######## block 1 ########
block_1/floorplan.png
Bar = 20 um. Pins as bars on the die edge.
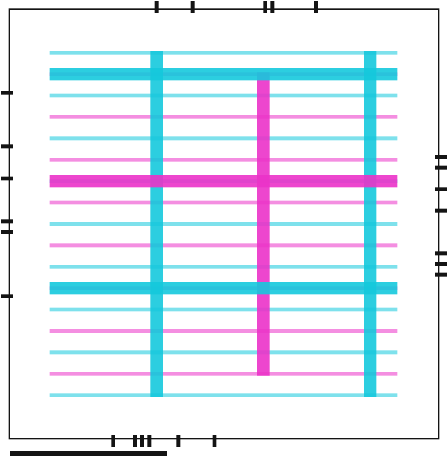
File: src/rtl/gray_monitor.sv
// Gray-code position monitor: decodes each accepted sample, tracks +/-1 steps,
// counts them with saturation and latches wrap and illegal-jump flags.
module gray_monitor #(
  parameter int WIDTH = 3
) (
  input  logic             Clk,
  input  logic             Reset,
  input  logic             Valid,
  input  logic             Clear,
  input  logic [WIDTH-1:0] Gray,
  output logic [WIDTH-1:0] Bin,
  output logic             BinValid,
  output logic             Up,
  output logic             Down,
  output logic             Overflow,
  output logic             Underflow,
  output logic             Error,
  output logic [7:0]       StepCount
);

  typedef enum logic [1:0] {
    IDLE,
    TRACK,
    ERROR
  } state_t;

  localparam logic [WIDTH-1:0] ALL_ONES = '1;
  localparam logic [WIDTH-1:0] ONE      = WIDTH'(1);

  state_t           state, state_d;
  logic [WIDTH-1:0] decoded, diff;
  logic [WIDTH-1:0] bin_d;
  logic             bin_valid_d, up_d, down_d;
  logic             overflow_d, underflow_d, error_d;
  logic [7:0]       step_count_d;

  // Binary bit i is the XOR of all Gray bits at or above i.
  function automatic logic [WIDTH-1:0] gray_to_bin(input logic [WIDTH-1:0] g);
    logic [WIDTH-1:0] acc;
    acc = g;
    for (int k = 1; k < WIDTH; k++) acc ^= g >> k;
    return acc;
  endfunction

  assign decoded = gray_to_bin(Gray);
  assign diff    = decoded - Bin;

  always_comb begin
    // NOTE: every signal driven here gets a default first, so no path can infer a latch.
    state_d      = state;
    bin_d        = Bin;
    bin_valid_d  = BinValid;
    up_d         = 1'b0;
    down_d       = 1'b0;
    overflow_d   = Overflow;
    underflow_d  = Underflow;
    error_d      = Error;
    step_count_d = StepCount;

    if (Clear) begin
      // Bin is deliberately kept; only Reset zeroes it.
      state_d      = IDLE;
      bin_valid_d  = 1'b0;
      overflow_d   = 1'b0;
      underflow_d  = 1'b0;
      error_d      = 1'b0;
      step_count_d = '0;
    end else begin
      case (state)
        IDLE: begin
          if (Valid) begin
            bin_d       = decoded;
            bin_valid_d = 1'b1;
            state_d     = TRACK;
          end
        end
        TRACK: begin
          if (Valid && diff != '0) begin
            if (diff == ONE || diff == ALL_ONES) begin
              bin_d = decoded;
              if (StepCount != 8'hFF) step_count_d = StepCount + 8'd1;
              if (diff == ONE) begin
                up_d = 1'b1;
                if (Bin == ALL_ONES) overflow_d = 1'b1;
              end else begin
                down_d = 1'b1;
                if (Bin == '0) underflow_d = 1'b1;
              end
            end else begin
              error_d = 1'b1;
              state_d = ERROR;
            end
          end
        end
        ERROR:   ;
        default: state_d = IDLE;
      endcase
    end
  end

  always_ff @(posedge Clk) begin
    // NOTE: registered state uses non-blocking assignments so all flops update together.
    if (Reset) begin
      state     <= IDLE;
      Bin       <= '0;
      BinValid  <= 1'b0;
      Up        <= 1'b0;
      Down      <= 1'b0;
      Overflow  <= 1'b0;
      Underflow <= 1'b0;
      Error     <= 1'b0;
      StepCount <= '0;
    end else begin
      state     <= state_d;
      Bin       <= bin_d;
      BinValid  <= bin_valid_d;
      Up        <= up_d;
      Down      <= down_d;
      Overflow  <= overflow_d;
      Underflow <= underflow_d;
      Error     <= error_d;
      StepCount <= step_count_d;
    end
  end

endmodule

File: config.mk
export PLATFORM = sky130hd
export DESIGN_NAME = gray_monitor
export DESIGN_NICKNAME = d
export VERILOG_FILES = /design/src/rtl/gray_monitor.sv
export SDC_FILE = /design/constraint.sdc
export NUM_CORES = 1
export LEC_CHECK = 0
export ABC_AREA = 1
export CAP_MARGIN = 20
export CORE_MARGIN = 5
export CORE_UTILIZATION = 56
export CTS_BUF_LIST = sky130_fd_sc_hd__clkbuf_4 sky130_fd_sc_hd__clkbuf_8
export DETAILED_ROUTE_END_ITERATION = 16
export GPL_ROUTABILITY_DRIVEN = 0
export PLACE_DENSITY = 0.87
export SYNTH_ARGS = -nofsm -noshare
export SYNTH_HDL_FRONTEND = slang
export SYNTH_SLANG_ARGS = --single-unit
File: constraint.sdc
create_clock -name Clk -period 6.7 [get_ports Clk]
set_clock_uncertainty 0.05 [all_clocks]
set_input_delay 0.67 -clock Clk [delete_from_list [all_inputs] [get_ports Clk]]
set_output_delay 0.67 -clock Clk [all_outputs]
set_load 0.02 [all_outputs]
==> impl_metrics.ini <==
; yosys + openroad results
[setup_path]
rr_worst_depth = 14
cpLargestDelayFamily = simple AND/OR/NAND/NOR gates
critPathMaxStageDelay_ns = 0.49
cp-start-kind = input pin
critPathCapture = StepCount[1]$_SDFFE_PP0P_
r2r_slack_ns = 4.46

[synthesis]
ys.flops = 19
synth_area_leader_cell = dfxtp_1
ff_type = dfxtp_1
async_flop_share = 0
yosys_warnings = 0
synth_cells = 156
common_cells = nand2_1 (34), inv_1 (22), dfxtp_1 (19)
ys_cells = 156

[pwr]
p_switching_mw = 0.0925
clock_power_mw = 0.0601
comb_power_share = 0.310
p_comb_mw = 0.0810

[die]
io_pins = 24
core_sq_mm = 0.00192

[sta]
fmax_mhz = 311
setup_violations = 0
fin_crit_ns = 3.22
finalCritPeriodShare = 0.480
slew_headroom = 0.716

[finish]
fin_area_sq_mm = 0.00139
lay_top_cells = nand2_1 (34), clkdlybuf4s50_1 (23), inv_1 (22), dfxtp_1 (19), nand3_1 (15)
largest_reg_flops = 8
layout.area.seq_sq_um = 380
inv_count = 25
drive_gt1_frac = 0.115
flop-count = 19
seq_share = 0.273

[drt]
dr.first_iter.drc_count = 38
drt_wl_total_mm = 2.52
drt_pass1_iterations = 4
wl_met1_mm = 1.10

[min_path]
whs_path_depth = 2
hold_end = Error$_SDFFE_PP0P_

[global_route]
use_met3 = 0.0272

[clock_network]
cts.path.max_buffers = 2
post_cts_buffers = 0

[job]
openroad.warnings = 26

[status]
status = finished, final reports clean
About block_1/floorplan.png:
- VDD: magenta
- VSS: cyan
- met5 straps: 3
- met1 rails: 17
die width: 54.4 um
Die Span Y: 54.4 um

==> logic make-up after synthesis <==
logic type | Yosys count | share of synthesized area
buffers and inverters | 26 | 0.0896
AOI/OAI and AO/OA | 11 | 0.0499
adders and majority gates | 3 | 0.0408
DFF | 19 | 0.345
and+or+nand+nor | 89 | 0.412
xor gates and xnor gates | 8 | 0.0635
==> stage by stage <==
step | hold WS (ns) | worst slack (ns) | cells
CTS | 0.414 | 3.50 | 209
floorplan | 0.426 | 3.99 | 156
global placement | 0.390 | 3.34 | 205
finish | 0.411 | 3.48 | 209
detailed placement | 0.397 | 3.21 | 205
global route | 0.432 | 3.26 | 209

######## block 2 ########
block_2/floorplan.png
Bar = 10 um. Pins as bars on the die edge.
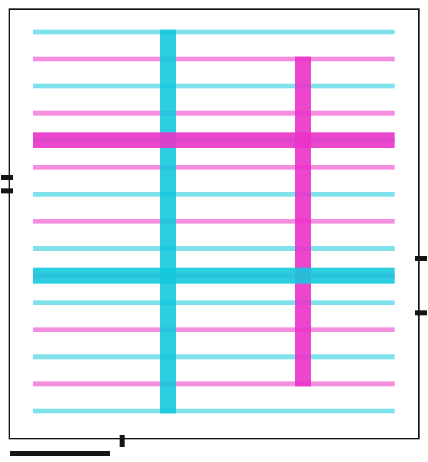
block_2/class_map.png
Bar = 10 um.
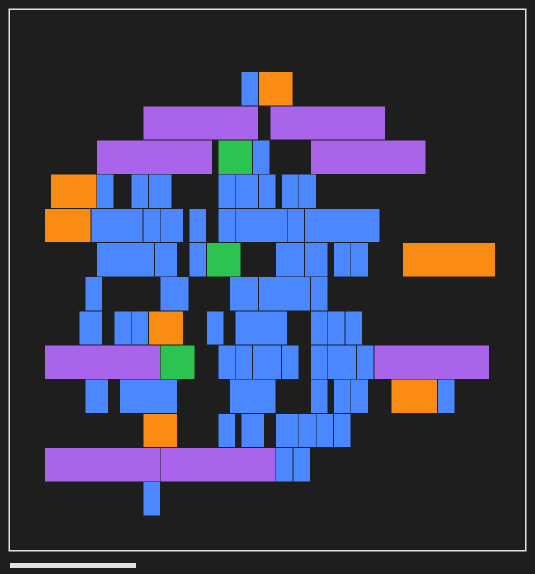
block_2/clock_wires.png
Bar = 10 um.
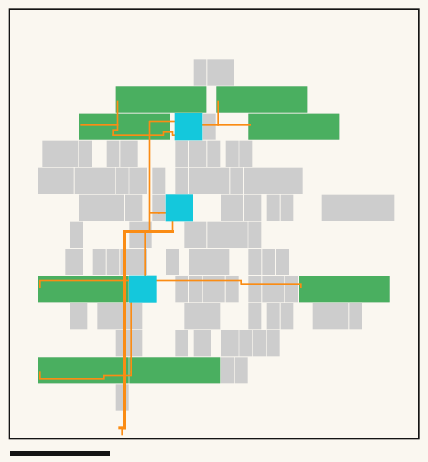
File: config.mk
export PLATFORM = sky130hd
export DESIGN_NAME = truth_table_checker_settle_timer
export DESIGN_NICKNAME = d
export VERILOG_FILES = /design/src/rtl/truth_table_checker_pkg.sv /design/src/rtl/truth_table_checker_settle_timer.sv
export SDC_FILE = /design/constraint.sdc
export NUM_CORES = 1
export LEC_CHECK = 0
export ABC_AREA = 1
export CAP_MARGIN = 20
export CORE_AREA = 2 2 39 41
export CTS_BUF_LIST = sky130_fd_sc_hd__clkbuf_4 sky130_fd_sc_hd__clkbuf_8 sky130_fd_sc_hd__clkbuf_16
export DETAILED_ROUTE_END_ITERATION = 12
export DIE_AREA = 0 0 41 43
export SLEW_MARGIN = 20
export SYNTH_ARGS = -nofsm -noshare
export SYNTH_HDL_FRONTEND = slang
export SYNTH_SLANG_ARGS = --single-unit
File: constraint.sdc
create_clock -name clk -period 1.5 [get_ports clk]
set_input_delay 0.3 -clock clk [delete_from_list [all_inputs] [get_ports clk]]
set_output_delay 0.3 -clock clk [all_outputs]
set_load 0.05 [all_outputs]
File: src/rtl/truth_table_checker_pkg.sv
`default_nettype none
// ============================================================================
//  Module  : truth_table_checker_pkg
//  Brief   : Shared types and constants for the truth-table checker: FSM
//            state encoding, settle-timer width and default expected table.
//  Rev     : 1.0  initial release
// ============================================================================
package truth_table_checker_pkg;

    // Explicit encodings keep state values stable across tools and dumps
    typedef enum logic [1:0] {
        ST_IDLE   = 2'd0,
        ST_SETTLE = 2'd1,
        ST_SAMPLE = 2'd2,
        ST_DONE   = 2'd3
    } state_t;

    // Default table: F = A & B & C, only vector 7 produces a 1
    localparam logic [7:0] c_EXPECTED_AND3 = 8'b1000_0000;

    // Settle counter is wide enough for SETTLE_CYC up to 255
    localparam int c_TIMER_W = 8;

    // State entered when a vector is first applied; a zero settle time
    // skips straight to sampling
    function automatic state_t first_vec_state(input int settle_cyc);
        return (settle_cyc == 0) ? ST_SAMPLE : ST_SETTLE;
    endfunction

endpackage
`default_nettype wire

File: src/rtl/truth_table_checker_settle_timer.sv
`default_nettype none
// ============================================================================
//  Module  : truth_table_checker_settle_timer
//  Brief   : Per-vector settle counter. clear has priority over enable;
//            expire_o flags the last settle cycle (count == SETTLE_CYC-1).
//  Rev     : 1.0  initial release
// ============================================================================
module truth_table_checker_settle_timer
    import truth_table_checker_pkg::*;
#(
    parameter int SETTLE_CYC = 2
) (
    input  wire logic clk,
    input  wire logic reset,
    input  wire logic clr_i,
    input  wire logic en_i,
    output logic      expire_o
);
    // With a zero settle time the timer is never enabled; the compare value
    // is pinned to 0 only to keep the constant in range
    localparam logic [c_TIMER_W-1:0] c_LAST =
        (SETTLE_CYC > 0) ? c_TIMER_W'(SETTLE_CYC - 1) : '0;

    logic [c_TIMER_W-1:0] cnt_q;
    logic [c_TIMER_W-1:0] cnt_d;

    // Next count: clear wins, otherwise count while enabled
    always_comb begin
        cnt_d = cnt_q;
        if (clr_i) begin
            cnt_d = '0;
        end else if (en_i) begin
            cnt_d = cnt_q + 1'b1;
        end
    end

    // Counter register
    always_ff @(posedge clk or posedge reset) begin
        if (reset) begin
            cnt_q <= '0;
        end else begin
            cnt_q <= cnt_d;
        end
    end

    assign expire_o = (cnt_q == c_LAST);

endmodule
`default_nettype wire

==> impl_metrics.ini <==
; yosys + openroad results
[status]
status = complete, but fails checks
violations = negative setup slack

[finish]
final_cells = 95
syn2layout_area_growth_pct = 24.9
n_all_buffers = 7
top_regs = cnt_q (8)
nets = 87
fillers = 133
comb_area_sq_um = 263
comb-cell-share = 0.414
mostFrequentLayoutCell = nand2_1
lay_top_cells = nand2_1 (16), inv_1 (14), nor2_1 (8), dfrtp_1 (8), nor2_4 (4)
flop-count = 8

[setup_path]
regToRegEndpoint = cnt_q[2]$_DFFE_PP0P_
reg2reg_from = cnt_q[0]$_DFFE_PP0P_
path_depth = 5
crit_type = flop to output port
critPathCapture = expire_o
crit_slowest_cell = dfrtp_1
r2r_slack_ns = 0.24
cp-start-kind = flop

[global_route]
antenna_found_initial = 0
grt_usage = 0.153

[sta]
hold_ws_ns = 0.286
final-hold-violation-count = 0
finalSetupTns_ns = -0.116
setup_violations = 1
fin_crit_ns = 1.62
slew_violations = 0
postLayoutSetupSlackWorst_ns = -0.116

[clock_network]
cts_buffers = 3
cts_root_buf = clkbuf_4
tritoncts = done
post_cts_buffers = 0
cts_hold_buf = 0

[synthesis]
yosys_warnings = 0
synth_cells = 69
ys_cells = 69
synth_area_leader_cell = dfrtp_1
xor_area_frac = 0
syn_area_per_cell_sq_um = 7.36
top_area_frac = 0.394
synthMuxAreaShare = 0
ys_sh_adder = 0.0493
top_logic_kind = simple AND/OR/NAND/NOR gates

[die]
io_pins = 5
die_w_um = 41
die_area_sq_mm = 0.00176
fp-utilization = 0.367

[drt]
drt_pass1_iterations = 4
final_antenna_net_count = 0
wire_per_inst_um = 10.1
drt_wl_total_um = 962

[pwr]
p_per_area_mw_per_mm2 = 732
p_leak_nw = 0.321

[placed_design]
dpl.cell_count = 92
dp_slack_ns = 0.0599

[job]
drv_cap = 0
openroad.warnings = 29
About block_2/floorplan.png:
- VDD: magenta
- VSS: cyan
- rows: 14
- met1 rails: 15
peak supply drop: 0.442 mV
Die Span Y: 43 um

About block_2/class_map.png:
- clock-net drivers: green (cells 3)
- registers: purple (cells 8)
- remaining logic cells: blue (cells 61)
- remaining buffers and delay cells: orange (cells 7)
flop share of the area: 0.316
row cnt: 14
Design Area, Final: 634 sq um
Final Util: 0.458

About block_2/clock_wires.png:
- clock-net drivers: cyan (count 3)
- clock wires: orange (length 124 um)
- flip-flops: green (count 8)
- routed clock nets: 4
Clock Skew: 0.0109 ns
Worst-Skew Late Latency: 0.25 ns

Yosys cell counts:
cell type,number
nand4_1,3
nor3_1,2
inv_1,14
dfrtp_1,8
nand2_1,16
ha_1,2
o21ai_1,1
nor3_2,1
o21ai_0,3
a21oi_1,1
nand2_2,2
nor2_1,8
nand3_1,3
nor2_4,4
inv_2,1
per-layer routing:
layer,routed length (um),GRT usage
met1,403,0.175
met2,515,0.241
met3,23,0.0314
met4,19,0.100
met5,0,0
power breakdown:
| group | switching (mW) | internal, mW |
|---|---|---|
| Sequential | 0.00249 | 0.221 |
| Clock | 0.0724 | 0.0915 |
| Combinational | 0.0435 | 0.0334 |

######## block 3 ########
block_3/floorplan.png
Bar = 20 um. Pins as bars on the die edge.
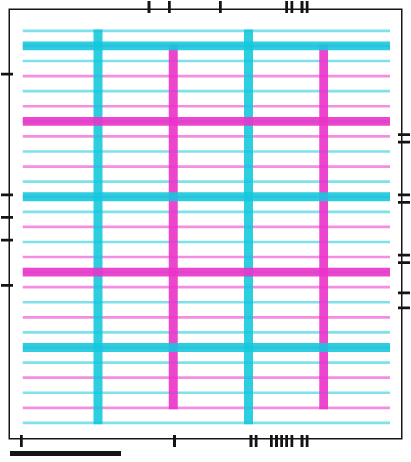
--- config.mk ---
export PLATFORM = sky130hd
export DESIGN_NAME = simeck_round_ctrl
export DESIGN_NICKNAME = d
export VERILOG_FILES = /design/src/rtl/simeck_round_ctrl.sv
export SDC_FILE = /design/constraint.sdc
export NUM_CORES = 1
export LEC_CHECK = 0
export CAP_MARGIN = 20
export CORE_ASPECT_RATIO = 1.1
export CORE_MARGIN = 2
export CORE_UTILIZATION = 30
export CTS_CLUSTER_SIZE = 24
export DETAILED_ROUTE_END_ITERATION = 10
export GPL_ROUTABILITY_DRIVEN = 0
export PLACE_DENSITY_LB_ADDON = 0.25
export SLEW_MARGIN = 0
export SYNTH_ARGS = -nofsm -noshare
export SYNTH_HDL_FRONTEND = slang
export SYNTH_SLANG_ARGS = --single-unit
--- constraint.sdc ---
create_clock -name clk -period 2.4 [get_ports clk]
set_input_delay 0.36 -clock clk [delete_from_list [all_inputs] [get_ports clk]]
set_output_delay 0.36 -clock clk [all_outputs]
set_load 0.1 [all_outputs]
--- src/rtl/simeck_round_ctrl.sv ---
// simeck_round_ctrl: Simeck32/64 sequencer (key expansion pass, round pass, start/busy/done).
// Define SIMECK_KEY_CACHE_EN to keep round keys across operations and skip KEYGEN when new_key = 0.
module simeck_round_ctrl #(
    parameter int ROUNDS = 32,
    parameter int AW     = 5
) (
    input  logic          clk,
    input  logic          reset,
    input  logic          start,
    input  logic          mode,
    input  logic          new_key,
    input  logic          z_in,
    output logic          lfsr_set,
    output logic          key_load,
    output logic          pt_load,
    output logic          kg_en,
    output logic          kg_const,
    output logic          rk_we,
    output logic [AW-1:0] rk_waddr,
    output logic          rk_re,
    output logic [AW-1:0] rk_raddr,
    output logic          round_en,
    output logic [AW-1:0] round_idx,
    output logic          busy,
    output logic          done
);
    typedef enum logic [2:0] {IDLE, LOAD, KEYGEN, PRIME, RUN, DONE} state_t;
    localparam logic [AW-1:0] LAST = AW'(ROUNDS - 1);
    state_t state;
    logic [AW-1:0] cnt, cnt1, cnt2;
    logic md, kp, keys_valid, need;
    assign cnt1 = cnt + AW'(1);
    assign cnt2 = cnt + AW'(2);
    assign need = new_key || !keys_valid;
    assign kg_const = z_in & kg_en;
`ifdef SIMECK_KEY_CACHE_EN
    always_ff @(posedge clk or posedge reset)
        if (reset) keys_valid <= 1'b0;
        else if (state == KEYGEN && cnt == LAST) keys_valid <= 1'b1;
`else
    assign keys_valid = 1'b0;
`endif
    // Outputs are registered: each branch drives the values of the state being entered.
    always_ff @(posedge clk or posedge reset) begin
        if (reset) begin
            state     <= IDLE;
            cnt       <= '0;
            md        <= 1'b0;
            kp        <= 1'b0;
            lfsr_set  <= 1'b1;
            key_load  <= 1'b0;
            pt_load   <= 1'b0;
            kg_en     <= 1'b0;
            rk_we     <= 1'b0;
            rk_waddr  <= '0;
            rk_re     <= 1'b0;
            rk_raddr  <= '0;
            round_en  <= 1'b0;
            round_idx <= '0;
            busy      <= 1'b0;
            done      <= 1'b0;
        end else begin
            key_load  <= 1'b0;
            pt_load   <= 1'b0;
            kg_en     <= 1'b0;
            rk_we     <= 1'b0;
            rk_waddr  <= '0;
            rk_re     <= 1'b0;
            rk_raddr  <= '0;
            round_en  <= 1'b0;
            round_idx <= '0;
            done      <= 1'b0;
            lfsr_set  <= 1'b1;
            busy      <= 1'b1;
            case (state)
                IDLE: begin
                    busy <= start;
                    if (start) begin
                        state    <= LOAD;
                        md       <= mode;
                        kp       <= need;
                        pt_load  <= 1'b1;
                        key_load <= need;
                    end
                end
                LOAD: begin
                    if (kp) begin
                        state    <= KEYGEN;
                        cnt      <= '0;
                        lfsr_set <= 1'b0;
                        kg_en    <= 1'b1;
                        rk_we    <= 1'b1;
                    end else begin
                        state    <= PRIME;
                        rk_re    <= 1'b1;
                        rk_raddr <= md ? LAST : '0;
                    end
                end
                KEYGEN: begin
                    if (cnt == LAST) begin
                        state    <= PRIME;
                        rk_re    <= 1'b1;
                        rk_raddr <= md ? LAST : '0;
                    end else begin
                        cnt      <= cnt1;
                        lfsr_set <= 1'b0;
                        kg_en    <= 1'b1;
                        rk_we    <= 1'b1;
                        rk_waddr <= cnt1;
                    end
                end
                PRIME: begin
                    state    <= RUN;
                    cnt      <= '0;
                    lfsr_set <= 1'b0;
                    round_en <= 1'b1;
                    rk_re    <= ROUNDS > 1;
                    rk_raddr <= md ? LAST - AW'(1) : AW'(1);
                end
                RUN: begin
                    if (cnt == LAST) begin
                        state <= DONE;
                        done  <= 1'b1;
                    end else begin
                        cnt       <= cnt1;
                        lfsr_set  <= 1'b0;
                        round_en  <= 1'b1;
                        round_idx <= cnt1;
                        // Prefetch the key for round cnt1+1; nothing left to read in the last round.
                        if (cnt1 != LAST) begin
                            rk_re    <= 1'b1;
                            rk_raddr <= md ? LAST - cnt2 : cnt2;
                        end
                    end
                end
                DONE: begin
                    state <= IDLE;
                    busy  <= 1'b0;
                end
                default: state <= IDLE;
            endcase
        end
    end
endmodule

==> impl_metrics.ini <==
; yosys + openroad results
[status]
status = finished, final reports clean

[synthesis]
synth_nets = 147
synth.cell_area_sq_mm = 0.00146
yosys_warnings = 0
async_flop_share = 1.00
synthDistinctLibCells = 42

[global_route]
overflow = 0
antenna_found_initial = 0
grt_max_degree = 33
busiest_layer = met2
grt_use_met1 = 0.135
grt_pass1_vias = 1035

[drt]
drt_wl_total_mm = 2.87
wl_met3_um = 149
final_antenna_net_count = 0
dr.first_iter.drc_count = 24
drc = 0

[clock_network]
cts_hold_buf = 0
cts_buffers = 5

[finish]
clockBufferCount = 6
lay_top_cells = dfrtp_1 (31), buf_4 (31), nor2_1 (16), nand2_1 (12), o21ai_0 (8)
fillers = 488

[setup_path]
cp_data_arrival_time_ns = 2.35
cp-start-kind = flop
regToRegEndpoint = cnt[2]$_DFFE_PP0P_

[sta]
rsz0062_at_grt = false
postLayoutSetupSlackWorst_ns = 0.221
Notes on block_3/floorplan.png above:
- VDD: magenta
- VSS: cyan
- met1 rails: 27
- rows: 26
- met5 straps: 5
- met4 straps: 4
- signal pins: 31
die width: 70.5 um
core area: 0.00468 sq mm
Die Span Y: 77.2 um

## critical path: cells and delay by family, from the launching register on
| family | cells | cell delay (ns) |
|---|---|---|
| and+or+nand+nor | 2 | 0.78 |
| DFF | 1 | 0.38 |
| adders and majority gates | 2 | 0.43 |
| AOI/OAI and AO/OA | 3 | 0.48 |
## metrics by stage
stage          hold WS [ns]  cell area (sq um)  cells
2_1_floorplan         0.475               1460    137
3_5_place_dp          0.530               1770    218
3_3_place_gp          0.526               1770    218
4_1_cts               0.465               1860    226
6_report              0.449               1860    226
5_1_grt               0.504               1860    226

######## block 4 ########
**src/rtl/y86_pkg.sv**
```systemverilog
// Shared Y86-64 definitions for the execute stage: instruction codes, ALU
// operation selects, condition codes, CC bit positions and the condition
// evaluator used for jXX/cmovXX.
package y86_pkg;

   localparam logic [3:0] I_HALT   = 4'h0;
   localparam logic [3:0] I_NOP    = 4'h1;
   localparam logic [3:0] I_RRMOVQ = 4'h2;
   localparam logic [3:0] I_IRMOVQ = 4'h3;
   localparam logic [3:0] I_RMMOVQ = 4'h4;
   localparam logic [3:0] I_MRMOVQ = 4'h5;
   localparam logic [3:0] I_OPQ    = 4'h6;
   localparam logic [3:0] I_JXX    = 4'h7;
   localparam logic [3:0] I_CALL   = 4'h8;
   localparam logic [3:0] I_RET    = 4'h9;
   localparam logic [3:0] I_PUSHQ  = 4'hA;
   localparam logic [3:0] I_POPQ   = 4'hB;

   localparam logic [1:0] ALU_ADD = 2'b00;
   localparam logic [1:0] ALU_SUB = 2'b01;
   localparam logic [1:0] ALU_AND = 2'b10;
   localparam logic [1:0] ALU_XOR = 2'b11;

   localparam logic [3:0] C_ALWAYS = 4'h0;
   localparam logic [3:0] C_LE     = 4'h1;
   localparam logic [3:0] C_L      = 4'h2;
   localparam logic [3:0] C_E      = 4'h3;
   localparam logic [3:0] C_NE     = 4'h4;
   localparam logic [3:0] C_GE     = 4'h5;
   localparam logic [3:0] C_G      = 4'h6;

   // CC register layout is {ZF,SF,OF}
   localparam int CC_ZF = 2;
   localparam int CC_SF = 1;
   localparam int CC_OF = 0;

   // Evaluates a jXX/cmovXX condition against the CC register; unknown
   // condition codes never take the branch or the move.
   function automatic logic evalCond(input logic [3:0] ifun, input logic [2:0] ccVal);
      logic zf;
      logic sf;
      logic of;
      logic taken;
      zf = ccVal[CC_ZF];
      sf = ccVal[CC_SF];
      of = ccVal[CC_OF];
      case (ifun)
         C_ALWAYS: taken = 1'b1;
         C_LE:     taken = (sf ^ of) | zf;
         C_L:      taken = sf ^ of;
         C_E:      taken = zf;
         C_NE:     taken = ~zf;
         C_GE:     taken = ~(sf ^ of);
         C_G:      taken = ~(sf ^ of) & ~zf;
         default:  taken = 1'b0;
      endcase
      return taken;
   endfunction

endpackage

```
**src/rtl/y86_execute_stage_alu.sv**
```systemverilog
// Combinational Y86-64 ALU: computes a OP b and flags two's-complement
// overflow for add and subtract.
module y86_execute_stage_alu
   import y86_pkg::*;
#(
   parameter int WIDTH = 64
) (
   output logic [WIDTH-1:0] ans,
   output logic             overflow,
   input  logic [1:0]       sel,
   input  logic [WIDTH-1:0] a,
   input  logic [WIDTH-1:0] b
);

   // Overflow is judged from operand and result sign bits; logical ops never overflow
   always_comb begin
      ans      = '0;
      overflow = 1'b0;
      case (sel)
         ALU_ADD: begin
            ans      = a + b;
            overflow = (a[WIDTH-1] == b[WIDTH-1]) && (ans[WIDTH-1] != a[WIDTH-1]);
         end
         ALU_SUB: begin
            ans      = a - b;
            overflow = (a[WIDTH-1] != b[WIDTH-1]) && (ans[WIDTH-1] != a[WIDTH-1]);
         end
         ALU_AND: ans = a & b;
         ALU_XOR: ans = a ^ b;
         default: ans = '0;
      endcase
   end

endmodule

```
**src/rtl/y86_execute_stage.sv**
```systemverilog
// Y86-64 execute stage: one register stage between decode and memory with a
// valid/ready handshake on both sides. It selects the ALU operands, registers
// valE and the branch/cmov condition, and owns the {ZF,SF,OF} CC register.
module y86_execute_stage
   import y86_pkg::*;
#(
   parameter int WIDTH      = 64,
   parameter int STACK_STEP = 8
) (
   input  logic             clk,
   input  logic             rst_n,
   input  logic             in_valid,
   output logic             in_ready,
   input  logic [3:0]       in_icode,
   input  logic [3:0]       in_ifun,
   input  logic [WIDTH-1:0] in_valA,
   input  logic [WIDTH-1:0] in_valB,
   input  logic [WIDTH-1:0] in_valC,
   output logic             out_valid,
   input  logic             out_ready,
   output logic [3:0]       out_icode,
   output logic [3:0]       out_ifun,
   output logic [WIDTH-1:0] out_valE,
   output logic [WIDTH-1:0] out_valA,
   output logic             out_cnd,
   output logic [2:0]       cc,
   output logic             halted,
   output logic             err
);

   localparam logic [WIDTH-1:0] STEP_POS = WIDTH'(STACK_STEP);
   localparam logic [WIDTH-1:0] STEP_NEG = -STEP_POS;

   logic [WIDTH-1:0] aluA;
   logic [WIDTH-1:0] aluB;
   logic [WIDTH-1:0] aluAns;
   logic [1:0]       aluSel;
   logic             aluOvf;

   logic             out_valid_q;
   logic [3:0]       out_icode_q;
   logic [3:0]       out_ifun_q;
   logic [WIDTH-1:0] out_valE_q;
   logic [WIDTH-1:0] out_valA_q;
   logic             out_cnd_q;
   logic [2:0]       cc_q;
   logic [2:0]       cc_d;
   logic             cnd_d;
   logic             halted_q;
   logic             err_q;

   logic             isOpq;
   logic             isCond;
   logic             isBad;
   logic             isStop;
   logic             accept;

   y86_execute_stage_alu #(
      .WIDTH(WIDTH)
   ) u_alu (
      .ans      (aluAns),
      .overflow (aluOvf),
      .sel      (aluSel),
      .a        (aluA),
      .b        (aluB)
   );

   // Operand routing per icode; anything without an ALU job adds 0+0 so valE is 0
   always_comb begin
      aluA   = '0;
      aluB   = '0;
      aluSel = ALU_ADD;
      case (in_icode)
         I_OPQ: begin
            aluA   = in_valB;
            aluB   = in_valA;
            aluSel = in_ifun[1:0];
         end
         I_RRMOVQ: aluB = in_valA;
         I_IRMOVQ: aluB = in_valC;
         I_RMMOVQ, I_MRMOVQ: begin
            aluA = in_valB;
            aluB = in_valC;
         end
         I_CALL, I_PUSHQ: begin
            aluA = in_valB;
            aluB = STEP_NEG;
         end
         I_RET, I_POPQ: begin
            aluA = in_valB;
            aluB = STEP_POS;
         end
         I_HALT, I_NOP, I_JXX: begin
            aluA = '0;
            aluB = '0;
         end
         default: begin
            aluA = '0;
            aluB = '0;
         end
      endcase
   end

   // Instruction legality, condition outcome and the CC value an OPq would leave behind
   always_comb begin
      isOpq  = (in_icode == I_OPQ);
      isCond = (in_icode == I_JXX) || (in_icode == I_RRMOVQ);
      isBad  = (isOpq && (in_ifun > 4'd3))
             || (isCond && (in_ifun > C_G))
             || (in_icode > I_POPQ);
      isStop = isBad || (in_icode == I_HALT);
      cnd_d  = isCond && evalCond(in_ifun, cc_q);
      cc_d   = cc_q;
      if (isOpq && !isBad) begin
         cc_d[CC_ZF] = (aluAns == '0);
         cc_d[CC_SF] = aluAns[WIDTH-1];
         cc_d[CC_OF] = ((aluSel == ALU_ADD) || (aluSel == ALU_SUB)) && aluOvf;
      end
   end

   assign in_ready = ~halted_q & (~out_valid_q | out_ready);
   assign accept   = in_valid & in_ready;

   // Result register, CC register and sticky halt/error flags; a new accept overwrites the entry
   always_ff @(posedge clk or negedge rst_n) begin
      if (!rst_n) begin
         out_valid_q <= 1'b0;
         out_icode_q <= '0;
         out_ifun_q  <= '0;
         out_valE_q  <= '0;
         out_valA_q  <= '0;
         out_cnd_q   <= 1'b0;
         cc_q        <= 3'b100;
         halted_q    <= 1'b0;
         err_q       <= 1'b0;
      end else if (accept) begin
         out_valid_q <= 1'b1;
         out_icode_q <= in_icode;
         out_ifun_q  <= in_ifun;
         out_valE_q  <= aluAns;
         out_valA_q  <= in_valA;
         out_cnd_q   <= cnd_d;
         cc_q        <= cc_d;
         if (isStop) halted_q <= 1'b1;
         if (isBad)  err_q    <= 1'b1;
      end else if (out_ready) begin
         out_valid_q <= 1'b0;
      end
   end

   assign out_valid = out_valid_q;
   assign out_icode = out_icode_q;
   assign out_ifun  = out_ifun_q;
   assign out_valE  = out_valE_q;
   assign out_valA  = out_valA_q;
   assign out_cnd   = out_cnd_q;
   assign cc        = cc_q;
   assign halted    = halted_q;
   assign err       = err_q;

endmodule

```
**config.mk**
```make
export PLATFORM = sky130hd
export DESIGN_NAME = y86_execute_stage
export DESIGN_NICKNAME = d
export VERILOG_FILES = /design/src/rtl/y86_pkg.sv /design/src/rtl/y86_execute_stage_alu.sv /design/src/rtl/y86_execute_stage.sv
export SDC_FILE = /design/constraint.sdc
export NUM_CORES = 1
export LEC_CHECK = 0
export CORE_ASPECT_RATIO = 1.1
export CORE_MARGIN = 5
export CORE_UTILIZATION = 40
export CTS_BUF_LIST = sky130_fd_sc_hd__clkbuf_16
export DETAILED_ROUTE_END_ITERATION = 6
export PLACE_DENSITY = 0.65
export SLEW_MARGIN = 20
export SYNTH_ARGS = -nofsm -noshare
export SYNTH_HDL_FRONTEND = slang
export SYNTH_SLANG_ARGS = --single-unit
```
**constraint.sdc**
```tcl
create_clock -name clk -period 4.13 [get_ports clk]
set_input_delay 0.826 -clock clk [delete_from_list [all_inputs] [get_ports clk]]
set_output_delay 0.826 -clock clk [all_outputs]
set_load 0.02 [all_outputs]
```
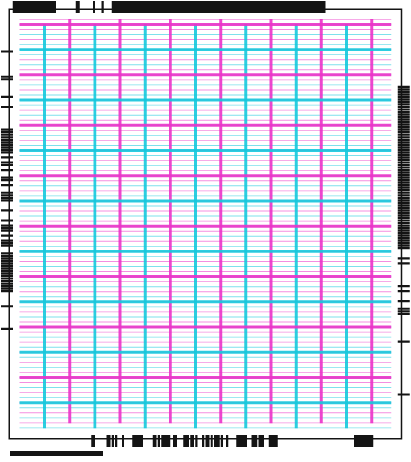
block_4/floorplan.png
Bar = 50 um. Pins as bars on the die edge.
- VDD: magenta
- VSS: cyan
- rows: 81
- met4 straps: 14
- met1 rails: 82
die width: 211 um
core area: 0.0442 sq mm
Die Span Y: 231 um
peak supply drop: 0.408 mV

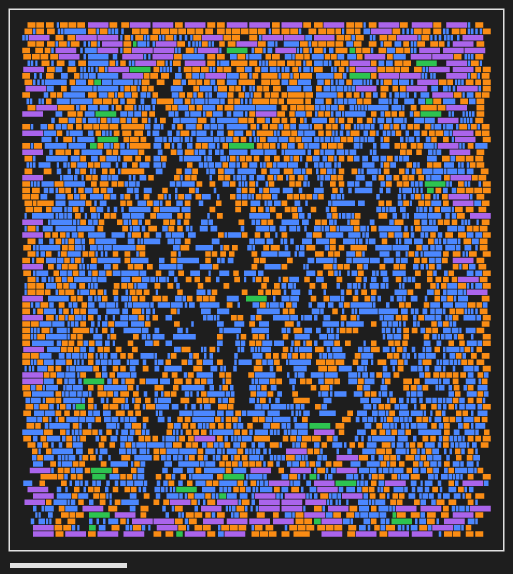
block_4/class_map.png
Bar = 50 um.
- clock drivers and dummy loads: green (cells 32)
- remaining buffers and delay cells: orange (cells 1460)
- remaining logic cells: blue (cells 2229)
- registers: purple (cells 143)
Final Util: 0.768
flop share of the area: 0.106
Design Area, Final: 0.0339 sq mm
row cnt: 81

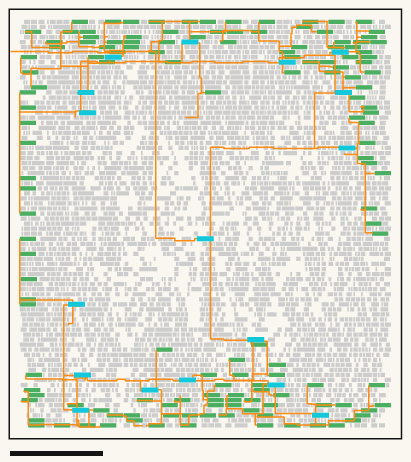
block_4/clock_wires.png
Bar = 50 um.
- flip-flops: green (count 143)
- clock wires: orange (length 2550 um)
- clock-net drivers: cyan (count 17)
- flops lie: all over the die
Clk pwr share: 0.130
clk pwr: 1.59 mW
Worst-Skew Late Latency: 0.50 ns
Clock Skew: 0.0107 ns

==> impl_metrics.ini <==
; yosys + openroad results
[status]
status = complete, but fails checks
violations = negative setup slack

[synthesis]
ys_cells = 2539
synthDistinctLibCells = 106
synth-edff-count = 0
synth_nets = 2873
yosysChipArea_sq_mm = 0.0177
top_logic_kind = AND-OR/OR-AND gates
ys_sh_simple = 0.289
ys_seq_frac = 0.202
async_flop_share = 1.00

[clock_network]
cts.path.max_buffers = 2
cts_hold_buf = 0
cts_buffers = 17

[setup_path]
crit_buf_inv = 10
cpLargestDelayFamily = simple AND/OR/NAND/NOR gates
startpoint = in_icode[2]
crit_type = input pin to flop
cp_data_arrival_time_ns = 6.03
required_ns = 4.54

[finish]
lay_top_cells = buf_4 (983), nand2_1 (471), clkdlybuf4s50_1 (341), nor2_1 (165), dfrtp_1 (142)
antenna_cells = 1
clockBufferCount = 17
buf_share = 0.369
largest_class = logic gates
logic_gate_count = 2086

[sta]
slew_headroom = 0.246
fin_crit_ns = 5.62
final-hold-violation-count = 0
setup_violations = 46
tightestPinTransition_ns = 1.13
hold_ws_ns = 0.325
postLayoutSetupSlackWorst_ns = -1.49

[job]
openroad.warnings = 91

[global_route]
grt_pass1_vias = 27400
overflow = 0
grt_usage = 0.435
use_met3 = 0.0852

[placed_design]
dpl_cell_area_sq_mm = 0.0290
dpl.cell_count = 4279

[die]
fp-utilization = 0.401
tapCellCount = 581

[pwr]
p_per_area_mw_per_mm2 = 362

[drt]
wl_met2_mm = 53.7
-- power groups by stage --
stage / clock [mW] / combinational [mW] / sequential [mW]
finish: 1.59 / 8.28 / 2.43
detailed placement: 0 / 7.09 / 2.41
global route: 1.67 / 8.65 / 2.49
global placement: 0 / 6.97 / 2.38
CTS: 1.60 / 7.62 / 2.40
floorplan: 0 / 2.36 / 3.17
-- state kept, by name, summed over array words and instances, names as in the netlist, 3 cells and up --
signal     cells
cc             3
out_ifun       4
out_valE      64
out_valA      64
out_icode      4

######## block 5 ########
block_5/floorplan.png
Bar = 20 um. Pins as bars on the die edge.
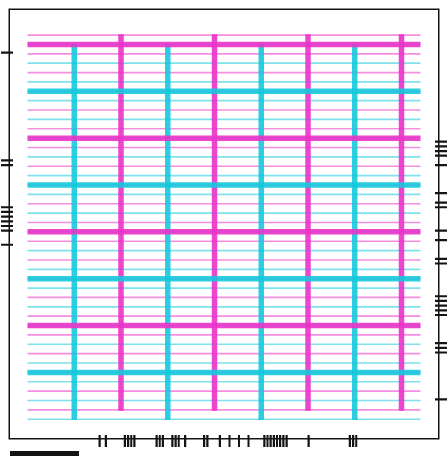
block_5/class_map.png
Bar = 20 um.
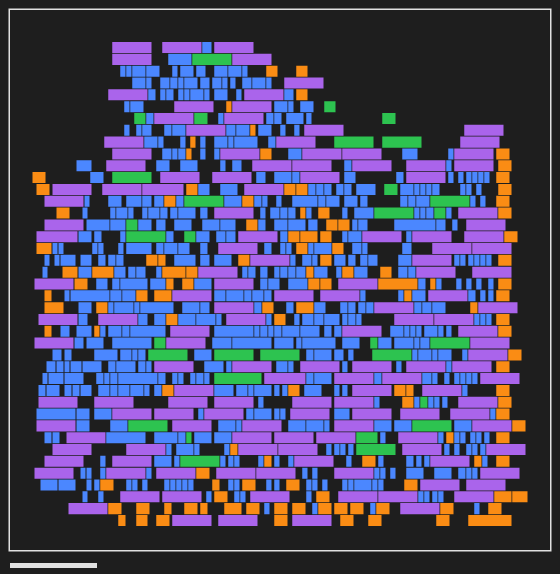
block_5/clock_wires.png
Bar = 20 um.
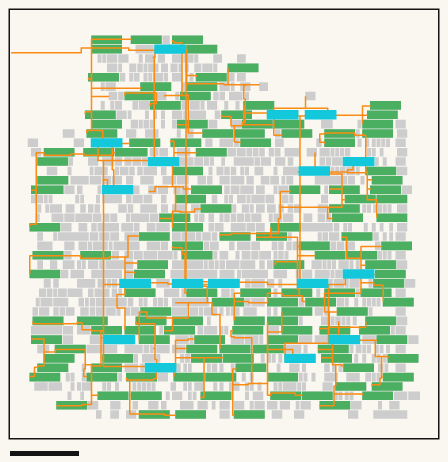
[config.mk]
export PLATFORM = sky130hd
export DESIGN_NAME = rv_boot_loader
export DESIGN_NICKNAME = d
export VERILOG_FILES = /design/src/rtl/rv_boot_loader.sv
export SDC_FILE = /design/constraint.sdc
export NUM_CORES = 1
export LEC_CHECK = 0
export ABC_AREA = 0
export CORE_MARGIN = 5
export CORE_UTILIZATION = 52
export CTS_CLUSTER_DIAMETER = 80
export DETAILED_ROUTE_END_ITERATION = 8
export GPL_TIMING_DRIVEN = 0
export PLACE_DENSITY = 0.77
export SYNTH_ARGS = -nofsm -noshare
export SYNTH_HDL_FRONTEND = slang
export SYNTH_SLANG_ARGS = --single-unit
[constraint.sdc]
create_clock -name clk -period 1.9 [get_ports clk]
set_clock_uncertainty 0.1 [all_clocks]
set_input_delay 0.57 -clock clk [delete_from_list [all_inputs] [get_ports clk]]
set_output_delay 0.57 -clock clk [all_outputs]
set_load 0.01 [all_outputs]
[src/rtl/rv_boot_loader.sv]
`default_nettype none
// ----------------------------------------------------------------------------
// rv_boot_loader : serial boot sequencer, loads a framed image into IMEM
// Revision 1.0
// ----------------------------------------------------------------------------
module rv_boot_loader #(
    parameter int         AW      = 12,
    parameter int         TIMEOUT = 1000000,
    parameter logic [7:0] MAGIC   = 8'hA5
) (
    input  logic          clk,
    input  logic          clrn,
    input  logic [7:0]    rx_data,
    input  logic          rx_valid,
    input  logic          load_req,
    output logic [AW-1:0] im_addr,
    output logic [31:0]   im_wdata,
    output logic          im_we,
    output logic          cpu_clrn,
    output logic          loading,
    output logic          done,
    output logic [1:0]    err
);

    localparam logic [2:0] S_HDR  = 3'd0;
    localparam logic [2:0] S_CNTL = 3'd1;
    localparam logic [2:0] S_CNTH = 3'd2;
    localparam logic [2:0] S_DATA = 3'd3;
    localparam logic [2:0] S_SUM  = 3'd4;
    localparam logic [2:0] S_RUN  = 3'd5;

    localparam int             TW        = $clog2(TIMEOUT + 1);
    localparam logic [TW-1:0]  TMO_LAST  = TW'(TIMEOUT - 1);
    localparam logic [16:0]    MAX_WORDS = 17'(2 ** AW);

    logic [2:0]    state;
    logic [7:0]    cnt_lo;
    logic [16:0]   remaining;
    logic [AW-1:0] wr_addr;
    logic [1:0]    byte_idx;
    logic [23:0]   word_buf;
    logic [7:0]    csum;
    logic [TW-1:0] tmo_cnt;

    logic          in_frame;
    logic          timeout;
    logic [15:0]   frame_count;
    logic [7:0]    csum_next;

    assign in_frame    = (state == S_CNTL) || (state == S_CNTH) ||
                         (state == S_DATA) || (state == S_SUM);
    // An arriving byte always beats an expiring timer.
    assign timeout     = in_frame && !rx_valid && (tmo_cnt == TMO_LAST);
    assign frame_count = {rx_data, cnt_lo};
    assign csum_next   = csum + rx_data;

    always_ff @(posedge clk or negedge clrn) begin
        if (!clrn) begin
            state     <= S_HDR;
            cnt_lo    <= '0;
            remaining <= '0;
            wr_addr   <= '0;
            byte_idx  <= '0;
            word_buf  <= '0;
            csum      <= '0;
            tmo_cnt   <= '0;
            im_addr   <= '0;
            im_wdata  <= '0;
            im_we     <= 1'b0;
            cpu_clrn  <= 1'b0;
            loading   <= 1'b1;
            done      <= 1'b0;
            err       <= 2'd0;
        end else begin
            im_we <= 1'b0;
            done  <= 1'b0;

            if (rx_valid || !in_frame) begin
                tmo_cnt <= '0;
            end else begin
                tmo_cnt <= tmo_cnt + TW'(1);
            end

            if (timeout) begin
                err   <= 2'd2;
                state <= S_HDR;
            end else begin
                case (state)
                    S_HDR: begin
                        if (rx_valid && (rx_data == MAGIC)) begin
                            state    <= S_CNTL;
                            err      <= 2'd0;
                            csum     <= '0;
                            wr_addr  <= '0;
                            byte_idx <= '0;
                        end
                    end
                    S_CNTL: begin
                        if (rx_valid) begin
                            cnt_lo <= rx_data;
                            csum   <= csum_next;
                            state  <= S_CNTH;
                        end
                    end
                    S_CNTH: begin
                        if (rx_valid) begin
                            csum      <= csum_next;
                            remaining <= {1'b0, frame_count};
                            if ({1'b0, frame_count} > MAX_WORDS) begin
                                err   <= 2'd3;
                                state <= S_HDR;
                            end else if (frame_count == 16'd0) begin
                                state <= S_SUM;
                            end else begin
                                state <= S_DATA;
                            end
                        end
                    end
                    S_DATA: begin
                        if (rx_valid) begin
                            csum     <= csum_next;
                            byte_idx <= byte_idx + 2'd1;
                            case (byte_idx)
                                2'd0: word_buf[7:0]   <= rx_data;
                                2'd1: word_buf[15:8]  <= rx_data;
                                2'd2: word_buf[23:16] <= rx_data;
                                default: begin
                                    im_we     <= 1'b1;
                                    im_addr   <= wr_addr;
                                    im_wdata  <= {rx_data, word_buf};
                                    wr_addr   <= wr_addr + AW'(1);
                                    remaining <= remaining - 17'd1;
                                    if (remaining == 17'd1) begin
                                        state <= S_SUM;
                                    end
                                end
                            endcase
                        end
                    end
                    S_SUM: begin
                        if (rx_valid) begin
                            if (rx_data == csum) begin
                                done     <= 1'b1;
                                cpu_clrn <= 1'b1;
                                loading  <= 1'b0;
                                state    <= S_RUN;
                            end else begin
                                err   <= 2'd1;
                                state <= S_HDR;
                            end
                        end
                    end
                    S_RUN: begin
                        if (load_req) begin
                            cpu_clrn <= 1'b0;
                            loading  <= 1'b1;
                            state    <= S_HDR;
                        end
                    end
                    default: state <= S_HDR;
                endcase
            end
        end
    end

endmodule
`default_nettype wire

==> impl_metrics.ini <==
; yosys + openroad results
[global_route]
globalRouteMet2Util = 0.355
overflow = 0
grt_pass1_wl_mm = 28.1
antenna_found_initial = 0

[clock_network]
cts_sinks = 144
cts_buffers = 17
post_cts_buffers = 17
tritoncts = done
htree_levels = 4
cts.path.max_buffers = 2

[setup_path]
crit_buf_inv = 1
crit_type = flop to flop
crit_path_cell_trace = or4_4 > buf_6 > nor4_4 > nor2_1 > or3_1 > a21oi_2
critPathMaxFanout = 4
startpoint = remaining[5]$_DFFE_PN0P_

[pwr]
comb_power_share = 0.299
intPower_mw = 6.93
power_frac_seq = 0.399

[synthesis]
synthMuxAreaShare = 0.0542
async_flop_share = 1.00
synth_cells = 705
yosys_warnings = 0
common_cells = nand2_1 (175), dfrtp_1 (143), nor2_1 (55)
top_cells_by_area = dfrtp_1 (53%), nand2_1 (9.7%), mux2_2 (5.0%)
ys_cells = 705
yosysChipArea_sq_mm = 0.00679
syn_area_per_cell_sq_um = 9.63

[drt]
drc = 0
wl_met3_mm = 1.07
wl_met2_mm = 8.52

[sta]
hold_ws_ns = 0.360
slew_headroom = 0.685
finalSetupTns_ns = -1.23
finalCritPeriodShare = 1.11
postLayoutSetupSlackWorst_ns = -0.208
setup_violations = 11

[finish]
n_all_buffers = 121
logic_gate_count = 517
buf_share = 0.113
largest_class = flip-flops and latches
flop-count = 144
fillers = 967
mostFrequentLayoutCell = nand2_1
comb_area_sq_mm = 0.00332
clockBufferCount = 19
lay_top_cells = nand2_1 (175), dfrtp_1 (141), nor2_1 (52), dlygate4sd2_1 (49), o21ai_0 (31)
syn2layout_area_growth_pct = 28.6

[job]
openroad.warnings = 33

[status]
violations = negative setup slack
status = complete, but fails checks

[placed_design]
portBuffers = 61
dp_hpwl_mm = 11.0
dp_slack_ns = -1.22
place.gp.congestion = 0.909

[die]
tapCellCount = 172

[min_path]
hold_end = loading$_DFFE_PN1P_
Notes on block_5/floorplan.png above:
- VDD: magenta
- VSS: cyan
- rows: 41
- signal pins: 62
- met1 rails: 42
- met4 straps: 8
die width: 124 um
Die Span Y: 124 um

Notes on block_5/class_map.png above:
- clock drivers and dummy loads: green (cells 31)
- registers: purple (cells 144)
- remaining buffers and delay cells: orange (cells 121)
- remaining logic cells: blue (cells 529)
Final Util: 0.686
Design Area, Final: 0.00873 sq mm
row cnt: 41
flop share of the area: 0.413
core area: 0.0127 sq mm

Notes on block_5/clock_wires.png above:
- clock wires: orange (length 1770 um)
- flip-flops: green (count 144)
- clock-net drivers: cyan (count 17)
- routed clock nets: 18
Worst-Skew Late Latency: 0.42 ns
Clk pwr share: 0.302

-- registers in the layout, indices dropped and copies added, names as in the netlist, 3 cells and up --
name / count
im_wdata: 32
tmo_cnt: 20
state: 3
csum: 8
wr_addr: 12
cnt_lo: 8
word_buf: 24
remaining: 17
im_addr: 12
-- per-stage QoR --
| step | instance area, sq um | std cells |
|---|---|---|
| after CTS | 8490 | 985 |
| after global placement | 7680 | 938 |
| after floorplan | 6850 | 705 |
| final | 8730 | 997 |
| after global routing | 8730 | 997 |
| after detailed placement | 7710 | 939 |

######## block 6 ########
block_6/floorplan.png
Bar = 20 um. Pins as bars on the die edge.
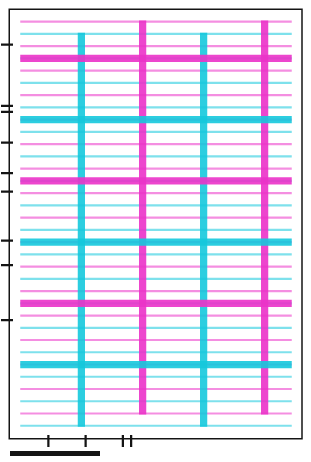
`config.mk`:
```
export PLATFORM = sky130hd
export DESIGN_NAME = baud_rate_ctrl
export DESIGN_NICKNAME = d
export VERILOG_FILES = /design/src/rtl/baud_pkg.sv /design/src/rtl/baud_tick_div.sv /design/src/rtl/baud_rate_ctrl.sv
export SDC_FILE = /design/constraint.sdc
export NUM_CORES = 1
export LEC_CHECK = 0
export CELL_PAD_IN_SITES_DETAIL_PLACEMENT = 1
export CELL_PAD_IN_SITES_GLOBAL_PLACEMENT = 1
export CORE_ASPECT_RATIO = 1.5
export CORE_MARGIN = 2
export CORE_UTILIZATION = 41
export CTS_CLUSTER_SIZE = 28
export DETAILED_ROUTE_END_ITERATION = 6
export PLACE_DENSITY = 0.74
export SKIP_LAST_GASP = 1
export SLEW_MARGIN = 40
export SYNTH_ARGS = -nofsm -noshare
export SYNTH_HDL_FRONTEND = slang
export SYNTH_HIERARCHICAL = 1
export SYNTH_SLANG_ARGS = --single-unit
```
`constraint.sdc`:
```
create_clock -name clk -period 2.3 [get_ports clk]
set_clock_uncertainty 0.2 [all_clocks]
set_input_delay 0.23 -clock clk [delete_from_list [all_inputs] [get_ports clk]]
set_output_delay 0.23 -clock clk [all_outputs]
set_load 0.01 [all_outputs]
```
`src/rtl/baud_pkg.sv`:
```
// Shared types and defaults for the UART baud timing path: FSM states, rate indices, divisors.
// Pure declarations, no latency; no handshake of its own.
package baud_pkg;

    typedef enum logic [1:0] {
        IDLE   = 2'd0,
        RUN    = 2'd1,
        DRAIN  = 2'd2,
        RELOAD = 2'd3
    } state_t;

    localparam logic [1:0] RATE_9600   = 2'd0;
    localparam logic [1:0] RATE_19200  = 2'd1;
    localparam logic [1:0] RATE_57600  = 2'd2;
    localparam logic [1:0] RATE_115200 = 2'd3;

    // 16x oversample divisors for a 50 MHz clock
    localparam int DEF_DIV0    = 326;
    localparam int DEF_DIV1    = 163;
    localparam int DEF_DIV2    = 54;
    localparam int DEF_DIV3    = 27;
    localparam int DEF_OS_RATE = 16;
    localparam int DEF_TIMEOUT = 65535;

    // A zero divisor would never tick; run it as divide-by-one instead.
    function automatic int div_or_one(input int d);
        return (d == 0) ? 1 : d;
    endfunction

endpackage

```
`src/rtl/baud_tick_div.sv`:
```
// Divider plus oversample counter: tick_os every div clocks, tick_bit every OS_RATE tick_os.
// Ticks are combinational from the counters (zero latency); clear holds both counters at 0.
module baud_tick_div #(
    parameter int CNT_W   = 16,
    parameter int OS_RATE = 16
) (
    input  logic             clk,
    input  logic             rst,
    input  logic             clear,
    input  logic [CNT_W-1:0] div,
    output logic             tick_os,
    output logic             tick_bit
);

    localparam int              OS_W    = (OS_RATE > 1) ? $clog2(OS_RATE) : 1;
    localparam logic [OS_W-1:0] OS_LAST = OS_W'(OS_RATE - 1);

    logic [CNT_W-1:0] div_cnt;
    logic [OS_W-1:0]  os_cnt;
    logic             div_end;

    // >= rather than == so a counter past the limit still wraps on the next clock.
    assign div_end  = (div_cnt >= div - CNT_W'(1));
    assign tick_os  = !clear && div_end;
    assign tick_bit = tick_os && (os_cnt == OS_LAST);

    always_ff @(posedge clk) begin
        if (!rst || clear) begin
            div_cnt <= '0;
            os_cnt  <= '0;
        end else if (div_end) begin
            div_cnt <= '0;
            os_cnt  <= (os_cnt == OS_LAST) ? '0 : os_cnt + OS_W'(1);
        end else begin
            div_cnt <= div_cnt + CNT_W'(1);
        end
    end

endmodule

```
`src/rtl/baud_rate_ctrl.sv`:
```
// Baud rate controller: owns rate_sel, defers cfg_req changes until uart_busy drops, then reloads phase-cleanly.
// cfg_ack >= 2 clocks after cfg_req in RUN; requester holds cfg_req until ack. BAUD_DRAIN_TIMEOUT_EN bounds the drain wait.
module baud_rate_ctrl
    import baud_pkg::*;
#(
    parameter int CNT_W   = 16,
    parameter int DIV0    = DEF_DIV0,
    parameter int DIV1    = DEF_DIV1,
    parameter int DIV2    = DEF_DIV2,
    parameter int DIV3    = DEF_DIV3,
    parameter int OS_RATE = DEF_OS_RATE
`ifdef BAUD_DRAIN_TIMEOUT_EN
    ,
    parameter int TIMEOUT = DEF_TIMEOUT
`endif
) (
    input  logic       clk,
    input  logic       rst,
    input  logic       en,
    input  logic       cfg_req,
    input  logic [1:0] cfg_sel,
    output logic       cfg_ack,
    input  logic       uart_busy,
    output logic [1:0] rate_sel,
    output logic       tick_os,
    output logic       tick_bit,
    output logic       cfg_pending
`ifdef BAUD_DRAIN_TIMEOUT_EN
    ,
    output logic       cfg_timeout
`endif
);

    function automatic logic [CNT_W-1:0] div_lut(input logic [1:0] sel);
        logic [CNT_W-1:0] d;
        case (sel)
            RATE_9600:  d = CNT_W'(div_or_one(DIV0));
            RATE_19200: d = CNT_W'(div_or_one(DIV1));
            RATE_57600: d = CNT_W'(div_or_one(DIV2));
            default:    d = CNT_W'(div_or_one(DIV3));
        endcase
        return d;
    endfunction

    state_t           state;
    logic [1:0]       pending_sel;
    logic [CNT_W-1:0] div;
    logic             clear;
    logic             drain_done;

    assign clear = !(state == RUN || state == DRAIN);

`ifdef BAUD_DRAIN_TIMEOUT_EN
    logic [15:0] drain_cnt;
    assign drain_done = !uart_busy || (drain_cnt == 16'(TIMEOUT - 1));
`else
    assign drain_done = !uart_busy;
`endif

    always_ff @(posedge clk) begin
        if (!rst) begin
            state       <= IDLE;
            rate_sel    <= RATE_9600;
            pending_sel <= RATE_9600;
            div         <= div_lut(RATE_9600);
            cfg_ack     <= 1'b0;
            cfg_pending <= 1'b0;
`ifdef BAUD_DRAIN_TIMEOUT_EN
            drain_cnt   <= '0;
            cfg_timeout <= 1'b0;
`endif
        end else begin
            cfg_ack     <= 1'b0;
            cfg_pending <= 1'b0;
            div         <= div_lut(rate_sel);
`ifdef BAUD_DRAIN_TIMEOUT_EN
            drain_cnt   <= '0;
            cfg_timeout <= 1'b0;
`endif
            case (state)
                IDLE: begin
                    if (en) state <= RUN;
                end
                RUN: begin
                    if (!en) begin
                        state <= IDLE;
                    end else if (cfg_req) begin
                        pending_sel <= cfg_sel;
                        cfg_pending <= 1'b1;
                        state       <= DRAIN;
                    end
                end
                DRAIN: begin
                    if (!en) begin
                        state <= IDLE;
                    end else if (drain_done) begin
                        state       <= RELOAD;
                        cfg_ack     <= 1'b1;
                        cfg_pending <= 1'b1;
`ifdef BAUD_DRAIN_TIMEOUT_EN
                        cfg_timeout <= uart_busy;
`endif
                    end else begin
                        cfg_pending <= 1'b1;
`ifdef BAUD_DRAIN_TIMEOUT_EN
                        drain_cnt   <= drain_cnt + 16'd1;
`endif
                    end
                end
                RELOAD: begin
                    // Divisor follows the new rate so the first RUN cycle already counts against it.
                    rate_sel <= pending_sel;
                    div      <= div_lut(pending_sel);
                    state    <= en ? RUN : IDLE;
                end
                default: state <= IDLE;
            endcase
        end
    end

    baud_tick_div #(
        .CNT_W   (CNT_W),
        .OS_RATE (OS_RATE)
    ) u_tick_div (
        .clk      (clk),
        .rst      (rst),
        .clear    (clear),
        .div      (div),
        .tick_os  (tick_os),
        .tick_bit (tick_bit)
    );

endmodule

```
==> impl_metrics.ini <==
; yosys + openroad results
[pwr]
power_frac_seq = 0.493
clockPowerShare = 0.353

[setup_path]
crit_type = flop to output port
critical_path.endpoint_type = output port
required_ns = 1.87
reg2reg_from = div[0]$_SDFF_PN0_
crit_path_cell_trace = inv_4 > ha_4 > ha_4 > a2111oi_4 > nor4b_4 > nor3_2 > buf_4 > nor2_1 > buf_2
critPathCapture = tick_os
critPathMaxFanout = 3
crit_slowest_cell = a2111oi_4
r2r_slack_ns = -0.26
cp-start-kind = flop

[synthesis]
xor_area_frac = 0.108
async_flop_share = 0
synth.cell_area_sq_mm = 0.00227
top_area_frac = 0.309

[clock_network]
cts.path.max_buffers = 2
cts_root_buf = clkbuf_8
path_clk_slew_ns = 0.08
cts_sinks = 35
cts_hold_buf = 0

[sta]
setup_violations = 22
tightestPinTransition_ns = 0.702
postLayoutSetupSlackWorst_ns = -0.318

[global_route]
grt_pass1_vias = 2251
globalRouteMet2Util = 0.418
busiest_layer = met2
grt_usage = 0.216

[status]
violations = negative setup slack
status = complete, but fails checks

[placed_design]
dp_slack_ns = -0.385
portBuffers = 12
dpl_cell_area_sq_mm = 0.00283

[finish]
fin_area_sq_mm = 0.00315
drive_gt1_frac = 0.266
largest_reg_flops = 16

[die]
fp-utilization = 0.419

[min_path]
whs_path_depth = 2

[drt]
final_antenna_net_count = 0
wl_met1_mm = 2.27
## Picture notes: block_6/floorplan.png
- VDD: magenta
- VSS: cyan
- met1 rails: 34
- met5 straps: 6
- met4 straps: 4
- signal pins: 13
peak supply drop: 0.287 mV
Die Span Y: 95.1 um
core area: 0.00541 sq mm
die width: 64.7 um

stage by stage:
step,cells,TNS [ns]
finish,405,-4.81
global route,405,-6.31
CTS,401,-6.04
detailed placement,391,-4.54
global placement,391,-3.67
floorplan,277,0
layout make-up:
| type | count | area [sq um] | share of cell area |
|---|---|---|---|
| repair buffers | 54 | 465 | 0.148 |
| multi-input cells | 223 | 1750 | 0.556 |
| clock buffers | 5 | 68.8 | 0.0218 |
| clock inverters | 3 | 15.0 | 0.00476 |
| inverters | 15 | 58.8 | 0.0187 |
| flip-flops and latches | 35 | 704 | 0.224 |
| well taps | 70 | 87.6 | 0.0278 |

######## block 7 ########
block_7/floorplan.png
Bar = 20 um. Pins as bars on the die edge.
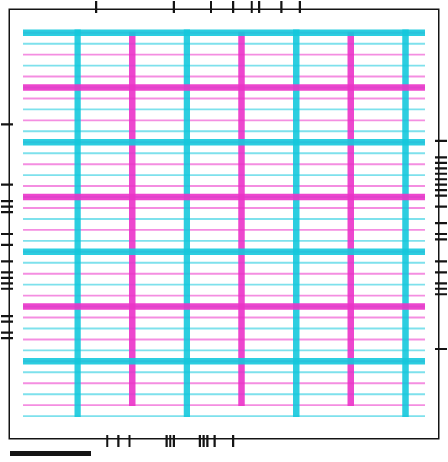
block_7/class_map.png
Bar = 20 um.
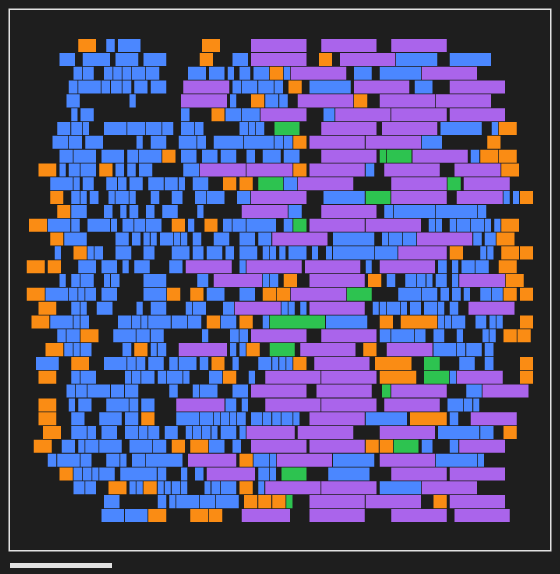
===== src/rtl/program_sequencer.sv =====
// Program sequencer: generates the instruction address stream.
// The PC steps by 2. Branches, jumps and interrupts redirect it.
// A return stack holds call and interrupt return addresses.
// HALT freezes the PC until an enabled interrupt arrives.
module program_sequencer #(
  parameter int              PC_W        = 16,
  parameter int              STACK_DEPTH = 4,
  parameter logic [PC_W-1:0] INT_VECTOR  = 'h0010
) (
  input  logic            clk,
  input  logic            reset,
  input  logic            clk_en,
  input  logic            branch_taken,
  input  logic [5:0]      branch_immediate,
  input  logic            jump_taken,
  input  logic            jump_link,
  input  logic [11:0]     jump_immediate,
  input  logic            return_cmd,
  input  logic            int_trigger,
  input  logic            int_enable_cmd,
  input  logic            int_disable_cmd,
  input  logic            halt_cmd,
  output logic [PC_W-1:0] pc,
  output logic            halted,
  output logic            int_enabled,
  output logic [4:0]      stack_count,
  output logic            stack_overflow,
  output logic            stack_underflow
);

  localparam int IDX_W = (STACK_DEPTH <= 2) ? 1 : $clog2(STACK_DEPTH);

  typedef enum logic {RUN, HALT} state_t;

  typedef struct packed {
    logic [PC_W-1:0] ret;
    logic            irq_tag;
  } stk_ent_t;

  state_t          state;
  stk_ent_t        stk [STACK_DEPTH];

  logic [PC_W-1:0] pc_inc, br_tgt, jmp_tgt;
  logic            take_irq, full, empty, push_req, push_wr;
  logic [IDX_W-1:0] wr_idx, top_idx;
  stk_ent_t        top;

  // Next-PC candidates, stack pointers and the push decision.
  // Immediates are word offsets, so they are shifted left by one before the add.
  always_comb begin
    pc_inc   = pc + PC_W'(2);
    br_tgt   = pc_inc + {{(PC_W-7){branch_immediate[5]}}, branch_immediate, 1'b0};
    jmp_tgt  = pc_inc + {{(PC_W-13){jump_immediate[11]}}, jump_immediate, 1'b0};
    take_irq = int_trigger & int_enabled;
    full     = (stack_count == 5'(STACK_DEPTH));
    empty    = (stack_count == 5'd0);
    wr_idx   = IDX_W'(stack_count);
    top_idx  = IDX_W'(stack_count - 5'd1);
    top      = stk[top_idx];
    // A linked jump pushes only when it is the winning RUN event.
    push_req = clk_en & (take_irq |
               ((state == RUN) & ~halt_cmd & ~return_cmd & jump_taken & jump_link));
    push_wr  = push_req & ~full;
  end

  // Stack storage. Entries are not reset; stack_count alone marks them valid.
  always_ff @(posedge clk) begin
    if (push_wr) stk[wr_idx] <= '{ret: pc_inc, irq_tag: take_irq};
  end

  // Main sequencer FSM. Interrupt outranks everything, in both RUN and HALT.
  always_ff @(posedge clk or posedge reset) begin
    if (reset) begin
      state           <= RUN;
      pc              <= '0;
      halted          <= 1'b0;
      int_enabled     <= 1'b0;
      stack_count     <= 5'd0;
      stack_overflow  <= 1'b0;
      stack_underflow <= 1'b0;
    end else if (clk_en) begin
      if (take_irq) begin
        state       <= RUN;
        halted      <= 1'b0;
        pc          <= INT_VECTOR;
        int_enabled <= 1'b0;
        if (full) stack_overflow <= 1'b1;
        else      stack_count    <= stack_count + 5'd1;
      end else if (state == RUN) begin
        // Enable commands ride along with any non-interrupt event; disable wins.
        if (int_disable_cmd)     int_enabled <= 1'b0;
        else if (int_enable_cmd) int_enabled <= 1'b1;
        if (halt_cmd) begin
          state  <= HALT;
          halted <= 1'b1;
        end else if (return_cmd) begin
          if (empty) begin
            pc              <= pc_inc;
            stack_underflow <= 1'b1;
          end else begin
            pc          <= top.ret;
            stack_count <= stack_count - 5'd1;
            if (top.irq_tag) int_enabled <= 1'b1;
          end
        end else if (jump_taken) begin
          pc <= jmp_tgt;
          if (jump_link) begin
            if (full) stack_overflow <= 1'b1;
            else      stack_count    <= stack_count + 5'd1;
          end
        end else if (branch_taken) begin
          pc <= br_tgt;
        end else begin
          pc <= pc_inc;
        end
      end
    end
  end

endmodule


===== config.mk =====
export PLATFORM = sky130hd
export DESIGN_NAME = program_sequencer
export DESIGN_NICKNAME = d
export VERILOG_FILES = /design/src/rtl/program_sequencer.sv
export SDC_FILE = /design/constraint.sdc
export NUM_CORES = 1
export LEC_CHECK = 0
export CAP_MARGIN = 20
export CORE_MARGIN = 3
export CORE_UTILIZATION = 58
export DETAILED_ROUTE_END_ITERATION = 12
export MAX_ROUTING_LAYER = met4
export PLACE_DENSITY_LB_ADDON = 0.3
export SKIP_CTS_REPAIR_TIMING = 1
export SLEW_MARGIN = 10
export SYNTH_ARGS = -nofsm -noshare
export SYNTH_HDL_FRONTEND = slang
export SYNTH_SLANG_ARGS = --single-unit

===== constraint.sdc =====
create_clock -name clk -period 3.4 [get_ports clk]
set_input_delay 0.68 -clock clk [delete_from_list [all_inputs] [get_ports clk]]
set_output_delay 0.68 -clock clk [all_outputs]
set_load 0.1 [all_outputs]

==> impl_metrics.ini <==
; yosys + openroad results
[status]
status = finished, final reports clean

[global_route]
globalRouteMet2Util = 0.469

[finish]
clockBufferCount = 11
top_regs = stk (68), pc (16), stack_count (5)
largest_reg_flops = 68

[sta]
fin_crit_ns = 3.24
setup_violations = 0
fmax_mhz = 308

[drt]
wl_met1_mm = 6.28

[pwr]
p_per_area_mw_per_mm2 = 988

[synthesis]
async_flop_share = 0.277
ys.flops = 94
synth-edff-count = 68

[placed_design]
portBuffers = 53
dpl_cell_area_sq_mm = 0.00675

[setup_path]
cp-start-kind = flop
crit_slowest_cell = or4_1

[clock_network]
cts_sinks = 94

[die]
die_area_sq_mm = 0.0113

[min_path]
hold_start = stack_overflow$_DFFE_PP0P_
About block_7/floorplan.png:
- VDD: magenta
- VSS: cyan
- signal pins: 54
- met4 straps: 7
- rows: 35
- met1 rails: 36
core area: 0.00950 sq mm
Die Span Y: 106 um
die width: 106 um

About block_7/class_map.png:
- remaining logic cells: blue (cells 424)
- clock drivers and dummy loads: green (cells 16)
- remaining buffers and delay cells: orange (cells 93)
- registers: purple (cells 94)
Final Util: 0.733
row cnt: 35
Design Area, Final: 0.00697 sq mm

[cells in the final DEF (no fill, tap or decap), drive strengths merged, types with 9 or more instances in the layout]
master	n
ha	34
o211ai	10
a21oi	30
dfrtp	26
clkdlybuf4s50	29
inv	20
a31oi	9
nor2	43
nand2	46
xor2	12
o21ai	38
buf	64
nand3	11
mux4	17
a211oi	16
edfxtp	68
nor3	13
xnor2	22
clkbuf	11
[where the power goes]
part	switching (mW)	total (mW)	internal, mW
Combinational	2.82	4.39	1.57
Clock	0.386	0.728	0.342
Sequential	0.230	1.76	1.53

######## block 8 ########
block_8/floorplan.png
Bar = 10 um. Pins as bars on the die edge.
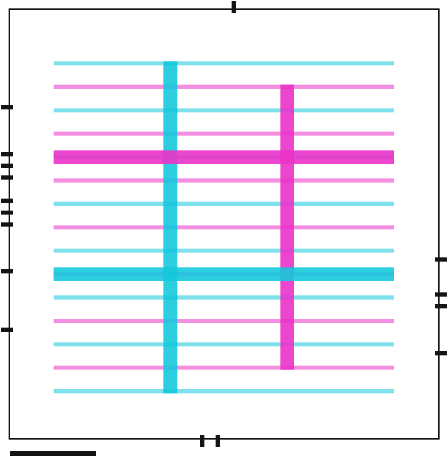
$ cat src/rtl/frame_tail_tracker.sv
// CAN frame tail tracker: CRC delimiter, ACK slot/delimiter, EOF window and intermission after the last CRC bit.
// Outputs are registered, updating 1 clock after an SP edge; no backpressure, state advances only on SP strobes.
module frame_tail_tracker #(
  parameter int EOF_BITS = 7,
  parameter int INT_BITS = 3,
  parameter int CNT_W    = 4
) (
  input  logic       clock,
  input  logic       reset,
  input  logic       SP,
  input  logic       RX,
  input  logic       CRC_End,
  input  logic       Abort,
  output logic       EOF_Flag,
  output logic       CRC_Delim_Error,
  output logic       ACK_Error,
  output logic       ACK_Delim_Error,
  output logic       Overload_Req,
  output logic       Frame_Start,
  output logic       Tail_Idle,
  output logic [2:0] State
);

  typedef enum logic [2:0] {
    S_IDLE     = 3'd0,
    S_CRC_DEL  = 3'd1,
    S_ACK_SLOT = 3'd2,
    S_ACK_DEL  = 3'd3,
    S_EOF      = 3'd4,
    S_INTER    = 3'd5
  } state_t;

  localparam logic [CNT_W-1:0] EOF_LAST = CNT_W'(EOF_BITS - 1);
  localparam logic [CNT_W-1:0] INT_LAST = CNT_W'(INT_BITS - 1);
  localparam logic [CNT_W-1:0] CNT_ONE  = CNT_W'(1);

  state_t           state, state_nxt;
  logic [CNT_W-1:0] cnt, cnt_nxt;
  logic             eof_flag_nxt;
  logic             crc_delim_err_nxt, ack_err_nxt, ack_delim_err_nxt;
  logic             overload_nxt, frame_start_nxt;

  always_ff @(posedge clock or negedge reset) begin
    if (!reset) begin
      state           <= S_IDLE;
      cnt             <= '0;
      EOF_Flag        <= 1'b1;
      CRC_Delim_Error <= 1'b1;
      ACK_Error       <= 1'b1;
      ACK_Delim_Error <= 1'b1;
      Overload_Req    <= 1'b0;
      Frame_Start     <= 1'b0;
    end else begin
      state           <= state_nxt;
      cnt             <= cnt_nxt;
      EOF_Flag        <= eof_flag_nxt;
      CRC_Delim_Error <= crc_delim_err_nxt;
      ACK_Error       <= ack_err_nxt;
      ACK_Delim_Error <= ack_delim_err_nxt;
      Overload_Req    <= overload_nxt;
      Frame_Start     <= frame_start_nxt;
    end
  end

  always_comb begin
    state_nxt         = state;
    cnt_nxt           = cnt;
    eof_flag_nxt      = EOF_Flag;
    crc_delim_err_nxt = CRC_Delim_Error;
    ack_err_nxt       = ACK_Error;
    ack_delim_err_nxt = ACK_Delim_Error;
    overload_nxt      = 1'b0;
    frame_start_nxt   = 1'b0;

    if (SP) begin
      // Abort keeps the sticky error flags so the checker can still read them.
      if (Abort) begin
        state_nxt    = S_IDLE;
        eof_flag_nxt = 1'b1;
        cnt_nxt      = '0;
      end else begin
        case (state)
          S_IDLE: begin
            if (CRC_End) begin
              state_nxt         = S_CRC_DEL;
              crc_delim_err_nxt = 1'b1;
              ack_err_nxt       = 1'b1;
              ack_delim_err_nxt = 1'b1;
            end
          end
          S_CRC_DEL: begin
            if (!RX) begin
              crc_delim_err_nxt = 1'b0;
              state_nxt         = S_IDLE;
            end else begin
              state_nxt = S_ACK_SLOT;
            end
          end
          S_ACK_SLOT: begin
            if (RX) ack_err_nxt = 1'b0;
            state_nxt = S_ACK_DEL;
          end
          S_ACK_DEL: begin
            if (!RX) begin
              ack_delim_err_nxt = 1'b0;
              state_nxt         = S_IDLE;
            end else begin
              eof_flag_nxt = 1'b0;
              cnt_nxt      = '0;
              state_nxt    = S_EOF;
            end
          end
          S_EOF: begin
            // EOF bit levels are judged by the downstream checker, not here.
            if (cnt == EOF_LAST) begin
              eof_flag_nxt = 1'b1;
              cnt_nxt      = '0;
              state_nxt    = S_INTER;
            end else begin
              cnt_nxt = cnt + CNT_ONE;
            end
          end
          S_INTER: begin
            if (cnt == INT_LAST) begin
              if (!RX) frame_start_nxt = 1'b1;
              cnt_nxt   = '0;
              state_nxt = S_IDLE;
            end else if (!RX) begin
              overload_nxt = 1'b1;
              cnt_nxt      = '0;
              state_nxt    = S_IDLE;
            end else begin
              cnt_nxt = cnt + CNT_ONE;
            end
          end
          default: begin
            state_nxt    = S_IDLE;
            eof_flag_nxt = 1'b1;
            cnt_nxt      = '0;
          end
        endcase
      end
    end
  end

  assign Tail_Idle = (state == S_IDLE);
  assign State     = state;

endmodule

$ cat config.mk
export PLATFORM = sky130hd
export DESIGN_NAME = frame_tail_tracker
export DESIGN_NICKNAME = d
export VERILOG_FILES = /design/src/rtl/frame_tail_tracker.sv
export SDC_FILE = /design/constraint.sdc
export NUM_CORES = 1
export LEC_CHECK = 0
export CORE_MARGIN = 5
export CORE_UTILIZATION = 49
export DETAILED_ROUTE_END_ITERATION = 7
export GPL_ROUTABILITY_DRIVEN = 0
export PLACE_DENSITY = 0.77
export SLEW_MARGIN = 20
export SYNTH_ARGS = -nofsm -noshare
export SYNTH_HDL_FRONTEND = slang
export SYNTH_SLANG_ARGS = --single-unit
$ cat constraint.sdc
create_clock -name clock -period 2.05 [get_ports clock]
set_clock_uncertainty 0.15 [all_clocks]
set_input_delay 0.205 -clock clock [delete_from_list [all_inputs] [get_ports clock]]
set_output_delay 0.205 -clock clock [all_outputs]
set_load 0.005 [all_outputs]
==> impl_metrics.ini <==
; yosys + openroad results
[synthesis]
yosysChipArea_sq_um = 773
yosys_warnings = 0
synth_area_leader_cell = dfrtp_1
async_flop_share = 1.00
top_area_frac = 0.291
ys_sh_adder = 0.0324
synth_cells = 83
ys_sh_simple = 0.265
synth.cell_area_sq_um = 773
syn_area_per_cell_sq_um = 9.32
xor_area_frac = 0
ys.flops = 13

[finish]
final-clk-cell-share = 0.0274
clockBufferCount = 4
n_all_buffers = 17
drive_gt1_frac = 0.170
regMostFlops = cnt
seq_share = 0.345
logic_gate_count = 60
nets = 109
mostFrequentLayoutCell = clkdlybuf4s50_1
fin_area_sq_um = 958
final_cells = 116
flop-count = 13

[drt]
drt_wl_total_mm = 1.70
drc = 0
dr.first_iter.drc_count = 20
vias_per_cell = 5.92
final_antenna_net_count = 0
drt_pass1_iterations = 5
wl_met1_um = 814

[pwr]
power_frac_seq = 0.474
p_switching_mw = 0.224
p_comb_mw = 0.205
clockPowerShare = 0.233
comb_power_share = 0.293

[clock_network]
cts_sinks = 13
cts_hold_buf = 0
tritoncts = done
cts_root_buf = clkbuf_4
clkLatencyLatePin_ns = 0.28
post_cts_resized = 0

[setup_path]
reg2reg_from = cnt[0]$_DFFE_PN0P_
cp_data_arrival_time_ns = 1.60
crit_path_cell_trace = nor3_1 > clkdlybuf4s50_1
crit_type = flop to output port
crit_buf_inv = 1
cpLargestDelayFamily = buffers and inverters
critical_path.endpoint_type = output port

[sta]
final-hold-violation-count = 0
finalSetupTns_ns = 0
tightestPinTransition_ns = 0.569
fin_crit_ns = 1.95
hold_ws_ns = 0.135

[status]
status = finished, final reports clean

[global_route]
grt_pass1_vias = 660
overflow = 0
antenna_found_initial = 0

[placed_design]
dp_hpwl_mm = 1.23
Notes on block_8/floorplan.png above:
- VSS: cyan
- VDD: magenta
- signal pins: 16
- met5 straps: 2
die width: 49.7 um
peak supply drop: 0.421 mV
core area: 0.00151 sq mm
Die Span Y: 49.7 um

-- worst max path at each step --
stage	slack, ns	to	depth (start not counted)	startpoint
2_1_floorplan	0.51	State[2]$_DFFE_PN0P_	5	cnt[0]$_DFFE_PN0P_
3_3_place_gp	0.23	cnt[2]$_DFFE_PN0P_	5	RX
3_5_place_dp	0.19	cnt[2]$_DFFE_PN0P_	5	RX
4_1_cts	0.1	Tail_Idle	2	State[1]$_DFFE_PN0P_
5_1_grt	0.03	Tail_Idle	2	State[1]$_DFFE_PN0P_
6_report	0.1	Tail_Idle	2	State[1]$_DFFE_PN0P_

######## block 9 ########
--- src/rtl/qei_encoder_emulator.sv ---
`default_nettype none
// ============================================================================
// Module      : qei_encoder_emulator
// Description : Quadrature encoder emulator. Produces Gray-sequenced A/B
//               channels and a once-per-revolution index pulse from a
//               commanded edge period and direction. Acts as the transmit-side
//               counterpart of the quadrature decoder (on-chip loopback or
//               pad-level encoder emulation for an external drive).
//
// Parameters  : CNT_W - width of the position counter and load value
//               DIV_W - width of the rate divider and period input
//               CPR   - quadrature counts per revolution (multiple of 4,
//                       at least 8, no larger than 2**CNT_W)
//
// Ports       : sys_clk  - system clock, rising edge
//               sys_rst  - synchronous active-high reset
//               enable   - 1 = generate edges, 0 = hold outputs, clear divider
//               dir      - 0 = forward (A leads B), 1 = reverse
//               period   - sys_clk cycles per quadrature edge, 0 = stopped
//               load     - one-cycle strobe, load position from load_pos
//               load_pos - position value to load (clamped to CPR-1)
//               qei_a    - quadrature channel A (registered)
//               qei_b    - quadrature channel B (registered)
//               qei_i    - index, high while position == 0 (registered)
//               position - current position, 0..CPR-1
//               edge_stb - one-cycle pulse when an edge moves the position
//
// Revision    : 1.0 - initial release
// ============================================================================
module qei_encoder_emulator #(
    parameter int CNT_W = 16,
    parameter int DIV_W = 16,
    parameter int CPR   = 4096
) (
    input  logic             sys_clk,
    input  logic             sys_rst,
    input  logic             enable,
    input  logic             dir,
    input  logic [DIV_W-1:0] period,
    input  logic             load,
    input  logic [CNT_W-1:0] load_pos,
    output logic             qei_a,
    output logic             qei_b,
    output logic             qei_i,
    output logic [CNT_W-1:0] position,
    output logic             edge_stb
);

    localparam logic [CNT_W-1:0] c_pos_zero = '0;
    localparam logic [CNT_W-1:0] c_pos_one  = CNT_W'(1);
    localparam logic [CNT_W-1:0] c_pos_max  = CNT_W'(CPR - 1);
    // One bit wider so that CPR == 2**CNT_W is representable.
    localparam logic [CNT_W:0]   c_cpr_ext  = (CNT_W + 1)'(CPR);
    localparam logic [DIV_W-1:0] c_div_zero = '0;
    localparam logic [DIV_W-1:0] c_div_one  = DIV_W'(1);

    logic [CNT_W-1:0] r_pos;
    logic             r_a;
    logic             r_b;
    logic             r_i;
    logic             r_stb;
    logic [DIV_W-1:0] r_div;

    logic             w_run;
    logic             w_fire;
    logic [DIV_W-1:0] w_period_m1;
    logic [CNT_W-1:0] w_load_val;
    logic [CNT_W-1:0] w_step_pos;
    logic [CNT_W-1:0] w_next_pos;

    assign w_run       = enable && (period != c_div_zero);
    assign w_period_m1 = period - c_div_one;
    // A >= compare rather than == lets a shortened period fire immediately
    // instead of letting the divider run all the way round to wrap.
    assign w_fire      = w_run && (r_div >= w_period_m1);

    assign w_load_val  = ({1'b0, load_pos} >= c_cpr_ext) ? c_pos_max : load_pos;

    // dir only matters on a fire cycle, so a change between edges is harmless.
    always_comb begin
        w_step_pos = r_pos;
        if (dir) begin
            w_step_pos = (r_pos == c_pos_zero) ? c_pos_max : (r_pos - c_pos_one);
        end else begin
            w_step_pos = (r_pos == c_pos_max) ? c_pos_zero : (r_pos + c_pos_one);
        end
    end

    // Load beats a coincident fire; that edge is simply dropped.
    always_comb begin
        w_next_pos = r_pos;
        if (load) begin
            w_next_pos = w_load_val;
        end else if (w_fire) begin
            w_next_pos = w_step_pos;
        end
    end

    // A/B/I are derived from the next position so they change on the same
    // clock edge as position. The mapping A = p1^p0, B = p1 is Gray coded;
    // CPR being a multiple of 4 keeps the wrap Gray as well.
    always_ff @(posedge sys_clk) begin
        if (sys_rst) begin
            r_pos <= c_pos_zero;
            r_a   <= 1'b0;
            r_b   <= 1'b0;
            r_i   <= 1'b1;
            r_stb <= 1'b0;
            r_div <= c_div_zero;
        end else begin
            r_pos <= w_next_pos;
            r_a   <= w_next_pos[1] ^ w_next_pos[0];
            r_b   <= w_next_pos[1];
            r_i   <= (w_next_pos == c_pos_zero);
            r_stb <= w_fire && !load;
            if (load || w_fire || !w_run) begin
                r_div <= c_div_zero;
            end else begin
                r_div <= r_div + c_div_one;
            end
        end
    end

    assign qei_a    = r_a;
    assign qei_b    = r_b;
    assign qei_i    = r_i;
    assign position = r_pos;
    assign edge_stb = r_stb;

endmodule
`default_nettype wire

--- config.mk ---
export PLATFORM = sky130hd
export DESIGN_NAME = qei_encoder_emulator
export DESIGN_NICKNAME = d
export VERILOG_FILES = /design/src/rtl/qei_encoder_emulator.sv
export SDC_FILE = /design/constraint.sdc
export NUM_CORES = 1
export LEC_CHECK = 0
export ABC_AREA = 1
export CAP_MARGIN = 40
export CORE_AREA = 2 2 111 113
export CTS_BUF_LIST = sky130_fd_sc_hd__clkbuf_4 sky130_fd_sc_hd__clkbuf_8 sky130_fd_sc_hd__clkbuf_16
export DETAILED_ROUTE_END_ITERATION = 8
export DIE_AREA = 0 0 113 115
export PLACE_DENSITY = 0.46
export SETUP_SLACK_MARGIN = 0.2
export SLEW_MARGIN = 10
export SYNTH_ARGS = -nofsm -noshare
export SYNTH_HDL_FRONTEND = slang
export SYNTH_SLANG_ARGS = --single-unit
--- constraint.sdc ---
create_clock -name sys_clk -period 4 [get_ports sys_clk]
set_input_delay 0.4 -clock sys_clk [delete_from_list [all_inputs] [get_ports sys_clk]]
set_output_delay 0.4 -clock sys_clk [all_outputs]
set_load 0.02 [all_outputs]
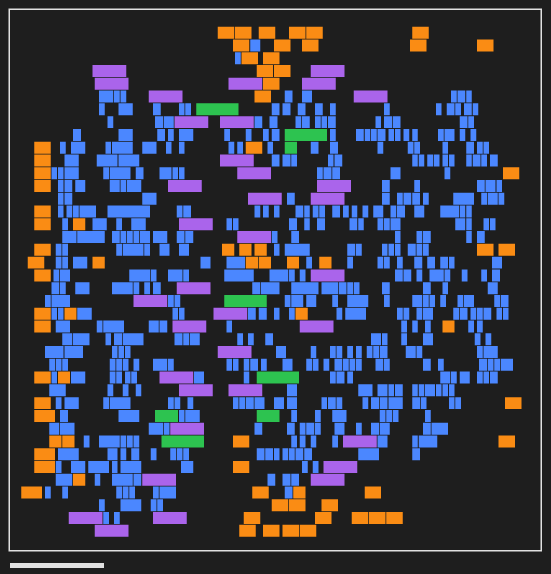
block_9/class_map.png
Bar = 20 um.
- clock drivers and dummy loads: green (cells 8)
- remaining buffers and delay cells: orange (cells 73)
- remaining logic cells: blue (cells 522)
- registers: purple (cells 35)
Final Util: 0.379
Design Area, Final: 0.00448 sq mm
core area: 0.0118 sq mm
row cnt: 40

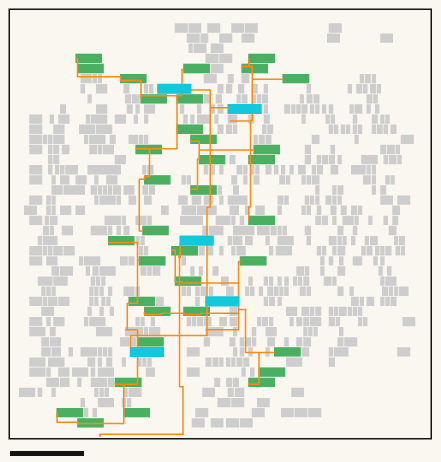
block_9/clock_wires.png
Bar = 20 um.
- clock-net drivers: cyan (count 5)
- flip-flops: green (count 35)
- clock wires: orange (length 590 um)
- routed clock nets: 6
Clk pwr share: 0.394
Clock Skew: 0.00322 ns
clk pwr: 0.419 mW

==> impl_metrics.ini <==
; yosys + openroad results
[finish]
comb_area_sq_mm = 0.00242
comb-cell-share = 0.540
lay_top_cells = nand2_1 (138), inv_1 (73), nor2_1 (71), nand3_1 (62), clkdlybuf4s50_1 (52)
fillers = 1339
final-clk-cell-share = 0.0357
nets = 696
drive_gt1_frac = 0.136
flop-count = 35
buf_share = 0.156
n_all_buffers = 73

[sta]
tightestPinTransition_ns = 0.728
finalSetupTns_ns = 0
fmax_mhz = 297
finalCritPeriodShare = 0.841

[pwr]
power_leader = clock
finalPower_mw = 1.06
comb_power_share = 0.241

[min_path]
hold_start = r_div[0]$_SDFF_PP0_

[clock_network]
htree_levels = 2
cts_buffers = 5
cts_root_buf = clkbuf_16
post_cts_resized = 0
cts_hold_buf = 0
cts_sinks = 35
cts.path.max_buffers = 2

[setup_path]
regToRegEndpoint = r_div[15]$_SDFF_PP0_
critPathMaxStageDelay_ns = 0.43
required_ns = 4.22
cp-start-kind = input pin
rr_worst_depth = 17
r2r_slack_ns = 1.69

[placed_design]
dpl_cell_area_sq_mm = 0.00419
portBuffers = 56

[synthesis]
synth-edff-count = 0
synth_nets = 634
aoi_share = 0.0851
synth.cell_area_sq_mm = 0.00346
async_flop_share = 0
common_cells = nand2_1 (139), inv_1 (75), nor2_1 (74)
top_area_frac = 0.203

[drt]
drc = 1
wl_met1_mm = 4.35
vias = 3772
vias_per_cell = 4.81
maxUsedRoutingLayer = met4

[global_route]
grt_pass1_wl_mm = 16.7
globalRouteMet2Util = 0.292
overflow = 0

[status]
status = complete, but fails checks
violations = design-rule violations

[die]
fp-utilization = 0.293
die.size.y_um = 115
## worst max-delay path by stage
stage	end	depth (start not counted)	from
finish	r_div[15]$_SDFF_PP0_	24	period[4]
global route	qei_i$_SDFF_PP1_	27	period[4]
CTS	qei_i$_SDFF_PP1_	29	period[2]
detailed placement	qei_i$_SDFF_PP1_	29	period[2]
global placement	qei_i$_SDFF_PP1_	29	period[2]
floorplan	qei_i$_SDFF_PP1_	28	period[0]
## flip-flops by register name, indices dropped and copies added (netlist names)
signal,cells
qei_i,1
r_div,16
qei_a,1
position,16
edge_stb,1


==> gallery <==
Clock distribution.
picture 1
Bar = 20 um.
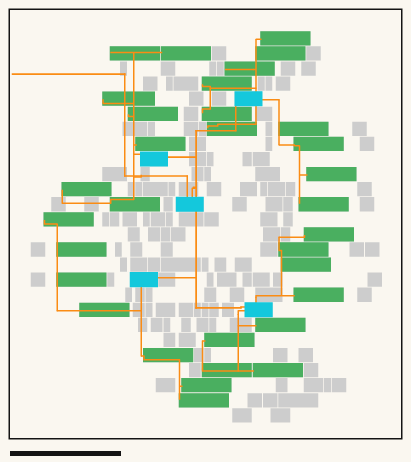
picture 2
Bar = 20 um.
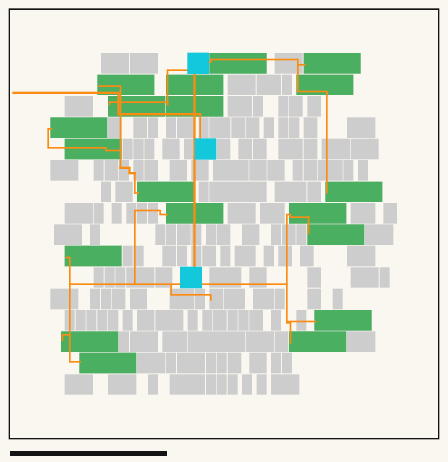
picture 3
Bar = 10 um.
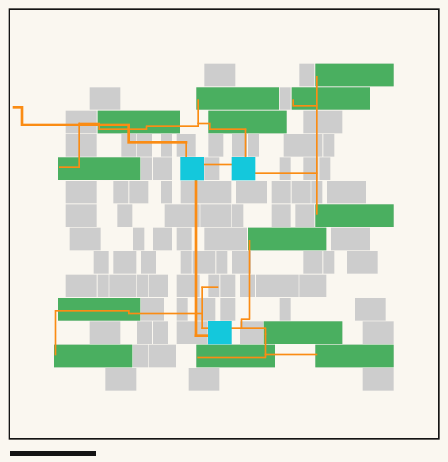
picture 4
Bar = 20 um.
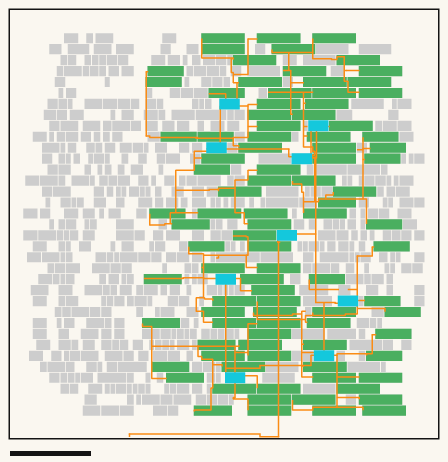
picture 5
Bar = 20 um.
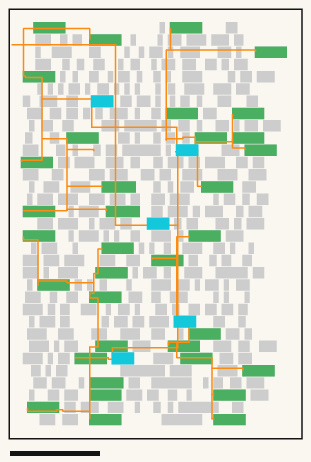
| from | picture |
|---|---|
| block 3 | picture 1 |
| block 7 | picture 4 |
| block 8 | picture 3 |
| block 1 | picture 2 |
| block 6 | picture 5 |
- smallest die: picture 3
- fewest sequential cells: picture 3

Key to picture 4:
- flip-flops: green (count 94)
- clock-net drivers: cyan (count 9)
- clock wires: orange (length 998 um)
- routed clock nets: 10


## Gallery

Signal wires by layer.
image #1
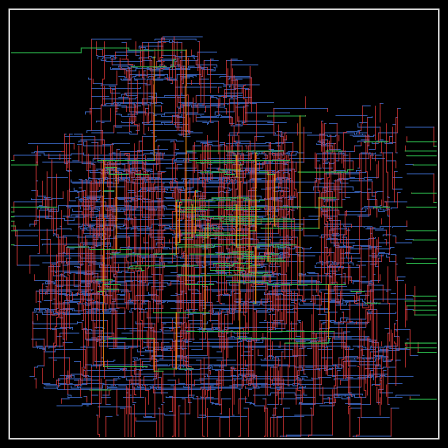
image #2
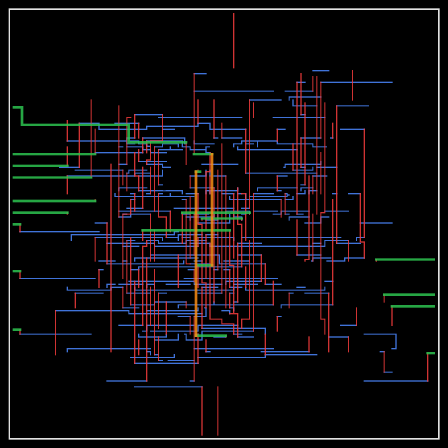
image #3
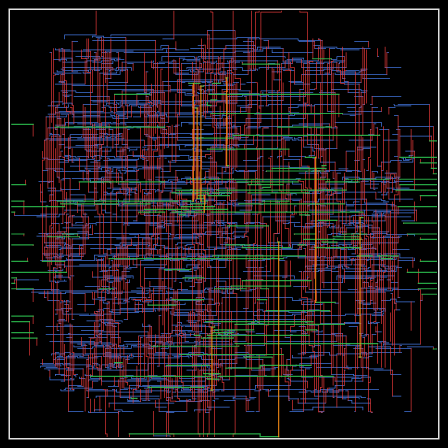
image #4
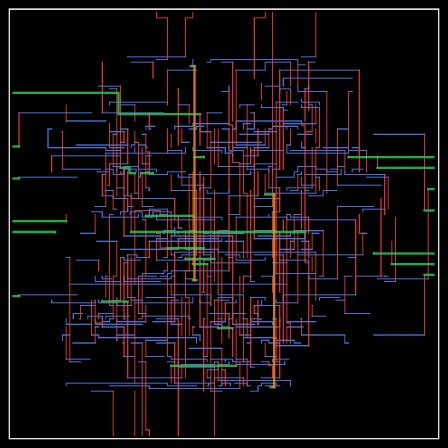
image #5
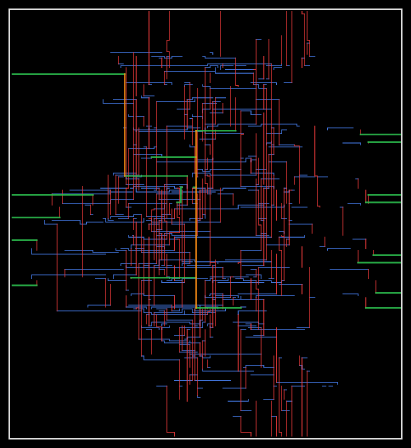
image #6
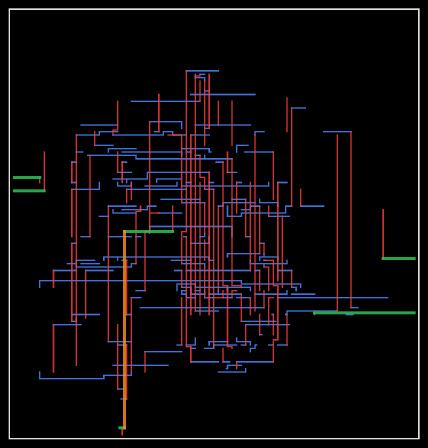
Block 2 is image #6.
Block 8 is image #2.
Block 1 is image #4.
Block 7 is image #3.
Block 5 is image #1.
Block 3 is image #5.
Of these, least wire: image #6

Key to image #2:
- M4: orange (wire length 32.0 um)
- M3: green (wire length 114 um)
- M1: blue (wire length 815 um)
- M2: red (wire length 741 um)

No activity file was given, so power comes from the tool's default toggle rates.
